==================== design 1
**Design 1: cell outlines without signal wires**

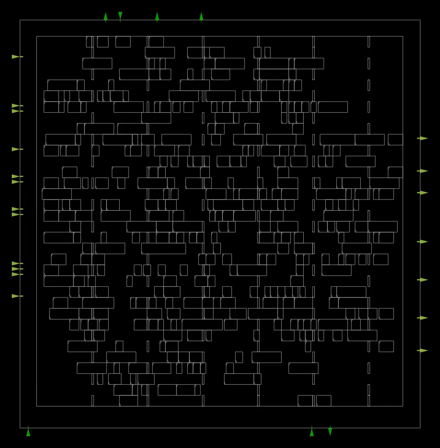

`config.mk`:
```
export PLATFORM = sky130hd
export DESIGN_NAME = max7219_chain_ctrl
export DESIGN_NICKNAME = d
export VERILOG_FILES = /design/src/rtl/max7219_chain_ctrl.sv
export SDC_FILE = /design/constraint.sdc
export NUM_CORES = 1
export LEC_CHECK = 0
export CORE_AREA = 4 4 96 98
export DETAILED_ROUTE_END_ITERATION = 12
export DIE_AREA = 0 0 100 102
export GPL_TIMING_DRIVEN = 0
export HOLD_SLACK_MARGIN = 0.06
export PLACE_DENSITY_LB_ADDON = 0.08
export SETUP_SLACK_MARGIN = 0.02
export SYNTH_ARGS = -nofsm -noshare
export SYNTH_HDL_FRONTEND = slang
export SYNTH_SLANG_ARGS = --single-unit
```
`constraint.sdc`:
```
create_clock -name clk -period 2.75 [get_ports clk]
set_input_delay 0.4125 -clock clk [delete_from_list [all_inputs] [get_ports clk]]
set_output_delay 0.4125 -clock clk [all_outputs]
set_load 0.02 [all_outputs]
```
`src/rtl/max7219_chain_ctrl.sv`:
```
// MAX7219 daisy-chain driver: broadcasts the power-up configuration, then refreshes
// all 8 rows of every device from a synchronous-read frame buffer.
module max7219_chain_ctrl #(
    parameter int N_DEV        = 4,
    parameter int CLK_DIV      = 4,
    parameter int SCAN_LIMIT   = 7,
    parameter int AUTO_REFRESH = 1,
    parameter int AW           = 6
) (
    input  logic          clk,
    input  logic          reset,
    input  logic          start,
    input  logic [3:0]    intensity,
    output logic [AW-1:0] rd_addr,
    input  logic [7:0]    rd_data,
    output logic          busy,
    output logic          frame_done,
    output logic          max7219_din,
    output logic          max7219_ncs,
    output logic          max7219_clk
);
    localparam int DEV_W = (N_DEV > 1) ? $clog2(N_DEV) : 1;
    localparam int DIV_W = $clog2(2 * CLK_DIV);
    localparam logic [DIV_W-1:0] SCLK_RISE = DIV_W'(CLK_DIV - 1);
    localparam logic [DIV_W-1:0] DIV_LAST  = DIV_W'(2 * CLK_DIV - 1);
    localparam logic [DEV_W-1:0] DEV_LAST  = DEV_W'(N_DEV - 1);

    typedef enum logic [2:0] {
        S_INIT_LOAD, S_FETCH, S_WAIT, S_SHIFT, S_GAP, S_IDLE, S_INT_LOAD
    } state_t;
    typedef enum logic [1:0] {K_INIT, K_INT, K_ROW} kind_t;

    state_t           state_q, state_d;
    kind_t            kind_q, kind_d;
    logic [2:0]       init_idx_q, init_idx_d;
    logic [DEV_W-1:0] dev_q, dev_d;
    logic [2:0]       row_q, row_d;
    logic [3:0]       bit_q, bit_d;
    logic [DIV_W-1:0] div_q, div_d;
    logic [15:0]      sr_q, sr_d;
    logic [3:0]       int_sent_q, int_sent_d;
    logic [AW-1:0]    rd_addr_q, rd_addr_d;
    logic             busy_q, busy_d;
    logic             frame_done_q, frame_done_d;
    logic             din_q, din_d;
    logic             ncs_q, ncs_d;
    logic             sclk_q, sclk_d;
    logic             load_bcast, fetch_row;
    logic [15:0]      bcast_word;

    function automatic logic [15:0] init_word(input logic [2:0] idx, input logic [3:0] inten);
        case (idx)
            3'd0:    return 16'h0C01;
            3'd1:    return {8'h0B, 8'(SCAN_LIMIT)};
            3'd2:    return {12'h0A0, inten};
            3'd3:    return 16'h0900;
            default: return 16'h0F00;
        endcase
    endfunction

    function automatic logic [AW-1:0] addr_of(input logic [DEV_W-1:0] dev, input logic [2:0] row);
        return (AW'(dev) << 3) | AW'(row);
    endfunction

    always_comb begin
        // NOTE: every _d starts from its _q so no path through this block can infer a latch.
        state_d      = state_q;
        kind_d       = kind_q;
        init_idx_d   = init_idx_q;
        dev_d        = dev_q;
        row_d        = row_q;
        bit_d        = bit_q;
        div_d        = div_q;
        sr_d         = sr_q;
        int_sent_d   = int_sent_q;
        rd_addr_d    = rd_addr_q;
        din_d        = din_q;
        ncs_d        = ncs_q;
        sclk_d       = sclk_q;
        frame_done_d = 1'b0;
        load_bcast   = 1'b0;
        fetch_row    = 1'b0;
        bcast_word   = 16'h0000;

        case (state_q)
            S_INIT_LOAD: begin
                load_bcast = 1'b1;
                bcast_word = init_word(init_idx_q, intensity);
                kind_d     = K_INIT;
            end
            S_INT_LOAD: begin
                load_bcast = 1'b1;
                bcast_word = {12'h0A0, intensity};
                kind_d     = K_INT;
            end
            S_IDLE: begin
                if (AUTO_REFRESH != 0 || start) begin
                    if (intensity != int_sent_q) begin
                        state_d = S_INT_LOAD;
                    end else begin
                        fetch_row = 1'b1;
                        row_d     = 3'd0;
                        kind_d    = K_ROW;
                    end
                end
            end
            S_FETCH: state_d = S_WAIT;
            S_WAIT: begin
                sr_d    = {4'h0, {1'b0, row_q} + 4'd1, rd_data};
                din_d   = 1'b0;
                div_d   = '0;
                bit_d   = 4'd0;
                state_d = S_SHIFT;
            end
            S_SHIFT: begin
                div_d = div_q + 1'b1;
                if (div_q == SCLK_RISE) sclk_d = 1'b1;
                if (div_q == DIV_LAST) begin
                    // Rotating rather than shifting restores the word after 16 bits,
                    // so a broadcast simply keeps going for the next device.
                    div_d  = '0;
                    sclk_d = 1'b0;
                    sr_d   = {sr_q[14:0], sr_q[15]};
                    din_d  = sr_q[14];
                    bit_d  = bit_q + 4'd1;
                    if (bit_q == 4'd15) begin
                        if (dev_q != '0) begin
                            dev_d = dev_q - 1'b1;
                            if (kind_q == K_ROW) begin
                                din_d     = 1'b0;
                                rd_addr_d = addr_of(dev_q - 1'b1, row_q);
                                state_d   = S_FETCH;
                            end
                        end else begin
                            din_d   = 1'b0;
                            ncs_d   = 1'b1;
                            state_d = S_GAP;
                        end
                    end
                end
            end
            S_GAP: begin
                div_d = div_q + 1'b1;
                if (div_q == DIV_LAST) begin
                    div_d = '0;
                    case (kind_q)
                        K_INIT: begin
                            if (init_idx_q == 3'd4) begin
                                state_d = S_IDLE;
                            end else begin
                                init_idx_d = init_idx_q + 3'd1;
                                load_bcast = 1'b1;
                                bcast_word = init_word(init_idx_q + 3'd1, intensity);
                            end
                        end
                        K_INT: begin
                            fetch_row = 1'b1;
                            row_d     = 3'd0;
                            kind_d    = K_ROW;
                        end
                        default: begin
                            if (row_q == 3'd7) begin
                                row_d        = 3'd0;
                                frame_done_d = 1'b1;
                                state_d      = S_IDLE;
                            end else begin
                                row_d     = row_q + 3'd1;
                                fetch_row = 1'b1;
                            end
                        end
                    endcase
                end
            end
            default: state_d = S_INIT_LOAD;
        endcase

        if (load_bcast) begin
            sr_d    = bcast_word;
            din_d   = bcast_word[15];
            ncs_d   = 1'b0;
            sclk_d  = 1'b0;
            div_d   = '0;
            bit_d   = 4'd0;
            dev_d   = DEV_LAST;
            state_d = S_SHIFT;
            if (bcast_word[15:8] == 8'h0A) int_sent_d = bcast_word[3:0];
        end
        if (fetch_row) begin
            ncs_d     = 1'b0;
            dev_d     = DEV_LAST;
            rd_addr_d = addr_of(DEV_LAST, row_d);
            state_d   = S_FETCH;
        end
        busy_d = (state_d != S_IDLE);
    end

    // NOTE: sequential state uses non-blocking assignments so all flops update together.
    always_ff @(posedge clk) begin
        if (reset) begin
            state_q      <= S_INIT_LOAD;
            kind_q       <= K_INIT;
            init_idx_q   <= 3'd0;
            dev_q        <= '0;
            row_q        <= 3'd0;
            bit_q        <= 4'd0;
            div_q        <= '0;
            sr_q         <= 16'h0000;
            int_sent_q   <= 4'd0;
            rd_addr_q    <= '0;
            busy_q       <= 1'b1;
            frame_done_q <= 1'b0;
            din_q        <= 1'b0;
            ncs_q        <= 1'b1;
            sclk_q       <= 1'b0;
        end else begin
            state_q      <= state_d;
            kind_q       <= kind_d;
            init_idx_q   <= init_idx_d;
            dev_q        <= dev_d;
            row_q        <= row_d;
            bit_q        <= bit_d;
            div_q        <= div_d;
            sr_q         <= sr_d;
            int_sent_q   <= int_sent_d;
            rd_addr_q    <= rd_addr_d;
            busy_q       <= busy_d;
            frame_done_q <= frame_done_d;
            din_q        <= din_d;
            ncs_q        <= ncs_d;
            sclk_q       <= sclk_d;
        end
    end

    assign rd_addr     = rd_addr_q;
    assign busy        = busy_q;
    assign frame_done  = frame_done_q;
    assign max7219_din = din_q;
    assign max7219_ncs = ncs_q;
    assign max7219_clk = sclk_q;
endmodule

```
==================== design 2
`config.mk`:
```
export PLATFORM = sky130hd
export DESIGN_NAME = comp_div
export DESIGN_NICKNAME = d
export VERILOG_FILES = /design/src/rtl/comp_div_pkg.sv /design/src/rtl/divu_iter.sv /design/src/rtl/comp_div.sv
export SDC_FILE = /design/constraint.sdc
export NUM_CORES = 1
export LEC_CHECK = 0
export CAP_MARGIN = 20
export CELL_PAD_IN_SITES_DETAIL_PLACEMENT = 0
export CELL_PAD_IN_SITES_GLOBAL_PLACEMENT = 1
export CORE_MARGIN = 3
export CORE_UTILIZATION = 45
export DETAILED_ROUTE_END_ITERATION = 12
export GPL_ROUTABILITY_DRIVEN = 0
export GPL_TIMING_DRIVEN = 0
export PLACE_DENSITY_LB_ADDON = 0.1
export RECOVER_POWER = 100
export SLEW_MARGIN = 20
export SYNTH_ARGS = -nofsm -noshare
export SYNTH_HDL_FRONTEND = slang
export SYNTH_SLANG_ARGS = --single-unit
export TNS_END_PERCENT = 10
```
`constraint.sdc`:
```
create_clock -name i_clk -period 5.46 [get_ports i_clk]
set_clock_uncertainty 0.1 [all_clocks]
set_input_delay 0.819 -clock i_clk [delete_from_list [all_inputs] [get_ports i_clk]]
set_output_delay 0.819 -clock i_clk [all_outputs]
set_load 0.01 [all_outputs]
```
`src/rtl/comp_div_pkg.sv`:
```
`default_nettype none
// ============================================================================
// Module   : comp_div_pkg
// Brief    : Shared types, width helpers and output conversion for comp_div.
// Revision : 1.0 - initial release
// ============================================================================
package comp_div_pkg;

    typedef enum logic [1:0] {
        IDLE = 2'd0,
        PREP = 2'd1,
        DIV  = 2'd2,
        OUT  = 2'd3
    } state_t;

    function automatic int num_width(input int wi, input int wii);
        return wi + wii + 1;
    endfunction

    function automatic int den_width(input int wii);
        return 2 * wii;
    endfunction

    function automatic int quo_width(input int wi, input int wii, input int frac);
        return wi + wii + frac;
    endfunction

    // Saturate clamps to the signed ow-bit range; wrap passes the value
    // through so the caller keeps only the low ow bits.
    function automatic logic signed [63:0] fit_output(
        input logic signed [63:0] v,
        input int                 ow,
        input logic               sat
    );
        logic signed [63:0] hi;
        logic signed [63:0] lo;
        logic signed [63:0] res;
        hi  = (64'sd1 <<< (ow - 1)) - 64'sd1;
        lo  = -(64'sd1 <<< (ow - 1));
        res = v;
        if (sat) begin
            if (v > hi) begin
                res = hi;
            end else if (v < lo) begin
                res = lo;
            end
        end
        return res;
    endfunction

endpackage
`default_nettype wire

```
`src/rtl/divu_iter.sv`:
```
`default_nettype none
// ============================================================================
// Module   : divu_iter
// Brief    : Unsigned restoring divider, one quotient bit per enabled cycle.
// Revision : 1.0 - initial release
// ============================================================================
module divu_iter
    import comp_div_pkg::*;
#(
    parameter int DEN_W = 8,
    parameter int QUO_W = 8
) (
    input  logic             i_clk,
    input  logic             i_rst_n,
    input  logic             i_load,
    input  logic             i_step,
    input  logic [QUO_W-1:0] i_dividend,
    input  logic [DEN_W-1:0] i_divisor,
    output logic [QUO_W-1:0] o_quotient
);

    logic [DEN_W-1:0] r_rem;
    logic [QUO_W-1:0] r_quo;
    logic [DEN_W:0]   w_shift;
    logic             w_ge;
    logic [DEN_W-1:0] w_diff;

    // The dividend shifts out of the top of r_quo as quotient bits shift in.
    assign w_shift = {r_rem, r_quo[QUO_W-1]};
    assign w_ge    = (w_shift >= {1'b0, i_divisor});
    // A successful subtraction always leaves less than the divisor.
    assign w_diff  = w_shift[DEN_W-1:0] - i_divisor;

    always_ff @(posedge i_clk or negedge i_rst_n) begin
        if (!i_rst_n) begin
            r_rem <= '0;
            r_quo <= '0;
        end else if (i_load) begin
            r_rem <= '0;
            r_quo <= i_dividend;
        end else if (i_step) begin
            r_rem <= w_ge ? w_diff : w_shift[DEN_W-1:0];
            r_quo <= {r_quo[QUO_W-2:0], w_ge};
        end
    end

    assign o_quotient = r_quo;

endmodule
`default_nettype wire

```
`src/rtl/comp_div.sv`:
```
`default_nettype none
// ============================================================================
// Module   : comp_div
// Brief    : Sequential complex divider (a+jb)/(c+jd), fixed latency QW+2.
// Revision : 1.0 - initial release
// ============================================================================
module comp_div
    import comp_div_pkg::*;
#(
    parameter int INPUT_WIDTH_I  = 4,
    parameter int INPUT_WIDTH_II = 4,
    parameter int OUTPUT_WIDTH   = 4,
    parameter int FRAC_BITS      = 0,
    parameter int WRAP_SATURATE  = 1
) (
    input  logic                             i_clk,
    input  logic                             i_rst_n,
    input  logic signed [INPUT_WIDTH_I-1:0]  i_a,
    input  logic signed [INPUT_WIDTH_I-1:0]  i_b,
    input  logic signed [INPUT_WIDTH_II-1:0] i_c,
    input  logic signed [INPUT_WIDTH_II-1:0] i_d,
    input  logic                             i_valid_data,
    output logic                             o_ready,
    output logic signed [OUTPUT_WIDTH-1:0]   o_r,
    output logic signed [OUTPUT_WIDTH-1:0]   o_im,
    output logic                             o_valid_data,
    output logic                             o_div_by_zero
);

    localparam int c_num_w = num_width(INPUT_WIDTH_I, INPUT_WIDTH_II);
    localparam int c_mag_w = c_num_w - 1;
    localparam int c_den_w = den_width(INPUT_WIDTH_II);
    localparam int c_quo_w = quo_width(INPUT_WIDTH_I, INPUT_WIDTH_II, FRAC_BITS);
    localparam int c_cnt_w = ($clog2(c_quo_w) > 5) ? $clog2(c_quo_w) : 5;

    state_t r_state;
    state_t w_next;

    logic signed [INPUT_WIDTH_I-1:0]  r_a;
    logic signed [INPUT_WIDTH_I-1:0]  r_b;
    logic signed [INPUT_WIDTH_II-1:0] r_c;
    logic signed [INPUT_WIDTH_II-1:0] r_d;

    logic signed [c_num_w-1:0] w_a_x;
    logic signed [c_num_w-1:0] w_b_x;
    logic signed [c_num_w-1:0] w_c_x;
    logic signed [c_num_w-1:0] w_d_x;
    logic signed [c_num_w-1:0] w_num_re;
    logic signed [c_num_w-1:0] w_num_im;
    logic signed [c_den_w-1:0] w_c_y;
    logic signed [c_den_w-1:0] w_d_y;
    logic        [c_den_w-1:0] w_den;
    logic        [c_mag_w-1:0] w_mag_re;
    logic        [c_mag_w-1:0] w_mag_im;
    logic        [c_quo_w-1:0] w_dvd_re;
    logic        [c_quo_w-1:0] w_dvd_im;
    logic        [c_quo_w-1:0] w_quo_re;
    logic        [c_quo_w-1:0] w_quo_im;
    logic signed [c_quo_w:0]   w_sq_re;
    logic signed [c_quo_w:0]   w_sq_im;

    logic [c_den_w-1:0] r_den;
    logic               r_neg_re;
    logic               r_neg_im;
    logic               r_dbz;
    logic [c_cnt_w-1:0] r_cnt;

    logic w_accept;
    logic w_load;
    logic w_step;

    assign o_ready  = (r_state == IDLE);
    assign w_accept = i_valid_data && o_ready;
    assign w_load   = (r_state == PREP);
    assign w_step   = (r_state == DIV);

    // Products are formed at the full numerator width so no partial sum overflows.
    assign w_a_x = {{(c_num_w-INPUT_WIDTH_I){r_a[INPUT_WIDTH_I-1]}}, r_a};
    assign w_b_x = {{(c_num_w-INPUT_WIDTH_I){r_b[INPUT_WIDTH_I-1]}}, r_b};
    assign w_c_x = {{(c_num_w-INPUT_WIDTH_II){r_c[INPUT_WIDTH_II-1]}}, r_c};
    assign w_d_x = {{(c_num_w-INPUT_WIDTH_II){r_d[INPUT_WIDTH_II-1]}}, r_d};
    assign w_c_y = {{(c_den_w-INPUT_WIDTH_II){r_c[INPUT_WIDTH_II-1]}}, r_c};
    assign w_d_y = {{(c_den_w-INPUT_WIDTH_II){r_d[INPUT_WIDTH_II-1]}}, r_d};

    assign w_num_re = w_a_x * w_c_x + w_b_x * w_d_x;
    assign w_num_im = w_b_x * w_c_x - w_a_x * w_d_x;
    assign w_den    = w_c_y * w_c_y + w_d_y * w_d_y;

    // |num| never exceeds 2^(c_mag_w-1), so the sign bit can be dropped.
    assign w_mag_re = w_num_re[c_num_w-1] ? c_mag_w'(-w_num_re) : w_num_re[c_mag_w-1:0];
    assign w_mag_im = w_num_im[c_num_w-1] ? c_mag_w'(-w_num_im) : w_num_im[c_mag_w-1:0];
    assign w_dvd_re = c_quo_w'(w_mag_re) << FRAC_BITS;
    assign w_dvd_im = c_quo_w'(w_mag_im) << FRAC_BITS;

    divu_iter #(
        .DEN_W (c_den_w),
        .QUO_W (c_quo_w)
    ) u_div_re (
        .i_clk      (i_clk),
        .i_rst_n    (i_rst_n),
        .i_load     (w_load),
        .i_step     (w_step),
        .i_dividend (w_dvd_re),
        .i_divisor  (r_den),
        .o_quotient (w_quo_re)
    );

    divu_iter #(
        .DEN_W (c_den_w),
        .QUO_W (c_quo_w)
    ) u_div_im (
        .i_clk      (i_clk),
        .i_rst_n    (i_rst_n),
        .i_load     (w_load),
        .i_step     (w_step),
        .i_dividend (w_dvd_im),
        .i_divisor  (r_den),
        .o_quotient (w_quo_im)
    );

    assign w_sq_re = r_neg_re ? -$signed({1'b0, w_quo_re}) : $signed({1'b0, w_quo_re});
    assign w_sq_im = r_neg_im ? -$signed({1'b0, w_quo_im}) : $signed({1'b0, w_quo_im});

    always_comb begin
        w_next = r_state;
        case (r_state)
            IDLE:    if (i_valid_data) w_next = PREP;
            PREP:    w_next = DIV;
            DIV:     if (r_cnt == '0) w_next = OUT;
            OUT:     w_next = IDLE;
            default: w_next = IDLE;
        endcase
    end

    always_ff @(posedge i_clk or negedge i_rst_n) begin
        if (!i_rst_n) begin
            r_state       <= IDLE;
            r_a           <= '0;
            r_b           <= '0;
            r_c           <= '0;
            r_d           <= '0;
            r_den         <= '0;
            r_neg_re      <= 1'b0;
            r_neg_im      <= 1'b0;
            r_dbz         <= 1'b0;
            r_cnt         <= '0;
            o_r           <= '0;
            o_im          <= '0;
            o_valid_data  <= 1'b0;
            o_div_by_zero <= 1'b0;
        end else begin
            r_state      <= w_next;
            o_valid_data <= (r_state == OUT);
            if (w_accept) begin
                r_a <= i_a;
                r_b <= i_b;
                r_c <= i_c;
                r_d <= i_d;
            end
            if (r_state == PREP) begin
                r_den    <= w_den;
                r_neg_re <= w_num_re[c_num_w-1];
                r_neg_im <= w_num_im[c_num_w-1];
                r_dbz    <= (w_den == '0);
                r_cnt    <= c_cnt_w'(c_quo_w - 1);
            end else if ((r_state == DIV) && (r_cnt != '0)) begin
                r_cnt <= r_cnt - c_cnt_w'(1);
            end
            if (r_state == OUT) begin
                o_div_by_zero <= r_dbz;
                o_r  <= r_dbz ? '0 : OUTPUT_WIDTH'(fit_output(64'(w_sq_re), OUTPUT_WIDTH, WRAP_SATURATE != 0));
                o_im <= r_dbz ? '0 : OUTPUT_WIDTH'(fit_output(64'(w_sq_im), OUTPUT_WIDTH, WRAP_SATURATE != 0));
            end
        end
    end

endmodule
`default_nettype wire

```
==================== design 3
File: config.mk
export PLATFORM = sky130hd
export DESIGN_NAME = mod_inverter
export DESIGN_NICKNAME = d
export VERILOG_FILES = /design/src/rtl/elliptic_curve_structs.sv /design/src/rtl/mod_half_sub.sv /design/src/rtl/mod_inverter.sv
export SDC_FILE = /design/constraint.sdc
export NUM_CORES = 1
export LEC_CHECK = 0
export ABC_AREA = 1
export CORE_UTILIZATION = 55
export CTS_BUF_LIST = sky130_fd_sc_hd__clkbuf_8
export CTS_CLUSTER_DIAMETER = 50
export CTS_CLUSTER_SIZE = 16
export DETAILED_ROUTE_END_ITERATION = 10
export GPL_TIMING_DRIVEN = 0
export PLACE_DENSITY = 0.72
export SKIP_CTS_REPAIR_TIMING = 1
export SLEW_MARGIN = 0
export SYNTH_ARGS = -nofsm -noshare
export SYNTH_HDL_FRONTEND = slang
export SYNTH_SLANG_ARGS = --single-unit
File: constraint.sdc
create_clock -name clk -period 3.58 [get_ports clk]
set_clock_uncertainty 0.1 [all_clocks]
set_input_delay 0.716 -clock clk [delete_from_list [all_inputs] [get_ports clk]]
set_output_delay 0.716 -clock clk [all_outputs]
set_load 0.01 [all_outputs]
File: src/rtl/elliptic_curve_structs.sv
// rtl/elliptic_curve_structs.sv - shared field parameters and state types for curve arithmetic
package elliptic_curve_structs;

   // Default prime field: a small field so the datapath stays easy to exercise
   localparam int                 P_WIDTH = 7;
   localparam logic [P_WIDTH-1:0] P       = 7'd101;

   typedef enum logic [1:0] {
      IDLE   = 2'd0,
      RUN    = 2'd1,
      FINISH = 2'd2
   } mod_inv_state_t;

endpackage

File: src/rtl/mod_half_sub.sv
// rtl/mod_half_sub.sv - combinational modular halve and modular subtract-with-wrap for the inverter x registers
module mod_half_sub
   import elliptic_curve_structs::*;
#(
   parameter int                 WIDTH   = P_WIDTH,
   parameter logic [WIDTH-1:0]   MODULUS = P
) (
   input  logic [WIDTH:0] x,
   input  logic [WIDTH:0] y,
   output logic [WIDTH:0] half,
   output logic [WIDTH:0] diff
);

   // x and y stay below MODULUS, so x + MODULUS fits in WIDTH+1 bits
   logic [WIDTH:0] m_ext;
   logic [WIDTH:0] sum;

   assign m_ext = {1'b0, MODULUS};
   assign sum   = x + m_ext;

   // Odd x is made even by adding the (odd) modulus before halving
   assign half = x[0] ? {1'b0, sum[WIDTH:1]} : {1'b0, x[WIDTH:1]};

   // Wrap negative differences back into the field
   assign diff = (x >= y) ? (x - y) : (sum - y);

endmodule

File: src/rtl/mod_inverter.sv
// rtl/mod_inverter.sv - modular inverse by binary extended Euclid, one step per clock
module mod_inverter
   import elliptic_curve_structs::*;
#(
   parameter int                 WIDTH   = P_WIDTH,
   parameter logic [WIDTH-1:0]   MODULUS = P
) (
   input  logic             clk,
   input  logic             Reset_n,
   input  logic             start,
   input  logic [WIDTH-1:0] a,
   output logic             busy,
   output logic             done,
   output logic [WIDTH-1:0] result,
   output logic             invalid
);

   localparam int             CW        = $clog2(4*WIDTH+4);
   localparam logic [CW-1:0]  CNT_LIMIT = CW'(4*WIDTH+2);
   localparam logic [WIDTH-1:0] ONE     = WIDTH'(1);

   mod_inv_state_t   state_q, state_d;
   logic [WIDTH-1:0] u_q, u_d, v_q, v_d;
   logic [WIDTH:0]   x1_q, x1_d, x2_q, x2_d;
   logic [CW-1:0]    cnt_q, cnt_d;
   logic             err_q, err_d;
   logic             busy_d, done_d, invalid_d;
   logic [WIDTH-1:0] result_d;

   logic [WIDTH:0]   x1_half, x1_diff, x2_half, x2_diff;

   mod_half_sub #(.WIDTH(WIDTH), .MODULUS(MODULUS)) u_hs_u (
      .x    (x1_q),
      .y    (x2_q),
      .half (x1_half),
      .diff (x1_diff)
   );

   mod_half_sub #(.WIDTH(WIDTH), .MODULUS(MODULUS)) u_hs_v (
      .x    (x2_q),
      .y    (x1_q),
      .half (x2_half),
      .diff (x2_diff)
   );

   // Next-state and datapath update: one Euclid step per RUN cycle
   always_comb begin
      state_d   = state_q;
      u_d       = u_q;
      v_d       = v_q;
      x1_d      = x1_q;
      x2_d      = x2_q;
      cnt_d     = cnt_q;
      err_d     = err_q;
      busy_d    = busy;
      done_d    = 1'b0;
      result_d  = result;
      invalid_d = invalid;
      case (state_q)
         IDLE: begin
            // A start coinciding with the done pulse is deliberately not taken
            if (start && !done) begin
               u_d     = a;
               v_d     = MODULUS;
               x1_d    = {{WIDTH{1'b0}}, 1'b1};
               x2_d    = '0;
               cnt_d   = '0;
               busy_d  = 1'b1;
               err_d   = (a == '0);
               state_d = (a == '0) ? FINISH : RUN;
            end
         end
         RUN: begin
            cnt_d = cnt_q + CW'(1);
            if (u_q == ONE || v_q == ONE) begin
               state_d = FINISH;
            end else if (cnt_d == CNT_LIMIT) begin
               // Safety net against a non-terminating loop on illegal operands
               err_d   = 1'b1;
               state_d = FINISH;
            end else if (!u_q[0]) begin
               u_d  = u_q >> 1;
               x1_d = x1_half;
            end else if (!v_q[0]) begin
               v_d  = v_q >> 1;
               x2_d = x2_half;
            end else if (u_q >= v_q) begin
               u_d  = u_q - v_q;
               x1_d = x1_diff;
            end else begin
               v_d  = v_q - u_q;
               x2_d = x2_diff;
            end
         end
         FINISH: begin
            done_d    = 1'b1;
            busy_d    = 1'b0;
            invalid_d = err_q;
            if (err_q)
               result_d = '0;
            else
               result_d = (u_q == ONE) ? x1_q[WIDTH-1:0] : x2_q[WIDTH-1:0];
            state_d   = IDLE;
         end
         default: state_d = IDLE;
      endcase
   end

   // State and output registers, cleared immediately on reset so an aborted job never reports
   always_ff @(posedge clk or negedge Reset_n) begin
      if (!Reset_n) begin
         state_q <= IDLE;
         u_q     <= '0;
         v_q     <= '0;
         x1_q    <= '0;
         x2_q    <= '0;
         cnt_q   <= '0;
         err_q   <= 1'b0;
         busy    <= 1'b0;
         done    <= 1'b0;
         result  <= '0;
         invalid <= 1'b0;
      end else begin
         state_q <= state_d;
         u_q     <= u_d;
         v_q     <= v_d;
         x1_q    <= x1_d;
         x2_q    <= x2_d;
         cnt_q   <= cnt_d;
         err_q   <= err_d;
         busy    <= busy_d;
         done    <= done_d;
         result  <= result_d;
         invalid <= invalid_d;
      end
   end

   // Operands at or above the modulus have no meaning in the field
   a_operand_in_field: assert property (@(posedge clk) disable iff (!Reset_n)
      (state_q == IDLE && start && !done) |-> (a < MODULUS));

endmodule

==================== design 4
## config.mk

```make
export PLATFORM = sky130hd
export DESIGN_NAME = alu_rr_scheduler
export DESIGN_NICKNAME = d
export VERILOG_FILES = /design/src/rtl/alu_pkg.sv /design/src/rtl/alu_core.sv /design/src/rtl/alu_rr_scheduler.sv
export SDC_FILE = /design/constraint.sdc
export NUM_CORES = 1
export LEC_CHECK = 0
export ABC_AREA = 1
export CAP_MARGIN = 5
export CELL_PAD_IN_SITES_DETAIL_PLACEMENT = 1
export CELL_PAD_IN_SITES_GLOBAL_PLACEMENT = 1
export CORE_MARGIN = 2
export CORE_UTILIZATION = 40
export CTS_CLUSTER_SIZE = 20
export DETAILED_ROUTE_END_ITERATION = 6
export PLACE_DENSITY_LB_ADDON = 0.15
export SLEW_MARGIN = 20
export SYNTH_ARGS = -nofsm -noshare
export SYNTH_HDL_FRONTEND = slang
export SYNTH_HIERARCHICAL = 1
export SYNTH_SLANG_ARGS = --single-unit
```

## constraint.sdc

```tcl
create_clock -name clk -period 10.4 [get_ports clk]
set_input_delay 1.56 -clock clk [delete_from_list [all_inputs] [get_ports clk]]
set_output_delay 1.56 -clock clk [all_outputs]
set_load 0.01 [all_outputs]
```

## src/rtl/alu_pkg.sv

```systemverilog
// Shared definitions for the round-robin ALU scheduler: opcode set,
// result width, divide-by-zero code and response slot states.
package alu_pkg;

    localparam int RES_W = 8;
    localparam logic [RES_W-1:0] DIV0_CODE = 8'hFF;

    typedef enum logic [3:0] {
        OP_ADD  = 4'd0,
        OP_SUB  = 4'd1,
        OP_MUL  = 4'd2,
        OP_DIV  = 4'd3,
        OP_INC  = 4'd4,
        OP_DEC  = 4'd5,
        OP_AND  = 4'd6,
        OP_OR   = 4'd7,
        OP_NOT  = 4'd8,
        OP_NAND = 4'd9,
        OP_NOR  = 4'd10,
        OP_XOR  = 4'd11,
        OP_XNOR = 4'd12,
        OP_SHR  = 4'd13,
        OP_SHL  = 4'd14,
        OP_ASR  = 4'd15
    } alu_op_e;

    typedef enum logic {
        SLOT_EMPTY = 1'b0,
        SLOT_FULL  = 1'b1
    } slot_state_e;

endpackage

```

## src/rtl/alu_core.sv

```systemverilog
// Combinational 16-function ALU: 4-bit operands zero-extended to 8 bits,
// 8-bit result modulo 256, with a divide-by-zero flag.
module alu_core
    import alu_pkg::*;
(
    input  logic [3:0]       a,
    input  logic [3:0]       b,
    input  logic [3:0]       sel,
    output logic [RES_W-1:0] result,
    output logic             div0
);

    logic [RES_W-1:0] a8;
    logic [RES_W-1:0] b8;

    assign a8 = {4'b0000, a};
    assign b8 = {4'b0000, b};

    // Inverting ops act on the extended operands, so the upper nibble reads as ones.
    always_comb begin
        result = '0;
        div0   = 1'b0;
        case (alu_op_e'(sel))
            OP_ADD:  result = a8 + b8;
            OP_SUB:  result = a8 - b8;
            OP_MUL:  result = a8 * b8;
            OP_DIV: begin
                if (b8 == '0) begin
                    result = DIV0_CODE;
                    div0   = 1'b1;
                end else begin
                    result = a8 / b8;
                end
            end
            OP_INC:  result = a8 + 8'd1;
            OP_DEC:  result = a8 - 8'd1;
            OP_AND:  result = a8 & b8;
            OP_OR:   result = a8 | b8;
            OP_NOT:  result = ~a8;
            OP_NAND: result = ~(a8 & b8);
            OP_NOR:  result = ~(a8 | b8);
            OP_XOR:  result = a8 ^ b8;
            OP_XNOR: result = ~(a8 ^ b8);
            OP_SHR:  result = a8 >> 1;
            OP_SHL:  result = a8 << 1;
            OP_ASR:  result = a8 >> 1;
            default: result = '0;
        endcase
    end

endmodule

```

## src/rtl/alu_rr_scheduler.sv

```systemverilog
// Round-robin scheduler sharing one ALU core between N_REQ requesters,
// with a single registered response slot and a consumed-response counter.
module alu_rr_scheduler
    import alu_pkg::*;
#(
    parameter int N_REQ = 2,
    parameter int ID_W  = 1
) (
    input  logic                 clk,
    input  logic                 rst,
    input  logic [N_REQ-1:0]     req_valid,
    output logic [N_REQ-1:0]     req_ready,
    input  logic [4*N_REQ-1:0]   req_a,
    input  logic [4*N_REQ-1:0]   req_b,
    input  logic [4*N_REQ-1:0]   req_sel,
    output logic                 rsp_valid,
    input  logic                 rsp_ready,
    output logic [RES_W-1:0]     rsp_result,
    output logic [ID_W-1:0]      rsp_id,
    output logic                 rsp_err,
    output logic [15:0]          ops_done
);

    slot_state_e      state;
    slot_state_e      state_nxt;
    logic [ID_W-1:0]  last_grant;
    logic [ID_W-1:0]  gnt_id;
    logic             gnt_any;
    logic             slot_free;
    logic             accept;
    int unsigned      rr_idx;
    logic [3:0]       op_a;
    logic [3:0]       op_b;
    logic [3:0]       op_sel;
    logic [RES_W-1:0] alu_res;
    logic             alu_div0;

    assign rsp_valid = (state == SLOT_FULL);
    assign slot_free = !rsp_valid || rsp_ready;

    // First valid requester scanning upward from the one after last_grant.
    always_comb begin
        gnt_any = 1'b0;
        gnt_id  = '0;
        rr_idx  = 0;
        for (int unsigned k = 1; k <= N_REQ; k++) begin
            rr_idx = (32'(last_grant) + k) % N_REQ;
            if (!gnt_any && req_valid[rr_idx]) begin
                gnt_any = 1'b1;
                gnt_id  = ID_W'(rr_idx);
            end
        end
    end

    assign accept = !rst && slot_free && gnt_any;

    always_comb begin
        req_ready = '0;
        if (accept) begin
            req_ready[gnt_id] = 1'b1;
        end
    end

    assign op_a   = req_a[4*gnt_id +: 4];
    assign op_b   = req_b[4*gnt_id +: 4];
    assign op_sel = req_sel[4*gnt_id +: 4];

    alu_core u_alu (
        .a      (op_a),
        .b      (op_b),
        .sel    (op_sel),
        .result (alu_res),
        .div0   (alu_div0)
    );

    always_comb begin
        state_nxt = state;
        case (state)
            SLOT_EMPTY: if (accept) state_nxt = SLOT_FULL;
            SLOT_FULL:  if (rsp_ready && !accept) state_nxt = SLOT_EMPTY;
            default:    state_nxt = SLOT_EMPTY;
        endcase
    end

    always_ff @(posedge clk or posedge rst) begin
        if (rst) begin
            state <= SLOT_EMPTY;
        end else begin
            state <= state_nxt;
        end
    end

    always_ff @(posedge clk or posedge rst) begin
        if (rst) begin
            rsp_result <= '0;
            rsp_id     <= '0;
            rsp_err    <= 1'b0;
            last_grant <= ID_W'(N_REQ - 1);
            ops_done   <= '0;
        end else begin
            if (accept) begin
                rsp_result <= alu_res;
                rsp_id     <= gnt_id;
                rsp_err    <= alu_div0;
                last_grant <= gnt_id;
            end
            if (rsp_valid && rsp_ready) begin
                ops_done <= ops_done + 16'd1;
            end
        end
    end

endmodule
```

**Design 1: placed cells, one color a class**

Scale: 3 px per µm.
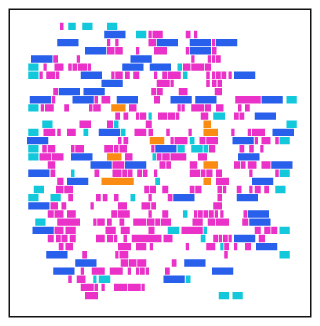
legend:
  blue:
    class: registers
    cells: 50
  magenta:
    class: remaining logic cells
    cells: 262
  cyan:
    class: remaining buffers and delay cells
    cells: 47
  orange:
    class: clock drivers and dummy loads
    cells: 8
FP Rows: 34
Finished Core Util: 39.6%
post-route cell area: 3350 µm²

Notes on 'cell outlines without signal wires' of design 1 above:
# fillers: 869
registers: 50
TAP cells: 108

==> flow_summary.yaml, design 1 <==
# physical design summary
status:
  status: "completed"
place:
  hpwl_um: 5890
  post_dp_cell_area_um2: 3230
  globalplace.congestion: 0.805
  numPortBuffers: 23
final_layout:
  comb_cells: 247
  buf_share_pct: 11.1
  n_antenna_cell: 0
  seqCellArea_um2: 1000
setup_path:
  r2r_end: "sr_q[3]"
  required_ps: 2930
final_timing:
  tns_ps: 0
  fmax_mhz: 431
flow_run:
  drv_cap: 0
min_path:
  min_path_cells: 2
global_routing:
  busiest_layer: "met2"
routing:
  drt_iter0_drc: 132
synthesis:
  syn_avg_cell_area_um2: 8.54
  synthTopCellsByArea: "dfxtp_1 (35%), ha_1 (5.7%), a21oi_1 (5.1%), nor2_1 (4.1%), nand2_1 (3.7%)"
  edf_count: 0
  yosysWarnings: 0
clocking:
  path_clk_slew_ps: 100
-- design 1: cell usage after synthesis (9+ instances only) --
cell     number
nand3_1      12
a21oi_1      29
nand2_1      28
a22oi_1      11
nor3_1        9
o21ai_0      12
nor2_1       31
dfxtp_1      50
inv_1        15
a31oi_1      10
ha_1         13
buf_2        12
-- design 1: critical path, delay by kind of cell (launching register included) --
kind | cells | cell delay [ps]
compound gates | 3 | 900
flops | 1 | 430
buf+inv | 3 | 390
simple gates | 2 | 250
fa+ha+maj | 1 | 210
-- design 1: per-stage QoR --
stage / worst slack (ps) / utilization, %
4_1_cts: 402 / 39.6
3_5_place_dp: 270 / 38.2
6_report: 431 / 39.6
5_1_grt: 183 / 39.6
2_1_floorplan: 757 / -
3_3_place_gp: 282 / 38.2
-- design 1: sequential cells by signal, summed over array words and instances, names as in the netlist --
signal,flops
bit_q,4
busy,1
dev_q,2
div_q,3
frame_done,1
init_idx_q,3
int_sent_q,4
kind_q,2
max7219_clk,1
max7219_din,1
max7219_ncs,1
rd_addr,5
row_q,3
sr_q,16
state_q,3
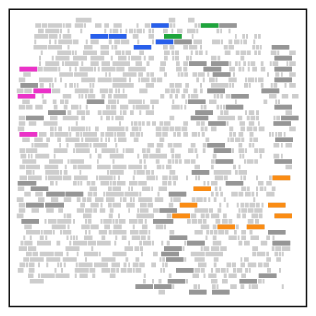
**Above:** design 2 (register map, names as in the netlist).
Scale: 2 px per µm. Other sequential cells in the stronger gray, the rest of the logic in the fainter gray.
legend:
  magenta:
    signal: r_a
    placed_flops: 4
    where: north-west
  blue:
    signal: r_cnt
    placed_flops: 5
    where: north
  green:
    signal: r_state
    placed_flops: 2
  orange:
    signal: u_div_re.r_rem
    placed_flops: 8
not colored: 57
Seq area share: 18.9%
Register Area: 1910 µm²

==> flow_summary.yaml, design 2 <==
# physical design summary
status:
  status: "finished, violations left"
  violations: "capacitance limit, slew limit"
routing:
  vias: 6855
  drtPass1Iterations: 5
  drtAntennaViolNets: 0
synthesis:
  largest_area_cell: "dfrtp_1"
  synthTopCellsByArea: "dfrtp_1 (21%), fa_1 (18%), ha_1 (13%), inv_1 (7.2%), xnor2_1 (4.4%)"
  edf_count: 0
  top_area_share_pct: 21.0
  synthCells: 1000
  ys_sh_simple_pct: 14.6
  ys_sh_adder_pct: 31.4
place:
  numPortBuffers: 29
final_timing:
  relSlewSlack_pct: -76.8
  slew_viol_final: 88
  setup_ws_ps: 214
global_routing:
  grt_pass1_wl_um: 35500
  met1_usage_pct: 28.7
  grt_pass1_vias: 7017
floorplan:
  fp_util_pct: 46.2
  die_w_um: 148
  coreArea_um2: 19600
final_layout:
  fin_nets: 1246
setup_path:
  critPathLaunchType: "register"
  required_ps: 5570
  endpoint_kind: "register"
clocking:
  cts.sinks: 76
flow_run:
  drv_cap: 3
  warnings: 38
design 2: registers in the layout, summed over array words and instances, names as in the netlist, 5 cells and up:
signal and flops:
r_den 8, u_div_im.o_quotient 8, u_div_im.r_rem 8, u_div_re.o_quotient 8, u_div_re.r_rem 8, r_cnt 5
design 2: stage by stage:
step / util (%) / instance area (µm²)
6_report: 51.6 / 10100
5_1_grt: 51.6 / 10100
4_1_cts: 51.3 / 10000
3_5_place_dp: 49.5 / 9700
3_3_place_gp: 49.4 / 9680
2_1_floorplan: - / 9050
design 2: path summary, 6_finish.rpt:
path,depth (start not counted),end,from
max in group asynchronous,2,r_neg_re,i_rst_n
min in group asynchronous,1,u_div_im.r_rem[5],i_rst_n
min,1,o_div_by_zero,o_div_by_zero
max reg2reg,18,u_div_re.o_quotient[7],r_d[3]
min reg2reg,1,o_div_by_zero,o_div_by_zero
max,18,u_div_re.o_quotient[7],r_d[3]
design 2: area by class of cell:
class                           instances  area, µm²  area share [%]
Buffer                                 33        173            1.71
Sequential cell                        76       1910            18.9
Timing Repair Buffer                   40        363            3.59
Inverter                              176        663            6.56
Clock inverter                          6       65.1           0.643
Tap cell                              265        332            3.28
Clock buffer                           10        229            2.26
Multi-Input combinational cell        713       6380            63.1
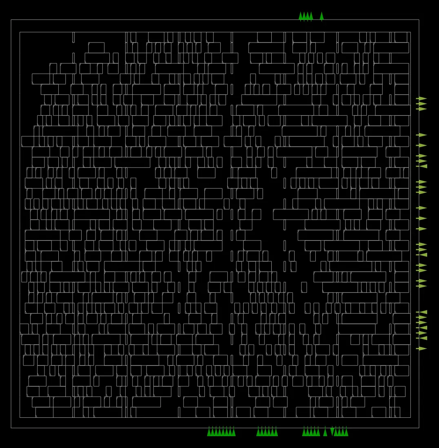
**Above:** design 4 (cell outlines without signal wires).
FP Rows: 37
Core Area: 10300 µm²
TAP cells: 136

==> flow_summary.yaml, design 4 <==
# physical design summary
final_layout:
  inv_count: 103
  flops: 28
clocking:
  post_cts_buffers: 1
setup_path:
  regToRegStartpoint: "last_grant"
  required_ps: 10560
  cpMostUsedCell: "nand2_1"
  crit_family: "simple AND/OR/NAND/NOR gates"
synthesis:
  syn_area_um2: 4210
  yosys_area_um2: 4210
  synth_cell_types: 51
global_routing:
  grt_max_degree: 30
  grt_overflow_total: 0
status:
  status: "completed"
final_timing:
  setup_ws_ps: 643
[design 4: kinds of logic (layout without fill, tap and decap cells)]
| logic type | Yosys count | in the layout | share of synthesized area, % |
|---|---|---|---|
| simple gates | 329 | 329 | 35.3 |
| buf+inv | 108 | 204 | 9.83 |
| compound gates | 78 | 78 | 12.4 |
| fa+ha+maj | 66 | 66 | 20.7 |
| flops | 28 | 28 | 16.7 |
| xor+xnor | 23 | 23 | 4.78 |
| other cells | 1 | 4 | 0.0890 |
| mux | 1 | 1 | 0.267 |
[design 4: layout by cell type (no fill, tap or decap), types with 7 or more instances in the layout]
cell             Yosys  routed
ha_1                60      53
a21oi_1             16      12
nand4_1              7       7
nand2_1            184     178
inv_1               96      91
inv_2                7      12
nand2_2              7      13
buf_4                1      37
nand3_1             22      21
dfrtp_1             27      27
nor3_1               9       8
nand2_4              8       8
nand3_2              6       7
nor2_1              70      66
o21ai_0             18      14
clkdlybuf4s50_1      0      55
xnor2_1             11      11
xor2_1              12      12
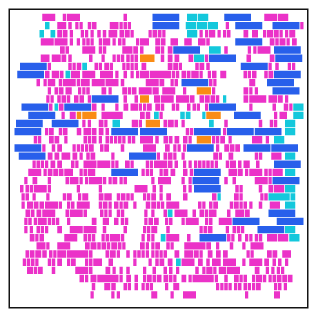
**Above:** design 3 (placed cells, one color a class).
Scale: 3 px per µm.
legend:
  magenta:
    class: remaining logic cells
    cells: 756
  orange:
    class: clock drivers and dummy loads
    cells: 8
  blue:
    class: registers
    cells: 48
  cyan:
    class: remaining buffers and delay cells
    cells: 38
Finished Core Util: 61.1%
FP Rows: 35
post-route cell area: 5620 µm²

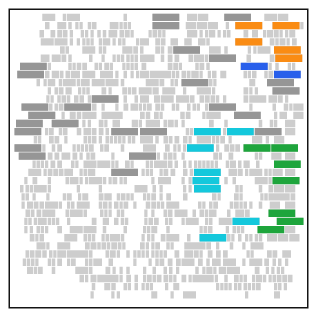
**Above:** design 3 (register map, names as in the netlist).
Scale: 3 px per µm. Other sequential cells in the stronger gray, the rest of the logic in the fainter gray.
legend:
  blue:
    signal: state_q
    placed_flops: 2
  orange:
    signal: cnt_q
    placed_flops: 5
    where: north-east
  green:
    signal: result
    placed_flops: 7
    where: east
  cyan:
    signal: x1_q
    placed_flops: 8
not colored: 26
Register Area: 1200 µm²
Seq area share: 21.4%

==> flow_summary.yaml, design 3 <==
# physical design summary
status:
  status: "completed"
synthesis:
  synthTopCellsByArea: "dfrtp_1 (23%), nand2_1 (20%), ha_1 (11%), inv_1 (9.1%), nand3_1 (8.3%)"
  ys_seq_elements: 48
  most_common_cell: "nand2_1"
  flop_cell: "dfrtp_1"
  syn_area_um2: 5180
  fp_nets: 885
  xor_share_pct: 3.72
  yosysWarnings: 0
  ys_async_sr_fraction_pct: 100
  yosysCellCount: 822
  mux_area_share_pct: 0
clocking:
  cts_root_buf: "clkbuf_8"
  clockBufferDepth: 2
  cts.sinks: 48
final_layout:
  combGateArea_um2: 3380
  inv_count: 132
  fillers: 898
  final_cells: 961
  comb_cells: 624
  buf_share_pct: 5.32
setup_path:
  required_ps: 3690
  crit_path_end: "x1_q[6]"
  rr_worst_depth: 12
  path_class: "register to register"
  regToRegStartpoint: "x2_q[0]"
routing:
  drt_wl_total_um: 14800
floorplan:
  taps: 111
  die_w_um: 99.0
final_timing:
  fin_crit_ps: 3060
  worst_pin_slew_ps: 562
  setup_ws_ps: 519
global_routing:
  grt_pass1_vias: 5172
min_path:
  hold_class: "input pin to asynchronous set/reset pin"
## design 3: flip-flops by register name (all words and copies together) (netlist names)
signal   count
invalid      1
err_q        1
u_q          7
done         1
state_q      2
cnt_q        5
v_q          7
busy         1
result       7
x2_q         8
x1_q         8
## design 3: worst max-delay path, stage by stage, from the launching register on
cell and delay, ps:
dfrtp_1 630, clkinv_1 410, ha_1 480, nand2_1 80, inv_1 60, nand3_1 160, nand2_1 70, nor2_1 420
nand3_1 230, nand2_1 120, nand2_1 50, nand3_1 100, nand2_1 50
## design 3: layout by cell type, fill, tap and decap left out, drive strengths merged, types with 5 or more instances in the layout
master and instances:
nand3 88, ha 47, xor2 17, a22oi 5
fa 6, inv 130, clkdlybuf4s50 18, o21ai 35
clkbuf 16, nand4 19, a32o 8, nand2 280
nor2 54, a21oi 39, buf 10, xnor2 5
dfrtp 48
## design 3: metal layers
metal	vias up	GRT usage [%]	wire length (µm)
met5	-	0	0
met4	0	8.73	301
met3	29	4.11	1110
met2	219	50.8	6580
met1	2510	45.9	6770
li1	2686	-	-

==================== design 5
**Design 5: cell outlines without signal wires**

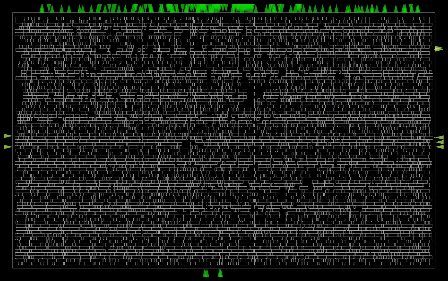

<file path="src/rtl/muldiv_unit.sv">
// Iterative MULT/MULTU/DIV/DIVU unit for the EX stage.
// Produces the 64-bit {hi,lo} result and stalls the pipeline while an operation is in flight.
module muldiv_unit #(
    parameter int unsigned MUL_CYCLES = 2,
    parameter int unsigned DIV_ITERS  = 32
) (
    input  logic        clk,
    input  logic        rst,
    input  logic        start,
    input  logic [1:0]  op,
    input  logic        flush,
    input  logic [31:0] srca,
    input  logic [31:0] srcb,
    output logic        stall,
    output logic        busy,
    output logic        done,
    output logic [31:0] hi,
    output logic [31:0] lo
);

    localparam int unsigned MulCntW = $clog2(MUL_CYCLES + 1);
    localparam int unsigned DivCntW = $clog2(DIV_ITERS + 1);
    localparam int unsigned CntW    = (MulCntW > DivCntW) ? MulCntW : DivCntW;

    typedef enum logic [1:0] {StIdle, StMul, StDiv, StFin} state_e;

    state_e            state_q, state_d;
    logic [CntW-1:0]   cnt_q, cnt_d;
    logic [31:0]       rem_q, rem_d;
    logic [31:0]       quo_q, quo_d;
    logic [31:0]       dvsr_q, dvsr_d;
    logic [31:0]       araw_q, araw_d;
    logic              qneg_q, qneg_d;
    logic              rneg_q, rneg_d;
    logic              dvz_q, dvz_d;
    logic [31:0]       hi_q, hi_d;
    logic [31:0]       lo_q, lo_d;
    logic              busy_q, busy_d;
    logic              done_q, done_d;

    logic              is_div;
    logic              is_signed;
    logic [31:0]       a_abs;
    logic [31:0]       b_abs;
    logic [63:0]       a_ext;
    logic [63:0]       b_ext;
    logic [63:0]       prod;
    logic [32:0]       trial;

    assign is_div    = op[1];
    assign is_signed = ~op[0];
    assign a_abs     = (is_signed && srca[31]) ? -srca : srca;
    assign b_abs     = (is_signed && srcb[31]) ? -srcb : srcb;
    assign a_ext     = {{32{is_signed & srca[31]}}, srca};
    assign b_ext     = {{32{is_signed & srcb[31]}}, srcb};
    assign prod      = a_ext * b_ext;

    // Restoring step: bit 32 set means the shifted remainder was smaller than the divisor.
    assign trial = {rem_q, quo_q[31]} - {1'b0, dvsr_q};

    always_comb begin
        state_d = state_q;
        cnt_d   = cnt_q;
        rem_d   = rem_q;
        quo_d   = quo_q;
        dvsr_d  = dvsr_q;
        araw_d  = araw_q;
        qneg_d  = qneg_q;
        rneg_d  = rneg_q;
        dvz_d   = dvz_q;
        hi_d    = hi_q;
        lo_d    = lo_q;
        busy_d  = 1'b0;
        done_d  = 1'b0;

        if (flush) begin
            state_d = StIdle;
        end else begin
            unique case (state_q)
                StIdle: begin
                    if (start) begin
                        cnt_d = '0;
                        if (is_div) begin
                            state_d = StDiv;
                            busy_d  = 1'b1;
                            rem_d   = '0;
                            quo_d   = a_abs;
                            dvsr_d  = b_abs;
                            araw_d  = srca;
                            qneg_d  = is_signed & (srca[31] ^ srcb[31]);
                            rneg_d  = is_signed & srca[31];
                            dvz_d   = (srcb == 32'd0);
                        end else begin
                            rem_d = prod[63:32];
                            quo_d = prod[31:0];
                            cnt_d = CntW'(1);
                            if (MUL_CYCLES <= 1) begin
                                state_d = StFin;
                                done_d  = 1'b1;
                                hi_d    = prod[63:32];
                                lo_d    = prod[31:0];
                            end else begin
                                state_d = StMul;
                                busy_d  = 1'b1;
                            end
                        end
                    end
                end
                StMul: begin
                    if (cnt_q >= CntW'(MUL_CYCLES - 1)) begin
                        state_d = StFin;
                        done_d  = 1'b1;
                        hi_d    = rem_q;
                        lo_d    = quo_q;
                    end else begin
                        busy_d = 1'b1;
                        cnt_d  = cnt_q + CntW'(1);
                    end
                end
                StDiv: begin
                    if (cnt_q < CntW'(DIV_ITERS)) begin
                        busy_d = 1'b1;
                        cnt_d  = cnt_q + CntW'(1);
                        if (!trial[32]) begin
                            rem_d = trial[31:0];
                            quo_d = {quo_q[30:0], 1'b1};
                        end else begin
                            rem_d = {rem_q[30:0], quo_q[31]};
                            quo_d = {quo_q[30:0], 1'b0};
                        end
                    end else begin
                        state_d = StFin;
                        done_d  = 1'b1;
                        if (dvz_q) begin
                            hi_d = araw_q;
                            lo_d = 32'hFFFF_FFFF;
                        end else begin
                            hi_d = rneg_q ? -rem_q : rem_q;
                            lo_d = qneg_q ? -quo_q : quo_q;
                        end
                    end
                end
                StFin: begin
                    state_d = StIdle;
                end
                default: begin
                    state_d = StIdle;
                end
            endcase
        end
    end

    always_ff @(posedge clk) begin
        if (rst) begin
            state_q <= StIdle;
            cnt_q   <= '0;
            rem_q   <= '0;
            quo_q   <= '0;
            dvsr_q  <= '0;
            araw_q  <= '0;
            qneg_q  <= 1'b0;
            rneg_q  <= 1'b0;
            dvz_q   <= 1'b0;
            hi_q    <= '0;
            lo_q    <= '0;
            busy_q  <= 1'b0;
            done_q  <= 1'b0;
        end else begin
            state_q <= state_d;
            cnt_q   <= cnt_d;
            rem_q   <= rem_d;
            quo_q   <= quo_d;
            dvsr_q  <= dvsr_d;
            araw_q  <= araw_d;
            qneg_q  <= qneg_d;
            rneg_q  <= rneg_d;
            dvz_q   <= dvz_d;
            hi_q    <= hi_d;
            lo_q    <= lo_d;
            busy_q  <= busy_d;
            done_q  <= done_d;
        end
    end

    assign stall = start & ~done_q;
    assign busy  = busy_q;
    assign done  = done_q;
    assign hi    = hi_q;
    assign lo    = lo_q;

endmodule

</file>
<file path="config.mk">
export PLATFORM = sky130hd
export DESIGN_NAME = muldiv_unit
export DESIGN_NICKNAME = d
export VERILOG_FILES = /design/src/rtl/muldiv_unit.sv
export SDC_FILE = /design/constraint.sdc
export NUM_CORES = 2
export LEC_CHECK = 0
export CAP_MARGIN = 15
export CORE_ASPECT_RATIO = 0.6
export CORE_MARGIN = 2
export CORE_UTILIZATION = 65
export DETAILED_ROUTE_END_ITERATION = 10
export GPL_TIMING_DRIVEN = 0
export PLACE_DENSITY_LB_ADDON = 0.08
export SETUP_SLACK_MARGIN = 0.2
export SLEW_MARGIN = 20
export SYNTH_ARGS = -nofsm -noshare
export SYNTH_HDL_FRONTEND = slang
export SYNTH_SLANG_ARGS = --single-unit
</file>
<file path="constraint.sdc">
create_clock -name clk -period 15.09 [get_ports clk]
set_input_delay 2.2635 -clock clk [delete_from_list [all_inputs] [get_ports clk]]
set_output_delay 2.2635 -clock clk [all_outputs]
set_load 0.02 [all_outputs]
</file>
==================== design 6
[src/rtl/axi_slave_mem_if.sv]
// Bundle of the simplified AXI-style read/write channels between the system
// Master and the memory-backed responder.
interface axi_slave_mem_if;
  logic        ARVALID;
  logic [15:0] AR;
  logic        ARREADY;
  logic        RVALID;
  logic        RREADY;
  logic [8:0]  R_OUT;
  logic        RLAST;
  logic        AWVALID;
  logic [11:0] AW;
  logic        AWREADY;
  logic        WVALID;
  logic [7:0]  WDATA;
  logic        WLAST;
  logic        WREADY;
  logic        BVALID;
  logic        BREADY;
  logic [4:0]  BRESP;

  modport slave (
    input  ARVALID, AR, RREADY, AWVALID, AW, WVALID, WDATA, WLAST, BREADY,
    output ARREADY, RVALID, R_OUT, RLAST, AWREADY, WREADY, BVALID, BRESP
  );

  modport master (
    output ARVALID, AR, RREADY, AWVALID, AW, WVALID, WDATA, WLAST, BREADY,
    input  ARREADY, RVALID, R_OUT, RLAST, AWREADY, WREADY, BVALID, BRESP
  );
endinterface

[src/rtl/axi_slave_mem.sv]
// Memory-backed burst responder: independent read and write FSMs sharing one
// dual-port byte array. Define SLAVE_ERR_EN to flag beats with addr >= MEM_DEPTH.
module axi_slave_mem #(
  parameter int MEM_DEPTH = 256
) (
  input  logic            clk,
  input  logic            rst_n,
  axi_slave_mem_if.slave  bus
);
  localparam int IDX_W = $clog2(MEM_DEPTH);

  typedef enum logic       {R_IDLE, R_DATA} r_state_t;
  typedef enum logic [1:0] {W_IDLE, W_DATA, W_RESP} w_state_t;

  logic [7:0] mem [MEM_DEPTH];

  r_state_t   r_state_reg;
  logic [7:0] r_addr_reg;
  logic [3:0] r_len_reg;
  logic [3:0] r_beat_reg;
  logic       arready_reg;
  logic       rvalid_reg;
  logic       rlast_reg;
  logic [8:0] r_out_reg;

  w_state_t   w_state_reg;
  logic [7:0] w_addr_reg;
  logic [3:0] w_id_reg;
  logic [4:0] w_cnt_reg;
  logic       w_err_reg;
  logic       awready_reg;
  logic       wready_reg;
  logic       bvalid_reg;
  logic [4:0] bresp_reg;

  // Read data is fetched one edge ahead so each beat is presented from a register.
  logic [7:0] rd_addr_next;
  logic [7:0] rd_byte;
  logic       rd_err;

  always_comb begin
    rd_addr_next = (r_state_reg == R_IDLE) ? bus.AR[15:8] : r_addr_reg + 8'd1;
  end

  logic wr_fire;
  logic wr_over;
  logic wr_addr_err;
  logic wr_en;

`ifdef SLAVE_ERR_EN
  assign rd_err      = ({1'b0, rd_addr_next} >= 9'(MEM_DEPTH));
  assign rd_byte     = rd_err ? 8'h00 : mem[rd_addr_next[IDX_W-1:0]];
  assign wr_addr_err = ({1'b0, w_addr_reg} >= 9'(MEM_DEPTH));
`else
  assign rd_err      = 1'b0;
  assign rd_byte     = mem[rd_addr_next[IDX_W-1:0]];
  assign wr_addr_err = 1'b0;
`endif

  assign wr_fire = (w_state_reg == W_DATA) && bus.WVALID;
  assign wr_over = w_cnt_reg[4];
  assign wr_en   = wr_fire && !wr_over && !wr_addr_err;

  // Array contents deliberately survive reset.
  always_ff @(posedge clk) begin
    if (wr_en) begin
      mem[w_addr_reg[IDX_W-1:0]] <= bus.WDATA;
    end
  end

  always_ff @(posedge clk or negedge rst_n) begin
    if (!rst_n) begin
      r_state_reg <= R_IDLE;
      r_addr_reg  <= 8'd0;
      r_len_reg   <= 4'd0;
      r_beat_reg  <= 4'd0;
      arready_reg <= 1'b1;
      rvalid_reg  <= 1'b0;
      rlast_reg   <= 1'b0;
      r_out_reg   <= 9'd0;
    end else begin
      case (r_state_reg)
        R_IDLE: begin
          if (bus.ARVALID) begin
            r_addr_reg  <= bus.AR[15:8];
            r_len_reg   <= bus.AR[7:4];
            r_beat_reg  <= 4'd0;
            arready_reg <= 1'b0;
            rvalid_reg  <= 1'b1;
            rlast_reg   <= (bus.AR[7:4] == 4'd0);
            r_out_reg   <= {rd_byte, rd_err};
            r_state_reg <= R_DATA;
          end
        end
        R_DATA: begin
          if (bus.RREADY) begin
            if (rlast_reg) begin
              rvalid_reg  <= 1'b0;
              rlast_reg   <= 1'b0;
              r_out_reg   <= 9'd0;
              arready_reg <= 1'b1;
              r_state_reg <= R_IDLE;
            end else begin
              r_addr_reg <= rd_addr_next;
              r_beat_reg <= r_beat_reg + 4'd1;
              rlast_reg  <= ((r_beat_reg + 4'd1) == r_len_reg);
              r_out_reg  <= {rd_byte, rd_err};
            end
          end
        end
        default: r_state_reg <= R_IDLE;
      endcase
    end
  end

  always_ff @(posedge clk or negedge rst_n) begin
    if (!rst_n) begin
      w_state_reg <= W_IDLE;
      w_addr_reg  <= 8'd0;
      w_id_reg    <= 4'd0;
      w_cnt_reg   <= 5'd0;
      w_err_reg   <= 1'b0;
      awready_reg <= 1'b1;
      wready_reg  <= 1'b0;
      bvalid_reg  <= 1'b0;
      bresp_reg   <= 5'd0;
    end else begin
      case (w_state_reg)
        W_IDLE: begin
          if (bus.AWVALID) begin
            w_addr_reg  <= bus.AW[11:4];
            w_id_reg    <= bus.AW[3:0];
            w_cnt_reg   <= 5'd0;
            w_err_reg   <= 1'b0;
            awready_reg <= 1'b0;
            wready_reg  <= 1'b1;
            w_state_reg <= W_DATA;
          end
        end
        W_DATA: begin
          if (wr_fire) begin
            w_addr_reg <= w_addr_reg + 8'd1;
            // Counter saturates at 16; every later beat is dropped and flagged.
            if (!wr_over) begin
              w_cnt_reg <= w_cnt_reg + 5'd1;
            end
            if (wr_over || wr_addr_err) begin
              w_err_reg <= 1'b1;
            end
            if (bus.WLAST) begin
              wready_reg  <= 1'b0;
              bvalid_reg  <= 1'b1;
              bresp_reg   <= {w_id_reg, w_err_reg | wr_over | wr_addr_err};
              w_state_reg <= W_RESP;
            end
          end
        end
        W_RESP: begin
          if (bus.BREADY) begin
            bvalid_reg  <= 1'b0;
            bresp_reg   <= 5'd0;
            awready_reg <= 1'b1;
            w_state_reg <= W_IDLE;
          end
        end
        default: w_state_reg <= W_IDLE;
      endcase
    end
  end

  assign bus.ARREADY = arready_reg;
  assign bus.RVALID  = rvalid_reg;
  assign bus.RLAST   = rlast_reg;
  assign bus.R_OUT   = r_out_reg;
  assign bus.AWREADY = awready_reg;
  assign bus.WREADY  = wready_reg;
  assign bus.BVALID  = bvalid_reg;
  assign bus.BRESP   = bresp_reg;
endmodule
[src/flat_wrapper.sv]
// flat-port wrapper written by rule: the top's interface ports become plain ports
module axi_slave_mem_flat 
#(
  parameter int MEM_DEPTH = 256
)
  (clk, rst_n, bus_ARVALID, bus_AR, bus_RREADY, bus_AWVALID, bus_AW, bus_WVALID, bus_WDATA, bus_WLAST, bus_BREADY, bus_ARREADY, bus_RVALID, bus_R_OUT, bus_RLAST, bus_AWREADY, bus_WREADY, bus_BVALID, bus_BRESP);
  axi_slave_mem_if bus_i ();
  input  logic clk;
  input  logic rst_n;
  input wire logic [$bits(bus_i.ARVALID)-1:0] bus_ARVALID;
  input wire logic [$bits(bus_i.AR)-1:0] bus_AR;
  input wire logic [$bits(bus_i.RREADY)-1:0] bus_RREADY;
  input wire logic [$bits(bus_i.AWVALID)-1:0] bus_AWVALID;
  input wire logic [$bits(bus_i.AW)-1:0] bus_AW;
  input wire logic [$bits(bus_i.WVALID)-1:0] bus_WVALID;
  input wire logic [$bits(bus_i.WDATA)-1:0] bus_WDATA;
  input wire logic [$bits(bus_i.WLAST)-1:0] bus_WLAST;
  input wire logic [$bits(bus_i.BREADY)-1:0] bus_BREADY;
  output wire logic [$bits(bus_i.ARREADY)-1:0] bus_ARREADY;
  output wire logic [$bits(bus_i.RVALID)-1:0] bus_RVALID;
  output wire logic [$bits(bus_i.R_OUT)-1:0] bus_R_OUT;
  output wire logic [$bits(bus_i.RLAST)-1:0] bus_RLAST;
  output wire logic [$bits(bus_i.AWREADY)-1:0] bus_AWREADY;
  output wire logic [$bits(bus_i.WREADY)-1:0] bus_WREADY;
  output wire logic [$bits(bus_i.BVALID)-1:0] bus_BVALID;
  output wire logic [$bits(bus_i.BRESP)-1:0] bus_BRESP;
  assign bus_i.ARVALID = bus_ARVALID;
  assign bus_i.AR = bus_AR;
  assign bus_i.RREADY = bus_RREADY;
  assign bus_i.AWVALID = bus_AWVALID;
  assign bus_i.AW = bus_AW;
  assign bus_i.WVALID = bus_WVALID;
  assign bus_i.WDATA = bus_WDATA;
  assign bus_i.WLAST = bus_WLAST;
  assign bus_i.BREADY = bus_BREADY;
  assign bus_ARREADY = bus_i.ARREADY;
  assign bus_RVALID = bus_i.RVALID;
  assign bus_R_OUT = bus_i.R_OUT;
  assign bus_RLAST = bus_i.RLAST;
  assign bus_AWREADY = bus_i.AWREADY;
  assign bus_WREADY = bus_i.WREADY;
  assign bus_BVALID = bus_i.BVALID;
  assign bus_BRESP = bus_i.BRESP;
  axi_slave_mem #(.MEM_DEPTH(MEM_DEPTH)) u_core (.clk(clk), .rst_n(rst_n), .bus(bus_i));
endmodule
[config.mk]
export PLATFORM = sky130hd
export DESIGN_NAME = axi_slave_mem_flat
export DESIGN_NICKNAME = d
export VERILOG_FILES = /design/src/rtl/axi_slave_mem_if.sv /design/src/rtl/axi_slave_mem.sv /design/src/flat_wrapper.sv
export SDC_FILE = /design/constraint.sdc
export NUM_CORES = 2
export LEC_CHECK = 0
export CORE_ASPECT_RATIO = 0.9
export CORE_MARGIN = 2
export CORE_UTILIZATION = 30
export CTS_CLUSTER_DIAMETER = 50
export DETAILED_ROUTE_END_ITERATION = 8
export PLACE_DENSITY_LB_ADDON = 0.3
export SLEW_MARGIN = 40
export SYNTH_ARGS = -nofsm -noshare
export SYNTH_HDL_FRONTEND = slang
export SYNTH_SLANG_ARGS = --single-unit
export TNS_END_PERCENT = 100
[constraint.sdc]
create_clock -name clk -period 3.3 [get_ports clk]
set_input_delay 0.66 -clock clk [delete_from_list [all_inputs] [get_ports clk]]
set_output_delay 0.66 -clock clk [all_outputs]
set_load 0.05 [all_outputs]
==================== design 7
`src/rtl/mem_arbiter.sv`:
```
// mem_arbiter: two-requester (CPU, DMA) arbiter for a single-port data memory.
// Zero-latency grant, one-cycle read return routed by a registered owner tag,
// DMA burst lock bounded by MAX_BURST while the CPU waits.
// Optional build macro: MEM_ARB_STALL_CNT_EN enables the CPU stall-cycle counter;
// without it cpu_stall_cnt_out is tied to 0.
//
// state | meaning
// ------+-------------------------------------------
// IDLE  | no owner; CPU has priority
// CPU   | last grant went to the CPU; CPU has priority
// DMA   | DMA burst lock held until MAX_BURST grants with CPU waiting
module mem_arbiter #(
   parameter int AW        = 8,
   parameter int DW        = 16,
   parameter int MAX_BURST = 4
) (
   input  logic          clk,
   input  logic          rst,
   input  logic          cpu_req_in,
   input  logic          cpu_wen_in,
   input  logic [AW-1:0] cpu_addr_in,
   input  logic [DW-1:0] cpu_wdata_in,
   output logic          cpu_gnt_out,
   output logic          cpu_rvalid_out,
   output logic [DW-1:0] cpu_rdata_out,
   input  logic          dma_req_in,
   input  logic          dma_wen_in,
   input  logic [AW-1:0] dma_addr_in,
   input  logic [DW-1:0] dma_wdata_in,
   output logic          dma_gnt_out,
   output logic          dma_rvalid_out,
   output logic [DW-1:0] dma_rdata_out,
   output logic          mem_en_out,
   output logic          mem_wen_out,
   output logic [AW-1:0] mem_addr_out,
   output logic [DW-1:0] mem_wdata_out,
   input  logic [DW-1:0] mem_rdata_in,
   output logic [15:0]   cpu_stall_cnt_out
);

   localparam int BW = $clog2(MAX_BURST + 1);
   localparam logic [BW-1:0] BURST_LIMIT = BW'(MAX_BURST);

   typedef enum logic [1:0] {
      IDLE = 2'd0,
      CPU  = 2'd1,
      DMA  = 2'd2
   } state_t;

   typedef enum logic {
      OWN_CPU = 1'b0,
      OWN_DMA = 1'b1
   } owner_t;

   state_t          state_q, state_d;
   logic [BW-1:0]   burst_cnt_q, burst_cnt_d;
   logic            cpu_gnt, dma_gnt;
   logic            rd_vld_q, rd_vld_d;
   owner_t          rd_owner_q, rd_owner_d;

   // State, burst counter and read tag registers
   always_ff @(posedge clk) begin
      if (rst) begin
         state_q     <= IDLE;
         burst_cnt_q <= '0;
         rd_vld_q    <= 1'b0;
         rd_owner_q  <= OWN_CPU;
      end else begin
         state_q     <= state_d;
         burst_cnt_q <= burst_cnt_d;
         rd_vld_q    <= rd_vld_d;
         rd_owner_q  <= rd_owner_d;
      end
   end

   // Grant decision, next state, burst count and read tag capture
   always_comb begin
      cpu_gnt     = 1'b0;
      dma_gnt     = 1'b0;
      state_d     = IDLE;
      burst_cnt_d = '0;
      rd_vld_d    = 1'b0;
      rd_owner_d  = OWN_CPU;

      if (state_q == DMA) begin
         // Lock holds until the burst limit is reached with the CPU waiting
         dma_gnt = dma_req_in && !(cpu_req_in && (burst_cnt_q == BURST_LIMIT));
         cpu_gnt = cpu_req_in && !dma_gnt;
      end else begin
         cpu_gnt = cpu_req_in;
         dma_gnt = dma_req_in && !cpu_req_in;
      end

      if (cpu_gnt) begin
         state_d = CPU;
      end else if (dma_gnt) begin
         state_d = DMA;
      end

      if (dma_gnt) begin
         burst_cnt_d = (burst_cnt_q == BURST_LIMIT) ? burst_cnt_q : burst_cnt_q + 1'b1;
      end

      if (cpu_gnt && cpu_wen_in) begin
         rd_vld_d   = 1'b1;
         rd_owner_d = OWN_CPU;
      end else if (dma_gnt && dma_wen_in) begin
         rd_vld_d   = 1'b1;
         rd_owner_d = OWN_DMA;
      end
   end

   // Memory port mux; idle port parks at read-disabled with zeroed buses
   always_comb begin
      mem_en_out    = 1'b0;
      mem_wen_out   = 1'b1;
      mem_addr_out  = '0;
      mem_wdata_out = '0;
      if (cpu_gnt) begin
         mem_en_out    = 1'b1;
         mem_wen_out   = cpu_wen_in;
         mem_addr_out  = cpu_addr_in;
         mem_wdata_out = cpu_wdata_in;
      end else if (dma_gnt) begin
         mem_en_out    = 1'b1;
         mem_wen_out   = dma_wen_in;
         mem_addr_out  = dma_addr_in;
         mem_wdata_out = dma_wdata_in;
      end
   end

   assign cpu_gnt_out    = cpu_gnt;
   assign dma_gnt_out    = dma_gnt;
   assign cpu_rvalid_out = rd_vld_q && (rd_owner_q == OWN_CPU);
   assign dma_rvalid_out = rd_vld_q && (rd_owner_q == OWN_DMA);
   assign cpu_rdata_out  = cpu_rvalid_out ? mem_rdata_in : '0;
   assign dma_rdata_out  = dma_rvalid_out ? mem_rdata_in : '0;

`ifdef MEM_ARB_STALL_CNT_EN
   logic [15:0] stall_cnt_q;

   // Saturating count of cycles the CPU requested but was not granted
   always_ff @(posedge clk) begin
      if (rst) begin
         stall_cnt_q <= '0;
      end else if (cpu_req_in && !cpu_gnt && (stall_cnt_q != 16'hFFFF)) begin
         stall_cnt_q <= stall_cnt_q + 16'd1;
      end
   end

   assign cpu_stall_cnt_out = stall_cnt_q;
`else
   assign cpu_stall_cnt_out = '0;
`endif

endmodule

```
`config.mk`:
```
export PLATFORM = sky130hd
export DESIGN_NAME = mem_arbiter
export DESIGN_NICKNAME = d
export VERILOG_FILES = /design/src/rtl/mem_arbiter.sv
export SDC_FILE = /design/constraint.sdc
export NUM_CORES = 1
export LEC_CHECK = 0
export CORE_MARGIN = 10
export CORE_UTILIZATION = 26
export DETAILED_ROUTE_END_ITERATION = 10
export PLACE_DENSITY = 0.89
export SYNTH_ARGS = -nofsm -noshare
export SYNTH_HDL_FRONTEND = slang
export SYNTH_SLANG_ARGS = --single-unit
```
`constraint.sdc`:
```
create_clock -name clk -period 4.8 [get_ports clk]
set_input_delay 0.96 -clock clk [delete_from_list [all_inputs] [get_ports clk]]
set_output_delay 0.96 -clock clk [all_outputs]
set_load 0.05 [all_outputs]
```
==================== design 8
===== config.mk =====
export PLATFORM = sky130hd
export DESIGN_NAME = eth_decap_flat
export DESIGN_NICKNAME = d
export VERILOG_FILES = /design/src/rtl/eth_decap_if.sv /design/src/rtl/eth_decap.sv /design/src/flat_wrapper.sv
export SDC_FILE = /design/constraint.sdc
export NUM_CORES = 1
export LEC_CHECK = 0
export ABC_AREA = 1
export CAP_MARGIN = 20
export CORE_MARGIN = 3
export CORE_UTILIZATION = 37
export DETAILED_ROUTE_END_ITERATION = 8
export HOLD_SLACK_MARGIN = 0.12
export PLACE_DENSITY = 0.79
export SLEW_MARGIN = 15
export SYNTH_ARGS = -nofsm -noshare
export SYNTH_HDL_FRONTEND = slang
export SYNTH_SLANG_ARGS = --single-unit

===== constraint.sdc =====
create_clock -name eth_clk -period 2.88 [get_ports eth_clk]
set_input_delay 0.432 -clock eth_clk [delete_from_list [all_inputs] [get_ports eth_clk]]
set_output_delay 0.432 -clock eth_clk [all_outputs]
set_load 0.01 [all_outputs]

===== src/rtl/eth_decap_if.sv =====
// rtl/eth_decap_if.sv - MAC RX stream and TLP FIFO write port bundle for eth_decap
interface eth_decap_if;
  logic        eth_tvalid;
  logic        eth_tready;
  logic        eth_tlast;
  logic [7:0]  eth_tkeep;
  logic [63:0] eth_tdata;
  logic        eth_tuser;
  logic        wr_en;
  logic [63:0] din_tdata;
  logic [7:0]  din_tkeep;
  logic        din_tlast;
  logic        din_tuser;
  logic [3:0]  din_tag;
  logic        full;

  modport slave (
    input  eth_tvalid, eth_tlast, eth_tkeep, eth_tdata, eth_tuser, full,
    output eth_tready, wr_en, din_tdata, din_tkeep, din_tlast, din_tuser, din_tag
  );

  modport master (
    output eth_tvalid, eth_tlast, eth_tkeep, eth_tdata, eth_tuser, full,
    input  eth_tready, wr_en, din_tdata, din_tkeep, din_tlast, din_tuser, din_tag
  );
endinterface


===== src/rtl/eth_decap.sv =====
// rtl/eth_decap.sv - NetTLP RX decapsulator: checks and strips the 48-byte header, forwards TLP payload
module eth_decap #(
  parameter logic [15:0] eth_proto = 16'h0800,
  parameter logic [15:0] udp_dport = 16'h3000,
  parameter bit          CHECK_MAC = 1'b1
) (
  input  logic        eth_clk,
  input  logic        eth_rst_n,
  eth_decap_if.slave  bus,
  input  logic [47:0] mymac,
  input  logic [31:0] dstip,
  output logic [31:0] rx_pkt_cnt,
  output logic [31:0] rx_drop_cnt
);

  typedef enum logic [1:0] {RX_IDLE, RX_HDR, RX_DATA, RX_DROP} rx_state_t;

  rx_state_t       state, state_nxt;
  logic [2:0]      hcnt;
  logic            hdr_ok;
  logic [3:0]      tag_q;
  logic [3:0]      din_tag_q;
  logic [7:0][7:0] b;
  logic [15:0]     dport_off;
  logic            mac_ok, chk, pass, beat, hdr_phase, in_data;

  assign b         = bus.eth_tdata;
  assign dport_off = {b[4], b[5]} - udp_dport;
  assign mac_ok    = (CHECK_MAC == 1'b0) ||
                     ({b[0], b[1], b[2], b[3], b[4], b[5]} == mymac) ||
                     (bus.eth_tdata[47:0] == 48'hFFFF_FFFF_FFFF);

  // Per-qword header checks; qword5 carries nothing we validate.
  always_comb begin
    chk = 1'b1;
    case (hcnt)
      3'd0: chk = mac_ok;
      3'd1: chk = ({b[4], b[5]} == eth_proto) && (b[6] == 8'h45);
      3'd2: chk = (b[7] == 8'd17);
      3'd3: chk = ({b[6], b[7]} == dstip[31:16]);
      3'd4: chk = ({b[0], b[1]} == dstip[15:0]) && (dport_off < 16'd16);
      default: chk = 1'b1;
    endcase
  end

  assign hdr_phase = (state == RX_IDLE) || (state == RX_HDR);
  assign beat      = bus.eth_tvalid & bus.eth_tready;
  assign pass      = hdr_ok & chk;

  always_ff @(posedge eth_clk) begin
    if (!eth_rst_n) state <= RX_IDLE;
    else            state <= state_nxt;
  end

  always_comb begin
    state_nxt = state;
    case (state)
      RX_IDLE: if (beat) state_nxt = bus.eth_tlast ? RX_IDLE : RX_HDR;
      RX_HDR: begin
        if (beat) begin
          if (bus.eth_tlast)      state_nxt = RX_IDLE;
          else if (hcnt == 3'd5)  state_nxt = pass ? RX_DATA : RX_DROP;
        end
      end
      RX_DATA: if (beat && bus.eth_tlast) state_nxt = RX_IDLE;
      RX_DROP: if (beat && bus.eth_tlast) state_nxt = RX_IDLE;
      default: state_nxt = RX_IDLE;
    endcase
  end

  // Payload path is combinational; outputs forced to 0 while in reset.
  always_comb begin
    in_data        = eth_rst_n && (state == RX_DATA);
    bus.eth_tready = eth_rst_n && ((state != RX_DATA) || !bus.full);
    bus.wr_en      = in_data && bus.eth_tvalid && !bus.full;
    bus.din_tdata  = in_data ? {b[4], b[5], b[6], b[7], b[0], b[1], b[2], b[3]} : 64'd0;
    bus.din_tkeep  = in_data ? bus.eth_tkeep : 8'd0;
    bus.din_tlast  = in_data && bus.eth_tlast;
    bus.din_tuser  = in_data && bus.eth_tlast && bus.eth_tuser;
  end

  assign bus.din_tag = din_tag_q;

  always_ff @(posedge eth_clk) begin
    if (!eth_rst_n) begin
      hcnt        <= 3'd0;
      hdr_ok      <= 1'b1;
      tag_q       <= 4'd0;
      din_tag_q   <= 4'd0;
      rx_pkt_cnt  <= 32'd0;
      rx_drop_cnt <= 32'd0;
    end else begin
      if (beat && hdr_phase) begin
        hcnt   <= (state_nxt == RX_HDR) ? hcnt + 3'd1 : 3'd0;
        hdr_ok <= (state_nxt == RX_HDR) ? pass : 1'b1;
        if (hcnt == 3'd4)
          tag_q <= dport_off[3:0];
        if (state_nxt == RX_DATA)
          din_tag_q <= tag_q;
        if ((state_nxt == RX_IDLE) || (state_nxt == RX_DROP))
          rx_drop_cnt <= rx_drop_cnt + 32'd1;
      end
      if (bus.wr_en && bus.eth_tlast)
        rx_pkt_cnt <= rx_pkt_cnt + 32'd1;
    end
  end

endmodule


===== src/flat_wrapper.sv =====
// flat-port wrapper written by rule: the top's interface ports become plain ports
module eth_decap_flat 
#(
  parameter logic [15:0] eth_proto = 16'h0800,
  parameter logic [15:0] udp_dport = 16'h3000,
  parameter bit          CHECK_MAC = 1'b1
)
  (eth_clk, eth_rst_n, mymac, dstip, rx_pkt_cnt, rx_drop_cnt, bus_eth_tvalid, bus_eth_tlast, bus_eth_tkeep, bus_eth_tdata, bus_eth_tuser, bus_full, bus_eth_tready, bus_wr_en, bus_din_tdata, bus_din_tkeep, bus_din_tlast, bus_din_tuser, bus_din_tag);
  eth_decap_if bus_i ();
  input  logic eth_clk;
  input  logic eth_rst_n;
  input  logic [47:0] mymac;
  input  logic [31:0] dstip;
  output logic [31:0] rx_pkt_cnt;
  output logic [31:0] rx_drop_cnt;
  input wire logic [$bits(bus_i.eth_tvalid)-1:0] bus_eth_tvalid;
  input wire logic [$bits(bus_i.eth_tlast)-1:0] bus_eth_tlast;
  input wire logic [$bits(bus_i.eth_tkeep)-1:0] bus_eth_tkeep;
  input wire logic [$bits(bus_i.eth_tdata)-1:0] bus_eth_tdata;
  input wire logic [$bits(bus_i.eth_tuser)-1:0] bus_eth_tuser;
  input wire logic [$bits(bus_i.full)-1:0] bus_full;
  output wire logic [$bits(bus_i.eth_tready)-1:0] bus_eth_tready;
  output wire logic [$bits(bus_i.wr_en)-1:0] bus_wr_en;
  output wire logic [$bits(bus_i.din_tdata)-1:0] bus_din_tdata;
  output wire logic [$bits(bus_i.din_tkeep)-1:0] bus_din_tkeep;
  output wire logic [$bits(bus_i.din_tlast)-1:0] bus_din_tlast;
  output wire logic [$bits(bus_i.din_tuser)-1:0] bus_din_tuser;
  output wire logic [$bits(bus_i.din_tag)-1:0] bus_din_tag;
  assign bus_i.eth_tvalid = bus_eth_tvalid;
  assign bus_i.eth_tlast = bus_eth_tlast;
  assign bus_i.eth_tkeep = bus_eth_tkeep;
  assign bus_i.eth_tdata = bus_eth_tdata;
  assign bus_i.eth_tuser = bus_eth_tuser;
  assign bus_i.full = bus_full;
  assign bus_eth_tready = bus_i.eth_tready;
  assign bus_wr_en = bus_i.wr_en;
  assign bus_din_tdata = bus_i.din_tdata;
  assign bus_din_tkeep = bus_i.din_tkeep;
  assign bus_din_tlast = bus_i.din_tlast;
  assign bus_din_tuser = bus_i.din_tuser;
  assign bus_din_tag = bus_i.din_tag;
  eth_decap #(.eth_proto(eth_proto), .udp_dport(udp_dport), .CHECK_MAC(CHECK_MAC)) u_core (.eth_clk(eth_clk), .eth_rst_n(eth_rst_n), .bus(bus_i), .mymac(mymac), .dstip(dstip), .rx_pkt_cnt(rx_pkt_cnt), .rx_drop_cnt(rx_drop_cnt));
endmodule


==> screenshots <==
Register map, names as in the netlist.
(a)
Scale: 2 px per µm. Other sequential cells in the stronger gray, the rest of the logic in the fainter gray.
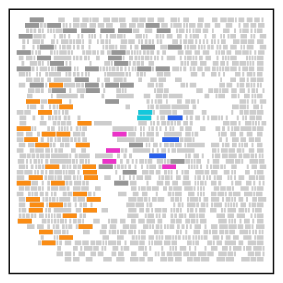
(b)
Scale: 3 px per µm. Other sequential cells in the stronger gray, the rest of the logic in the fainter gray.
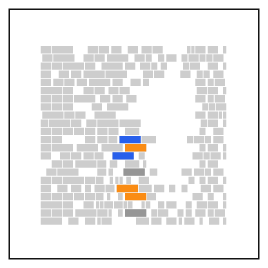
(c)
Scale: 1 px per µm. Other sequential cells in the stronger gray, the rest of the logic in the fainter gray.
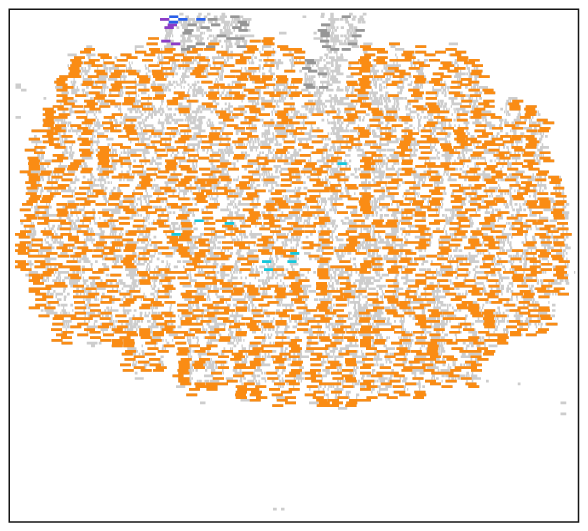
(a) is design 8.
(c) is design 6.
(b) is design 7.

**Design 7: placed cells, one color a class**

Scale: 3 px per µm.
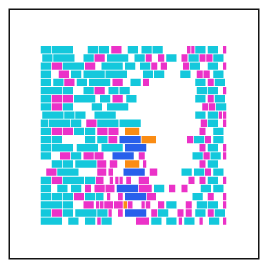
legend:
  cyan:
    class: remaining buffers and delay cells
    cells: 132
  orange:
    class: clock drivers and dummy loads
    cells: 4
  magenta:
    class: remaining logic cells
    cells: 107
  blue:
    class: registers
    cells: 7

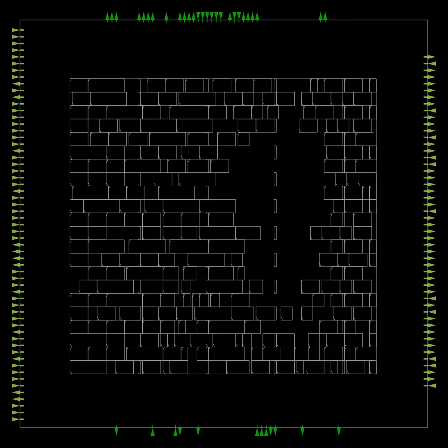
**Above:** design 7 (cell outlines without signal wires).
Seq area share: 5.51%
Finished Core Util: 68.4%
TAP cells: 48

==> flow_summary.yaml, design 7 <==
# physical design summary
synthesis:
  largest_area_cell: "a32o_1"
  mux_area_share_pct: 0.982
  synth_cell_types: 33
  syn_avg_cell_area_um2: 8.03
  yosysWarnings: 0
  ys_sh_adder_pct: 2.45
  yosys_area_um2: 1020
  top_area_share_pct: 23.6
  yosysCellCount: 127
  ys_seq_share_pct: 13.7
routing:
  drc: 0
clocking:
  cts_made_buffers: 3
  cts.sinks: 7
  post_cts_buffers: 0
  clockBufferDepth: 2
  path_clk_slew_ps: 40
  cts_resized: 0
global_routing:
  grt_overflow_total: 0
  antenna_found_initial: 0
  grt_max_degree: 30
  grt_pass1_vias: 1523
status:
  status: "completed"
setup_path:
  path_cells: "clkdlybuf4s50_1, o31a_1, a32oi_1, buf_12"
  endpoint_kind: "output pin"
  path_class: "input pin to output pin"
  crit_path_end: "mem_wen_out"
  regToRegStartpoint: "burst_cnt_q[0]"
  path_max_fanout: 27
  rr_worst_depth: 5
  crit_arrival_ps: 2920
min_path:
  hold_class: "register to register"
  min_path_cells: 2
  worstHoldEndpoint: "burst_cnt_q[1]"
place:
  numPortBuffers: 131
  globalplace.congestion: 0.785
  dpl_worst_slack_ps: 950
  dp.cells: 294
final_layout:
  post_route_cells_drive_above_1_share_pct: 14.0
  most-common-layout-cells: "clkdlybuf4s50_1 (105), buf_12 (25), a32o_1 (24)"
  fillers: 271
final_timing:
  hold_violations: 0
  worst_pin_slew_ps: 1020
  finClkSkew_ps: 0.691
  fmax_mhz: 258
  setup_viol: 0
floorplan:
  num_rows: 22
  fp_util_pct: 27.4
[design 7: cell type report]
type / count / share of cell area [%]
Sequential cell: 7 / 5.51
Tap cell: 48 / 2.36
Multi-Input combinational cell: 101 / 27.9
Timing Repair Buffer: 132 / 61.6
Inverter: 6 / 0.886
Clock buffer: 4 / 1.77
[design 7: cell usage after synthesis, types with 2 or more instances]
master	instances
dfxtp_1	7
buf_8	2
nor2_1	2
buf_2	2
buf_6	2
and3_1	16
and2_1	17
inv_1	6
ha_1	2
buf_4	16
nor3_1	4
a32o_1	24
nand2_1	2
clkbuf_1	6
[design 7: per-layer routing]
layer	share of wire (%)	GRT usage, %	vias up
li1	-	-	695
met1	30	11.3	626
met2	45	25.9	119
met3	23	12.6	8
met4	2.2	5.52	0
met5	0	0	-
[design 7: state kept, by name, indices dropped and copies added, names as in the netlist]
signal,flops
rd_owner_q,1
rd_vld_q,1
state_q,2
burst_cnt_q,3
[design 7: worst max-delay path: cells and delay by family]
kind	cells	cell delay, ps
compound gates	2	1100
buf+inv	2	850
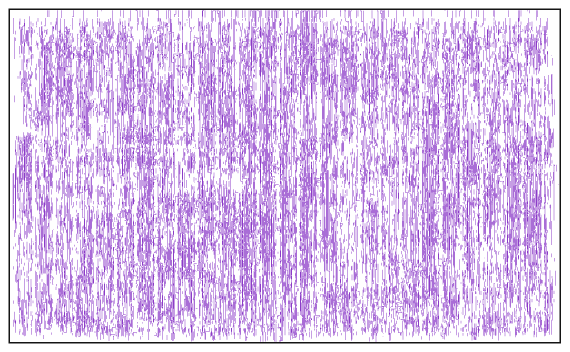
**Above:** design 5 (signal wires on met2).
Scale: 1.5 px per µm.
longest straight run: 93.5 µm
nets with wire on the layer: 6365
wire length on this layer: 72.0 mm

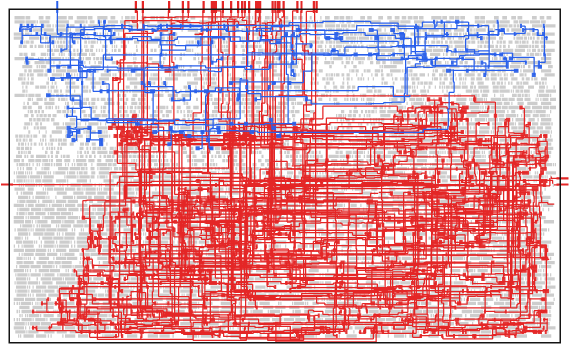
**Above:** design 5 (I/O nets highlighted).
Scale: 1.5 px per µm.
legend:
  blue:
    port: rst
    bits: 1
    direction: input
    end_cells: 204
    buffers: 24
    wire: 5000 µm
  red:
    port: srcb
    bits: 32
    direction: input
    end_cells: 1115
    buffers: 135
    wire: 38.1 mm
Ports: 137
Port Buf Inserts: 90

## Picture notes: 'cell outlines without signal wires' of design 5
Finished Core Util: 69.7%
registers: 205
# fillers: 6368
Core Area: 77800 µm²

==> flow_summary.yaml, design 5 <==
# physical design summary
setup_path:
  crit_path_end: "rem_q[25]"
  rr_worst_depth: 14
  path_max_fanout: 10
  critPathLaunchType: "input pin"
  r2r_setup_slack_ps: 10530
  regToRegStartpoint: "quo_q[31]"
  endpoint_kind: "register"
  crit_arrival_ps: 15000
  path_depth: 33
min_path:
  hold_class: "register to register"
  hp-start: "hi[31]"
synthesis:
  ys_async_sr_fraction_pct: 0
  fp_nets: 7433
  ys_seq_share_pct: 8.02
  mux_area_share_pct: 0.958
  most_common_cell: "inv_1"
  syn_avg_cell_area_um2: 8.56
global_routing:
  grt_usage_pct: 51.6
status:
  status: "completed"
floorplan:
  fp_util_pct: 65.8
  die_area_um2: 81100
final_layout:
  combGateArea_um2: 41100
  clkbuf_count: 21
  comb_share_pct: 75.8
  fin_area_um2: 54300
  final_cells: 7191
  n_antenna_cell: 29
  buf_share_pct: 4.67
routing:
  drtAntennaViolNets: 0
  wl_per_cell_um: 28.9
  wl_met3_um: 48000
  drt_iter0_drc: 7438
final_timing:
  relSlewSlack_pct: 5.95
  worst_pin_slew_ps: 1410
  hold_slack_ps: 455
  slew_viol_final: 0
flow_run:
  warnings: 31
clocking:
  clockBufferDepth: 3
  cts_root_buf: "clkbuf_16"
design 5: cell usage in the layout, fill, tap and decap left out, drive strengths merged, types with 11 or more instances in the layout:
master,netlist,final
nand3,32,32
clkdlybuf4s50,0,90
buf,68,69
a31oi,23,23
o31ai,22,22
nor2b,21,21
mux2,32,32
a21o,55,55
o211ai,36,36
nor3,78,78
nor2,310,310
nor4,19,19
o21ai,119,119
o22ai,50,50
o21a,11,11
nand3b,11,11
fa,1126,1126
nand2,911,911
ha,256,256
and2,360,360
a21oi,220,220
clkbuf,335,359
inv,1181,1184
diode,0,29
a311oi,25,25
and3,18,18
nand2b,24,24
xnor2,118,118
xor2,67,67
o41ai,12,12
dfxtp,205,205
nand4,15,15
mux2i,13,13
a211oi,80,80
or3,22,22
design 5: sequential cells by signal, summed over array words and instances (netlist names), 2 cells and up:
name / cells
araw_q: 32
cnt_q: 6
dvsr_q: 32
hi: 32
lo: 32
quo_q: 32
rem_q: 32
state_q: 2
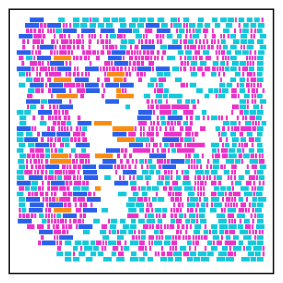
**Above:** design 8 (placed cells, one color a class).
Scale: 2 px per µm.
legend:
  cyan:
    class: remaining buffers and delay cells
    cells: 401
  blue:
    class: registers
    cells: 78
  magenta:
    class: remaining logic cells
    cells: 870
  orange:
    class: clock drivers and dummy loads
    cells: 16
Seq area share: 14.9%
FP Rows: 45

==> flow_summary.yaml, design 8 <==
# physical design summary
routing:
  drt_wl_total_um: 24500
  drt_iter0_drc: 376
clocking:
  cts_made_buffers: 9
  cts_hold_buf: 0
  post_cts_buffers: 4
synthesis:
  yosysCellCount: 964
  syn_avg_cell_area_um2: 6.04
  synthCells: 964
  yosys_area_um2: 5820
  yosysWarnings: 0
  edf_count: 0
  top_area_share_pct: 26.8
  mux_area_share_pct: 0
global_routing:
  grt_pass1_wl_um: 37600
  grt_pass1_vias: 7167
place:
  numPortBuffers: 301
  dpl_worst_slack_ps: -661
  dp.cells: 1549
final_layout:
  clock_tree_area_fraction_pct: 3.30
  clkbuf_count: 11
  inv_count: 179
  lay_top_count: "clkdlybuf4s50_1"
  seqCellArea_um2: 1570
  n_antenna_cell: 6
  fin_area_um2: 10600
  post_route_cells_drive_above_1_share_pct: 16.1
final_timing:
  fmax_mhz: 350
  relSlewSlack_pct: 43.2
status:
  status: "completed"
setup_path:
  rr_worst_depth: 22
  crit_start: "dstip[17]"
  max_stage_delay_ps: 470
flow_run:
  warnings: 31
floorplan:
  io_pins: 302
## design 8: layer usage
| layer | GRT usage [%] | routed length [µm] |
|---|---|---|
| met1 | 31.3 | 9620 |
| met2 | 49.1 | 12800 |
| met3 | 3.75 | 1470 |
| met4 | 7.93 | 616 |
| met5 | 0 | 13 |
## design 8: worst min path at each step
stage                         start                    to  cells past startpoint
4_1_cts        u_core.rx_pkt_cnt[6]  u_core.rx_pkt_cnt[6]                      2
3_3_place_gp   u_core.rx_pkt_cnt[6]  u_core.rx_pkt_cnt[6]                      2
6_report       u_core.rx_pkt_cnt[6]  u_core.rx_pkt_cnt[6]                      2
3_5_place_dp   u_core.rx_pkt_cnt[6]  u_core.rx_pkt_cnt[6]                      2
5_1_grt        u_core.rx_pkt_cnt[6]  u_core.rx_pkt_cnt[6]                      2
2_1_floorplan         u_core.hdr_ok         u_core.hdr_ok                      2
## design 8: registers in the layout, summed over array words and instances, names as in the netlist
signal              cells
u_core.bus.din_tag      4
u_core.hcnt             3
u_core.hdr_ok           1
u_core.rx_drop_cnt     32
u_core.rx_pkt_cnt      32
u_core.state            2
u_core.tag_q            4
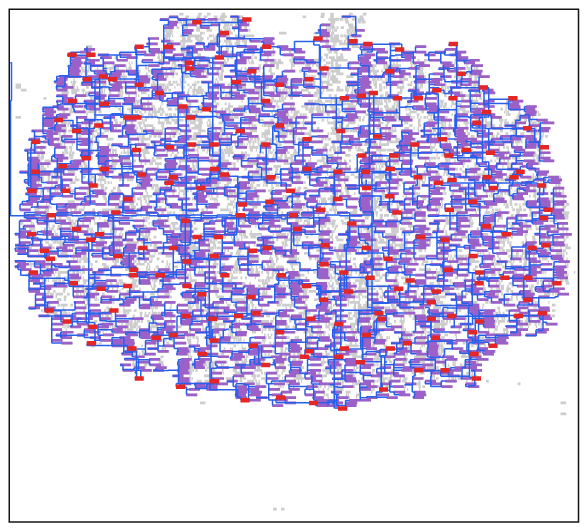
**Above:** design 6 (clock network drawn from the DEF).
Scale: 1 px per µm.
legend:
  blue:
    item: clock wires
    length: 25.9 mm
  red:
    item: clock-net drivers
    count: 219
  purple:
    item: flip-flops
    count: 2104
routed clock nets: 220
Skew-Pair Late Insertion Delay: 880 ps
Final Skew: 56.9 ps

==> flow_summary.yaml, design 6 <==
# physical design summary
status:
  status: "finished, violations left"
  violations: "setup timing"
setup_path:
  r2r_end: "u_core.bus.R_OUT[8]"
  crit_start: "u_core.r_addr_reg[0]"
  required_ps: 4040
  crit_arrival_ps: 4560
  regToRegStartpoint: "u_core.r_addr_reg[0]"
  path_depth: 14
  critPathLaunchType: "register"
  path_max_fanout: 10
  crit_buf_inv: 5
synthesis:
  ys_seq_share_pct: 73.3
  xor_share_pct: 0.133
  ys_async_sr_fraction_pct: 2.66
  most_common_cell: "nand2_1"
  synth_cell_types: 66
final_timing:
  fmax_mhz: 262
  setup_viol: 8
  fin_crit_ps: 3820
  rsz0062_at_grt: "true"
  setup_ws_ps: -522
clocking:
  path_clk_slew_ps: 60
  clockBufferDepth: 4
  cts_hold_buf: 1
  cts.sinks: 2104
  cts_max_level: 4
final_layout:
  fin_nets: 7714
  largest_reg_flops: 2048
  flops: 2104
  clkbuf_count: 261
  post_route_cells_drive_above_1_share_pct: 19.2
  fillers: 27290
  seq_share_pct: 59.1
floorplan:
  num_rows: 186
  taps: 3760
  coreArea_um2: 285000
global_routing:
  grt_pass1_wl_um: 406000
  grt_pass1_vias: 57493
  grt_overflow_total: 0
flow_run:
  warnings: 36
routing:
  drt_wl_total_um: 282000
min_path:
  worstHoldEndpoint: "u_core.mem[60][3]"
design 6: worst register-to-register path, cell delays in order, from the launching register on:
cell     delay [ps]
dfrtp_1         420
ha_4            280
mux2_8          360
buf_12          170
buf_12          140
buf_12          130
buf_16          140
buf_6           140
nand2_2          70
nand3_2         100
nand3_2         100
a31oi_1         110
a22oi_2         420
nand4_1         570
or3_1           540
design 6: layer usage:
| metal | wire length, µm | part of all wire, % | track usage, % | up-vias |
|---|---|---|---|---|
| li1 | - | - | - | 26680 |
| met1 | 123000 | 44 | 27.1 | 30485 |
| met2 | 126000 | 45 | 28.9 | 2677 |
| met3 | 25000 | 8.9 | 3.18 | 409 |
| met4 | 8000 | 2.8 | 5.02 | 0 |
| met5 | 0 | 0 | 0 | - |

==================== design 9
<file path="src/rtl/uart_tx.sv">
// uart_tx: pops one byte per frame from the TX FIFO and shifts it out LSB-first on txd as 8N1/8N2.
// Start bit follows the pop decision by 3 clocks; the FIFO is read only from IDLE and never while empty.
module uart_tx #(
  parameter int DATA_SIZE = 8,
  parameter int DIV_SIZE  = 16
) (
  input  logic                 clock,
  input  logic                 reset,
  input  logic                 tx_en,
  input  logic                 nstop,
  input  logic [DIV_SIZE-1:0]  div,
  input  logic                 fifo_empty,
  input  logic [DATA_SIZE-1:0] fifo_rd_data,
  output logic                 fifo_rd_en,
  output logic                 txd,
  output logic                 busy
);
  localparam int BW = $clog2(DATA_SIZE) + 1;
  localparam logic [BW-1:0] LAST_BIT = BW'(DATA_SIZE - 1);

  typedef enum logic [2:0] {IDLE, POP, LOAD, START, DATA, STOP} state_t;

  state_t               state_q;
  logic [DATA_SIZE-1:0] shift_q, shift_d;
  logic [DIV_SIZE-1:0]  baud_q, baud_d;
  logic [BW-1:0]        bit_q, bit_d;
  logic [DIV_SIZE-1:0]  div_q;
  logic                 nstop_q;
  logic                 txd_q, rd_en_q, busy_q;
  logic                 bit_end;

  always_comb begin
    shift_d = shift_q >> 1;
    baud_d  = baud_q + DIV_SIZE'(1);
    bit_d   = bit_q + BW'(1);
    bit_end = (baud_q == div_q);
  end

  // Frame config is frozen at LOAD so mid-frame div/nstop changes only affect the next byte.
  always_ff @(posedge clock) begin
    if (!reset) begin
      state_q <= IDLE;
      shift_q <= '0;
      baud_q  <= '0;
      bit_q   <= '0;
      div_q   <= '0;
      nstop_q <= 1'b0;
      txd_q   <= 1'b1;
      rd_en_q <= 1'b0;
      busy_q  <= 1'b0;
    end else begin
      rd_en_q <= 1'b0;
      case (state_q)
        IDLE: begin
          txd_q <= 1'b1;
          if (tx_en && !fifo_empty) begin
            state_q <= POP;
            rd_en_q <= 1'b1;
            busy_q  <= 1'b1;
          end
        end
        POP: state_q <= LOAD;
        LOAD: begin
          shift_q <= fifo_rd_data;
          div_q   <= div;
          nstop_q <= nstop;
          baud_q  <= '0;
          txd_q   <= 1'b0;
          state_q <= START;
        end
        START: begin
          if (bit_end) begin
            baud_q  <= '0;
            bit_q   <= '0;
            txd_q   <= shift_q[0];
            state_q <= DATA;
          end else begin
            baud_q <= baud_d;
          end
        end
        DATA: begin
          if (bit_end) begin
            baud_q  <= '0;
            shift_q <= shift_d;
            if (bit_q == LAST_BIT) begin
              bit_q   <= '0;
              txd_q   <= 1'b1;
              state_q <= STOP;
            end else begin
              bit_q <= bit_d;
              txd_q <= shift_d[0];
            end
          end else begin
            baud_q <= baud_d;
          end
        end
        STOP: begin
          // bit_q counts completed stop bits.
          if (bit_end) begin
            baud_q <= '0;
            if (bit_q == {{(BW-1){1'b0}}, nstop_q}) begin
              bit_q   <= '0;
              busy_q  <= 1'b0;
              state_q <= IDLE;
            end else begin
              bit_q <= bit_d;
            end
          end else begin
            baud_q <= baud_d;
          end
        end
        default: begin
          state_q <= IDLE;
          txd_q   <= 1'b1;
          busy_q  <= 1'b0;
        end
      endcase
    end
  end

  assign fifo_rd_en = rd_en_q;
  assign txd        = txd_q;
  assign busy       = busy_q;

endmodule

</file>
<file path="config.mk">
export PLATFORM = sky130hd
export DESIGN_NAME = uart_tx
export DESIGN_NICKNAME = d
export VERILOG_FILES = /design/src/rtl/uart_tx.sv
export SDC_FILE = /design/constraint.sdc
export NUM_CORES = 1
export LEC_CHECK = 0
export CAP_MARGIN = 20
export CORE_ASPECT_RATIO = 1.1
export CORE_MARGIN = 2
export CORE_UTILIZATION = 55
export DETAILED_ROUTE_END_ITERATION = 16
export PLACE_DENSITY = 0.9
export SLEW_MARGIN = 10
export SYNTH_ARGS = -nofsm -noshare
export SYNTH_HDL_FRONTEND = slang
export SYNTH_SLANG_ARGS = --single-unit
</file>
<file path="constraint.sdc">
create_clock -name clock -period 4.55 [get_ports clock]
set_input_delay 0.455 -clock clock [delete_from_list [all_inputs] [get_ports clock]]
set_output_delay 0.455 -clock clock [all_outputs]
set_load 0.02 [all_outputs]
</file>
==================== design 10
$ cat src/rtl/spi_flash_status_slave.sv
// SPI mode-0 target that emulates a serial flash status register (RDSR/WREN/WRDI/WRSR)
// with a modelled write-in-progress busy time. All SPI pins are oversampled on sys_clk.
module spi_flash_status_slave #(
    parameter int BUSY_CYCLES = 1000
) (
    input  logic       sys_clk,
    input  logic       sys_rst,
    input  logic       spi_sck,
    input  logic       spi_cs_n,
    input  logic       spi_mosi,
    output logic       spi_miso,
    input  logic       busy_req,
    output logic       cmd_valid,
    output logic [7:0] cmd_code,
    output logic [7:0] status_out,
    output logic       busy
);
    localparam int CW = $clog2(BUSY_CYCLES + 1);
    localparam logic [CW-1:0] BUSY_LOAD = CW'(BUSY_CYCLES);
    localparam logic [CW-1:0] CNT_ONE   = CW'(1);

    localparam logic [2:0] ST_IDLE     = 3'd0;
    localparam logic [2:0] ST_OPCODE   = 3'd1;
    localparam logic [2:0] ST_RDSR_OUT = 3'd2;
    localparam logic [2:0] ST_WRSR_IN  = 3'd3;
    localparam logic [2:0] ST_CMD_DONE = 3'd4;
    localparam logic [2:0] ST_IGNORE   = 3'd5;

    localparam logic [7:0] OP_WRSR = 8'h01;
    localparam logic [7:0] OP_WRDI = 8'h04;
    localparam logic [7:0] OP_RDSR = 8'h05;
    localparam logic [7:0] OP_WREN = 8'h06;

    // Synchronizer vectors: bit0 = SCK, bit1 = CS_n, bit2 = MOSI (MOSI needs no history stage).
    logic [2:0] sync_s1_q, sync_s2_q;
    logic [1:0] sync_s3_q;

    logic [2:0]    state_q, state_d;
    logic [4:0]    bit_cnt_q, bit_cnt_d;
    logic [2:0]    out_cnt_q, out_cnt_d;
    logic [7:0]    rx_q, rx_d;
    logic [6:0]    tx_q, tx_d;
    logic          miso_q, miso_d;
    logic          cmd_valid_q, cmd_valid_d;
    logic [7:0]    cmd_code_q, cmd_code_d;
    logic          srwd_q, srwd_d;
    logic [2:0]    bp_q, bp_d;
    logic          wel_q, wel_d;
    logic          wip_q, wip_d;
    logic [CW-1:0] busy_cnt_q, busy_cnt_d;

    logic       sck_rise, sck_fall, cs_rise, cs_fall, cs_high, mosi_sync;
    logic [7:0] rx_shift;
    logic [7:0] status_live;

    assign sck_rise  = sync_s2_q[0] & ~sync_s3_q[0];
    assign sck_fall  = ~sync_s2_q[0] & sync_s3_q[0];
    assign cs_rise   = sync_s2_q[1] & ~sync_s3_q[1];
    assign cs_fall   = ~sync_s2_q[1] & sync_s3_q[1];
    assign cs_high   = sync_s2_q[1];
    assign mosi_sync = sync_s2_q[2];
    assign rx_shift  = {rx_q[6:0], mosi_sync};

    assign status_live = {srwd_q, 2'b00, bp_q, wel_q, wip_q};

    always_ff @(posedge sys_clk) begin
        if (sys_rst) begin
            sync_s1_q <= 3'b010;
            sync_s2_q <= 3'b010;
            sync_s3_q <= 2'b10;
        end else begin
            sync_s1_q <= {spi_mosi, spi_cs_n, spi_sck};
            sync_s2_q <= sync_s1_q;
            sync_s3_q <= sync_s2_q[1:0];
        end
    end

    always_comb begin
        state_d     = state_q;
        bit_cnt_d   = bit_cnt_q;
        out_cnt_d   = out_cnt_q;
        rx_d        = rx_q;
        tx_d        = tx_q;
        miso_d      = miso_q;
        cmd_valid_d = 1'b0;
        cmd_code_d  = cmd_code_q;
        srwd_d      = srwd_q;
        bp_d        = bp_q;
        wel_d       = wel_q;
        wip_d       = wip_q;
        busy_cnt_d  = busy_cnt_q;

        // Busy timer; a completed program/erase also drops the write-enable latch.
        if (wip_q) begin
            if (busy_cnt_q > CNT_ONE) begin
                busy_cnt_d = busy_cnt_q - CNT_ONE;
            end else begin
                busy_cnt_d = '0;
                wip_d      = 1'b0;
                wel_d      = 1'b0;
            end
        end else if (busy_req) begin
            wip_d      = 1'b1;
            busy_cnt_d = BUSY_LOAD;
        end

        if (cs_high) begin
            state_d   = ST_IDLE;
            bit_cnt_d = '0;
            out_cnt_d = '0;
            miso_d    = 1'b0;
            if (cs_rise) begin
                if (state_q == ST_CMD_DONE && bit_cnt_q == 5'd8) begin
                    wel_d = (cmd_code_q == OP_WREN);
                end
                // WRSR load overrides any busy_req load made above in the same cycle.
                if (state_q == ST_WRSR_IN && bit_cnt_q == 5'd16 && wel_q) begin
                    srwd_d     = rx_q[7];
                    bp_d       = rx_q[4:2];
                    wip_d      = 1'b1;
                    busy_cnt_d = BUSY_LOAD;
                end
            end
        end else if (cs_fall) begin
            state_d   = ST_OPCODE;
            bit_cnt_d = '0;
            out_cnt_d = '0;
        end else if (state_q != ST_IDLE) begin
            if (sck_rise) begin
                rx_d = rx_shift;
                if (bit_cnt_q != 5'd31) begin
                    bit_cnt_d = bit_cnt_q + 5'd1;
                end
                if (state_q == ST_OPCODE && bit_cnt_q == 5'd7) begin
                    cmd_valid_d = 1'b1;
                    cmd_code_d  = rx_shift;
                    case (rx_shift)
                        OP_RDSR:          state_d = ST_RDSR_OUT;
                        OP_WREN, OP_WRDI: state_d = wip_q ? ST_IGNORE : ST_CMD_DONE;
                        OP_WRSR:          state_d = wip_q ? ST_IGNORE : ST_WRSR_IN;
                        default:          state_d = ST_IGNORE;
                    endcase
                end
            end
            // Each new byte re-snapshots the live status so polling in one frame sees updates.
            if (sck_fall && state_q == ST_RDSR_OUT) begin
                out_cnt_d = out_cnt_q + 3'd1;
                if (out_cnt_q == 3'd0) begin
                    tx_d   = status_live[6:0];
                    miso_d = status_live[7];
                end else begin
                    tx_d   = {tx_q[5:0], 1'b0};
                    miso_d = tx_q[6];
                end
            end
        end
    end

    always_ff @(posedge sys_clk) begin
        if (sys_rst) begin
            state_q     <= ST_IDLE;
            bit_cnt_q   <= '0;
            out_cnt_q   <= '0;
            rx_q        <= '0;
            tx_q        <= '0;
            miso_q      <= 1'b0;
            cmd_valid_q <= 1'b0;
            cmd_code_q  <= '0;
            srwd_q      <= 1'b0;
            bp_q        <= '0;
            wel_q       <= 1'b0;
            wip_q       <= 1'b0;
            busy_cnt_q  <= '0;
        end else begin
            state_q     <= state_d;
            bit_cnt_q   <= bit_cnt_d;
            out_cnt_q   <= out_cnt_d;
            rx_q        <= rx_d;
            tx_q        <= tx_d;
            miso_q      <= miso_d;
            cmd_valid_q <= cmd_valid_d;
            cmd_code_q  <= cmd_code_d;
            srwd_q      <= srwd_d;
            bp_q        <= bp_d;
            wel_q       <= wel_d;
            wip_q       <= wip_d;
            busy_cnt_q  <= busy_cnt_d;
        end
    end

    assign spi_miso   = miso_q;
    assign cmd_valid  = cmd_valid_q;
    assign cmd_code   = cmd_code_q;
    assign status_out = status_live;
    assign busy       = wip_q;

endmodule

$ cat config.mk
export PLATFORM = sky130hd
export DESIGN_NAME = spi_flash_status_slave
export DESIGN_NICKNAME = d
export VERILOG_FILES = /design/src/rtl/spi_flash_status_slave.sv
export SDC_FILE = /design/constraint.sdc
export NUM_CORES = 1
export LEC_CHECK = 0
export CAP_MARGIN = 20
export CORE_MARGIN = 2
export CORE_UTILIZATION = 44
export DETAILED_ROUTE_END_ITERATION = 16
export SLEW_MARGIN = 5
export SYNTH_ARGS = -nofsm -noshare
export SYNTH_HDL_FRONTEND = slang
export SYNTH_SLANG_ARGS = --single-unit
$ cat constraint.sdc
create_clock -name sys_clk -period 2.2 [get_ports sys_clk]
set_clock_uncertainty 0.1 [all_clocks]
set_input_delay 0.44 -clock sys_clk [delete_from_list [all_inputs] [get_ports sys_clk]]
set_output_delay 0.44 -clock sys_clk [all_outputs]
set_load 0.01 [all_outputs]
**Design 9: placed cells, one color a class**

Scale: 3 px per µm.
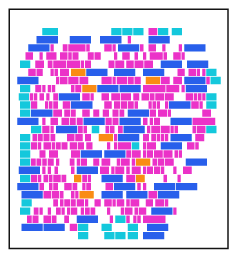
legend:
  magenta:
    class: remaining logic cells
    cells: 282
  orange:
    class: clock drivers and dummy loads
    cells: 8
  cyan:
    class: remaining buffers and delay cells
    cells: 34
  blue:
    class: registers
    cells: 51
Core Area: 5000 µm²
FP Rows: 27
post-route cell area: 3220 µm²

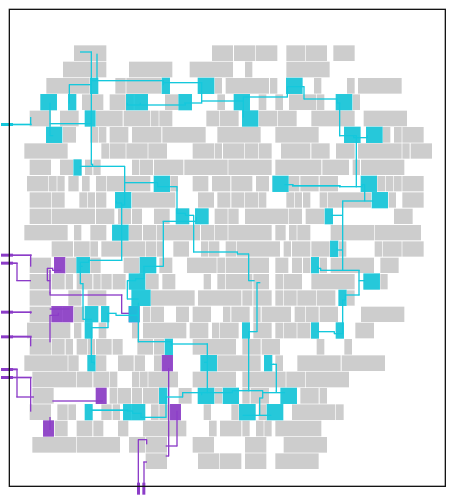
**Above:** design 9 (I/O nets highlighted).
Scale: 6 px per µm.
legend:
  purple:
    port: fifo_rd_data
    bits: 8
    direction: input
    end_cells: 8
    buffers: 8
    wire: 117 µm
  cyan:
    port: reset
    bits: 1
    direction: input
    end_cells: 54
    buffers: 3
    wire: 427 µm

==> flow_summary.yaml, design 9 <==
# physical design summary
synthesis:
  most_common_cell: "nand2_1"
  ys_sh_aoi_pct: 17.6
  synth_cell_types: 47
  ys_async_sr_fraction_pct: 0
  edf_count: 0
  yosysCellCount: 359
  mux_area_share_pct: 1.41
  flop_cell: "dfxtp_1"
  syn_area_um2: 2830
  ys_seq_share_pct: 36.0
  ys_sh_simple_pct: 30.7
final_layout:
  n_antenna_cell: 0
  fillers: 418
  buffers: 34
  flops: 51
  dominant_cells: "logic gates"
  inv_count: 3
  buf_share_pct: 10.6
final_timing:
  setup_viol: 0
  slew_viol_final: 0
  tns_ps: 0
  setup_ws_ps: 1630
  rsz0062_at_grt: "false"
routing:
  top_layer: "met4"
  drt_wl_total_um: 6070
  drc: 0
floorplan:
  die_w_um: 72.4
  chipHeight_um: 79.3
  fp_util_pct: 56.7
status:
  status: "completed"
clocking:
  cts_max_level: 2
  cts_hold_buf: 0
  clk_latency_ps: 310
  cts_made_buffers: 5
setup_path:
  max_stage_delay_ps: 820
  critPathLaunchType: "register"
  r2r_setup_slack_ps: 1630
  crit_buf_inv: 0
  path_class: "register to register"
power_and_ir_drop:
  combPwrFrac_pct: 39.3
  seq_cell_power_uw: 610
global_routing:
  grt_max_degree: 37
place:
  hpwl_um: 4120
## design 9: state kept, by name, indices dropped and copies added, names as in the netlist
name,cells
baud_q,16
div_q,16
shift_q,8
bit_q,4
state_q,3
busy,1
fifo_rd_en,1
nstop_q,1
txd,1
## design 9: routing by layer
layer	global-route usage, %	vias up
li1	-	1263
met1	28.1	1147
met2	40.5	77
met3	4.82	8
met4	7.22	0
met5	0	-
## design 9: placed cells by master, fill, tap and decap left out, types with 5 or more instances in the layout
cell             count
nand2_1             84
xnor2_1              5
clkbuf_8             6
a31oi_1              6
nand4_1              9
nand2b_1             7
nor2_1              21
o21ai_0             10
a21boi_1            10
xor2_1              23
nor2b_1             13
nand3_1             15
o211ai_1             9
dfxtp_1             51
a21boi_0             8
a21oi_1             10
clkdlybuf4s50_1     31
## design 9: final timing paths
| check | startpoint | end | cells after the start |
|---|---|---|---|
| min reg2reg | div_q[7] | div_q[7] | 2 |
| max | state_q[1] | shift_q[0] | 5 |
| min | div_q[7] | div_q[7] | 2 |
| max reg2reg | state_q[1] | shift_q[0] | 5 |
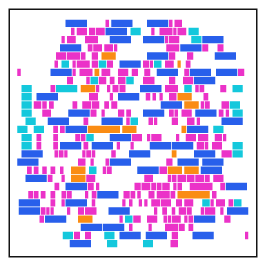
**Above:** design 10 (placed cells, one color a class).
Scale: 3 px per µm.
legend:
  cyan:
    class: remaining buffers and delay cells
    cells: 35
  orange:
    class: clock drivers and dummy loads
    cells: 16
  magenta:
    class: remaining logic cells
    cells: 227
  blue:
    class: registers
    cells: 60

==> flow_summary.yaml, design 10 <==
# physical design summary
clocking:
  cts_hold_buf: 0
  cts_made_buffers: 9
final_timing:
  relSlewSlack_pct: 64.2
  fmax_mhz: 508
status:
  status: "completed"
synthesis:
  ys_sh_adder_pct: 3.27
  most_common_cell: "dfxtp_1"
  yosysWarnings: 0
  top_area_share_pct: 44.9
  ys_async_sr_fraction_pct: 0
  ys_seq_elements: 60
  synth_cell_types: 50
setup_path:
  endpoint_kind: "register"
power_and_ir_drop:
  p_seq_share_pct: 46.7
  p_clk_share_pct: 44.0
final_layout:
  fin_nets: 346
  lay_top_count: "dfxtp_1"
floorplan:
  die_area_um2: 6720
  io_pins: 25
routing:
  drtPass1Iterations: 5
[design 10: path summary, 6_finish.rpt]
kind | from | end | slack (ps)
max | busy_cnt_q[0] | busy_cnt_q[8] | 230
min | sync_s1_q[1] | sync_s2_q[1] | 320
max reg2reg | busy_cnt_q[0] | busy_cnt_q[8] | 230
min reg2reg | sync_s1_q[1] | sync_s2_q[1] | 320
[design 10: layout make-up]
type                    count  area, µm²
repair buffers             35        330
fillers                   573       2660
clock buffers              11        141
flip-flops and latches     60       1200
clock inverters             5       75.1
well taps                  75       93.8
inverters                  12       45.0
multi-input cells         215       1340
[design 10: routing by layer]
| layer | part of all wire [%] | routed length (µm) | vias to the layer above | GRT usage, % |
|---|---|---|---|---|
| met1 | 51 | 3040 | 1043 | 27.5 |
| li1 | - | - | 1136 | - |
| met5 | 0 | 0 | - | 0 |
| met2 | 44 | 2620 | 47 | 28.4 |
| met3 | 4.1 | 246 | 7 | 5.49 |
| met4 | 1.1 | 65 | 0 | 6.50 |
[design 10: metrics by stage]
stage                     setup WS [ps]  cells
after floorplan                     303    305
after global placement              264    397
after detailed placement            264    397
after CTS                           229    413
after global routing               49.3    413
final                               231    413

==================== design 11
**src/rtl/chipper_inject_queue.sv**
```systemverilog
// Local injection stage for the Chipper deflection router. It ejects one flit
// addressed to this node and injects the local FIFO head into a free link slot.
module chipper_inject_queue #(
  parameter int              ADDR_W     = 5,
  parameter int              DEPTH      = 4,
  parameter logic [ADDR_W-1:0] LOCAL_ID = 5'b00100,
  parameter int              STARVE_LIM = 8,
  localparam int             FLIT_W     = ADDR_W + 1,
  localparam int             CNT_W      = $clog2(DEPTH) + 1
) (
  input  logic              clk,
  input  logic              rst,
  input  logic [FLIT_W-1:0] in_e,
  input  logic [FLIT_W-1:0] in_w,
  input  logic [FLIT_W-1:0] in_n,
  input  logic [FLIT_W-1:0] in_s,
  input  logic [ADDR_W-1:0] local_in,
  input  logic              local_valid,
  output logic              local_ready,
  output logic [FLIT_W-1:0] out_e,
  output logic [FLIT_W-1:0] out_w,
  output logic [FLIT_W-1:0] out_n,
  output logic [FLIT_W-1:0] out_s,
  output logic [FLIT_W-1:0] eject_flit,
  output logic [CNT_W-1:0]  fifo_count,
  output logic              starve
);

  localparam int PTR_W = $clog2(DEPTH);
  localparam int SC_W  = $clog2(STARVE_LIM + 1);

  logic [FLIT_W-1:0] in_slot [4];
  logic [FLIT_W-1:0] post_slot [4];
  logic [FLIT_W-1:0] next_slot [4];
  logic [FLIT_W-1:0] out_reg [4];
  logic [FLIT_W-1:0] eject_next, eject_reg;

  logic [ADDR_W-1:0] mem [DEPTH];
  logic [PTR_W-1:0]  wr_ptr_reg, rd_ptr_reg;
  logic [CNT_W-1:0]  count_reg;
  logic [SC_W-1:0]   starve_cnt_reg, starve_cnt_next;
  logic              starve_reg;

  logic fifo_empty, push, pop;

  assign in_slot[0] = in_e;
  assign in_slot[1] = in_w;
  assign in_slot[2] = in_n;
  assign in_slot[3] = in_s;

  assign fifo_empty  = (count_reg == '0);
  assign local_ready = (count_reg != CNT_W'(DEPTH));
  assign push        = local_valid && local_ready;

  // Eject the lowest-index local flit, then inject into the lowest free slot.
  always_comb begin
    logic ejected;
    logic injected;
    ejected    = 1'b0;
    injected   = 1'b0;
    eject_next = '0;
    for (int i = 0; i < 4; i++) begin
      post_slot[i] = in_slot[i];
      if (!ejected && in_slot[i][FLIT_W-1] && (in_slot[i][ADDR_W-1:0] == LOCAL_ID)) begin
        ejected      = 1'b1;
        eject_next   = in_slot[i];
        post_slot[i] = '0;
      end
    end
    for (int i = 0; i < 4; i++) begin
      next_slot[i] = post_slot[i];
      if (!injected && !fifo_empty && !post_slot[i][FLIT_W-1]) begin
        injected     = 1'b1;
        next_slot[i] = {1'b1, mem[rd_ptr_reg]};
      end
    end
    pop = injected;
  end

  always_comb begin
    starve_cnt_next = starve_cnt_reg;
    if (fifo_empty || pop)
      starve_cnt_next = '0;
    else if (starve_cnt_reg < SC_W'(STARVE_LIM))
      starve_cnt_next = starve_cnt_reg + 1'b1;
  end

  generate
    for (genvar gi = 0; gi < 4; gi++) begin : g_slot
      always_ff @(posedge clk or posedge rst) begin
        if (rst) out_reg[gi] <= '0;
        else     out_reg[gi] <= next_slot[gi];
      end
    end
  endgenerate

  always_ff @(posedge clk or posedge rst) begin
    if (rst) begin
      eject_reg      <= '0;
      wr_ptr_reg     <= '0;
      rd_ptr_reg     <= '0;
      count_reg      <= '0;
      starve_cnt_reg <= '0;
      starve_reg     <= 1'b0;
    end else begin
      eject_reg      <= eject_next;
      starve_cnt_reg <= starve_cnt_next;
      starve_reg     <= (starve_cnt_next >= SC_W'(STARVE_LIM));
      if (push) wr_ptr_reg <= wr_ptr_reg + 1'b1;
      if (pop)  rd_ptr_reg <= rd_ptr_reg + 1'b1;
      if (push && !pop)      count_reg <= count_reg + 1'b1;
      else if (pop && !push) count_reg <= count_reg - 1'b1;
    end
  end

  // Storage carries no reset; emptiness is tracked by the pointers and count.
  always_ff @(posedge clk) begin
    if (push) mem[wr_ptr_reg] <= local_in;
  end

  assign out_e      = out_reg[0];
  assign out_w      = out_reg[1];
  assign out_n      = out_reg[2];
  assign out_s      = out_reg[3];
  assign eject_flit = eject_reg;
  assign fifo_count = count_reg;
  assign starve     = starve_reg;

endmodule

```
**config.mk**
```make
export PLATFORM = sky130hd
export DESIGN_NAME = chipper_inject_queue
export DESIGN_NICKNAME = d
export VERILOG_FILES = /design/src/rtl/chipper_inject_queue.sv
export SDC_FILE = /design/constraint.sdc
export NUM_CORES = 1
export LEC_CHECK = 0
export ABC_CLOCK_PERIOD_IN_PS = 2100
export CAP_MARGIN = 20
export CORE_UTILIZATION = 44
export DETAILED_ROUTE_END_ITERATION = 10
export PLACE_DENSITY = 0.76
export SLEW_MARGIN = 20
export SYNTH_ARGS = -nofsm -noshare
export SYNTH_HDL_FRONTEND = slang
export SYNTH_SLANG_ARGS = --single-unit
```
**constraint.sdc**
```tcl
create_clock -name clk -period 2.1 [get_ports clk]
set_clock_uncertainty 0.2 [all_clocks]
set_input_delay 0.42 -clock clk [delete_from_list [all_inputs] [get_ports clk]]
set_output_delay 0.42 -clock clk [all_outputs]
set_load 0.01 [all_outputs]
```
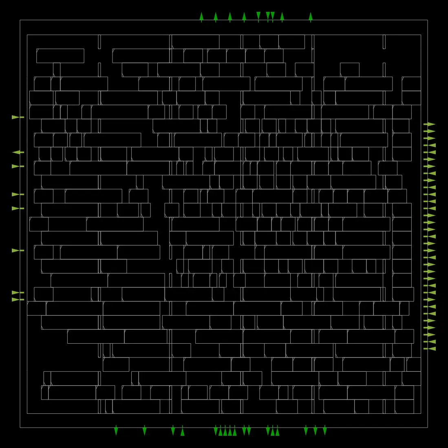
**Above:** design 11 (cell outlines without signal wires).
registers: 62
# fillers: 409
Finished Core Util: 71.0%

==> flow_summary.yaml <==
# physical design summary
status:
  violations: "setup timing"
  status: "finished, violations left"
synthesis:
  flop_cell: "dfrtp_1"
  yosys-top-cells-count: "dfrtp_1 (42), edfxtp_1 (20), mux2_2 (14), nand2_1 (10), nor2_1 (10)"
  ys_seq_share_pct: 63.2
  yosysCellCount: 183
  most_common_cell: "dfrtp_1"
  edf_count: 20
floorplan:
  chipHeight_um: 79.0
  die_area_um2: 6250
  num_rows: 27
routing:
  drt_wl_total_um: 5850
  vias: 1916
  drtPass1Iterations: 4
  wl_per_cell_um: 15.4
final_layout:
  synthToLayoutAreaGrowth_pct: 52.5
  most-common-layout-cells: "clkdlybuf4s50_1 (53), dfrtp_1 (42), buf_4 (42)"
  largest_reg_flops: 20
setup_path:
  required_ps: 2160
  rr_worst_depth: 9
  r2r_end: "fifo_count[2]"
  crit_path_end: "fifo_count[2]"
  path_class: "input pin to register"
global_routing:
  grt_max_degree: 43
  grt_usage_pct: 20.7
  grt_pass1_vias: 2050
power_and_ir_drop:
  p_leak_nw: 1.73
  switching_share_pct: 30.0
  p_clk_share_pct: 24.0
min_path:
  hp-start: "in_e[0]"
  hold_class: "input pin to register"
final_timing:
  finalClockPeriodUsage_pct: 124
  tns_ps: -4670
  setup_ws_ps: -510
  setup_viol: 13
  rsz0062_at_grt: "true"
clocking:
  cts_root_buf: "clkbuf_8"
  post_cts_buffers: 5
  cts_hold_buf: 0
  clk_latency_ps: 330
place:
  globalplace.congestion: 0.853
  numPortBuffers: 66
  hpwl_um: 4350
logic make-up after synthesis:
family / share of synthesized area, %
other: 0.144
XOR/XNOR: 2.68
multiplexers: 12.9
AND/OR/NAND/NOR: 10.9
adder cells (fa/ha/maj): 3.64
buffers and inverters: 2.30
flip-flops: 63.2
AND-OR/OR-AND: 4.12
worst max-delay path: stages:
cell and delay [ps]:
buf_6 90, or4b_4 530, or3b_4 390, o211ai_1 140, a21oi_2 110, inv_2 90, ha_4 130, inv_2 40
fa_2 340, xor2_2 150, nor2_2 90, xor2_1 140
metal layers:
metal  vias up  global-route usage [%]  share of wire, %  wire (µm)
met1       934                    22.2                38       2230
li1        899                       -                 -          -
met2        73                    37.1                54       3180
met5         -                       0                 0          0
met4         0                    11.8               1.6         94
met3        10                    4.71               5.9        347
final cells by class:
class / count / area, µm² / share of cell area (%)
Timing Repair Buffer: 110 / 980 / 24.6
Inverter: 8 / 30.0 / 0.754
Tap cell: 72 / 90.1 / 2.26
Clock inverter: 5 / 52.6 / 1.32
Multi-Input combinational cell: 112 / 1050 / 26.3
Sequential cell: 62 / 1650 / 41.5
Clock buffer: 11 / 131 / 3.30


## Gallery

Cell outlines without signal wires.
picture 1
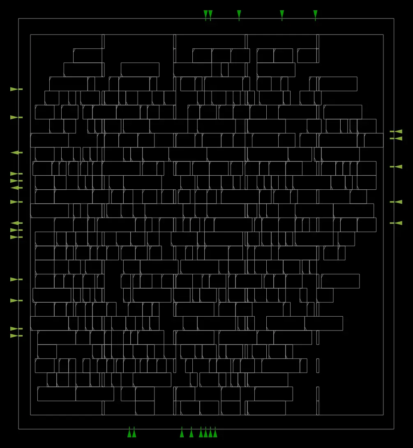
picture 2
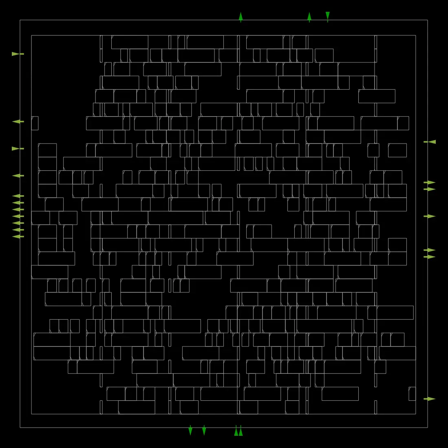
picture 3
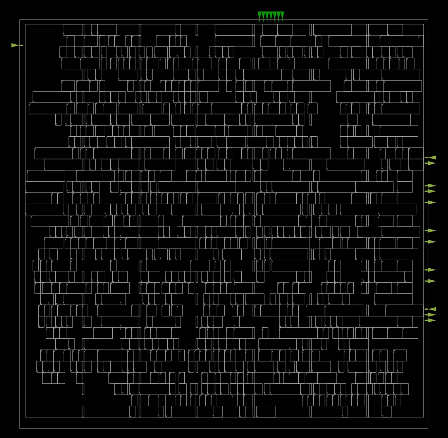
picture 4
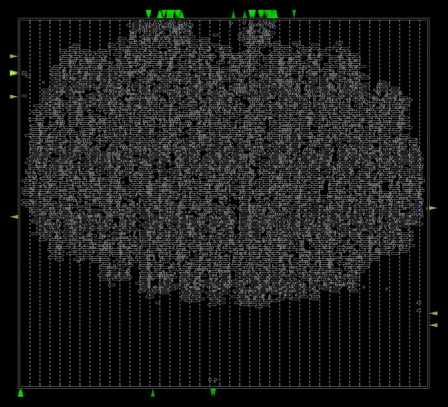
picture 5
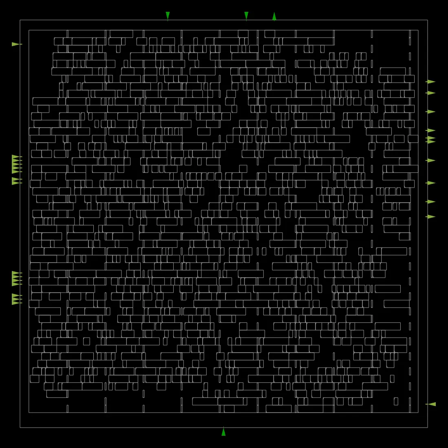
picture 6
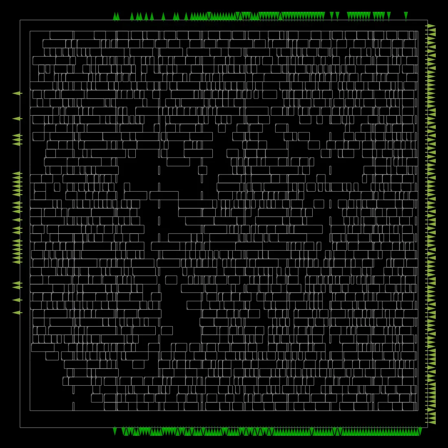
- most sequential cells: picture 4
- lowest utilization: picture 4
- design 3 = picture 3
- design 10 = picture 2
- design 6 = picture 4
- design 8 = picture 6
- design 9 = picture 1
- design 2 = picture 5


## Gallery

Clock network drawn from the DEF.
shot_01.png
Scale: 3 px per µm.
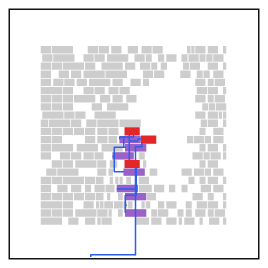
shot_02.png
Scale: 3 px per µm.
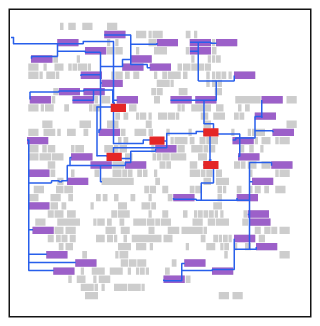
shot_03.png
Scale: 3 px per µm.
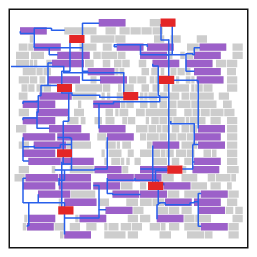
shot_04.png
Scale: 1 px per µm.
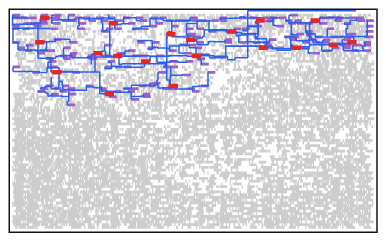
shot_05.png
Scale: 2 px per µm.
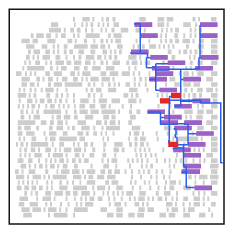
shot_06.png
Scale: 3 px per µm.
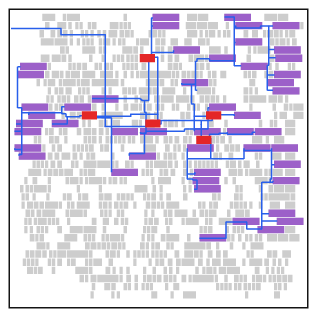
design 11: shot_03.png
design 4: shot_05.png
design 7: shot_01.png
design 5: shot_04.png
design 1: shot_02.png
design 3: shot_06.png
- largest die: shot_04.png

Key to shot_06.png:
legend:
  purple:
    item: flip-flops
    count: 48
  blue:
    item: clock wires
    length: 657 µm
  red:
    item: clock-net drivers
    count: 5
routed clock nets: 6

Power is estimated from default activity; no workload was simulated.
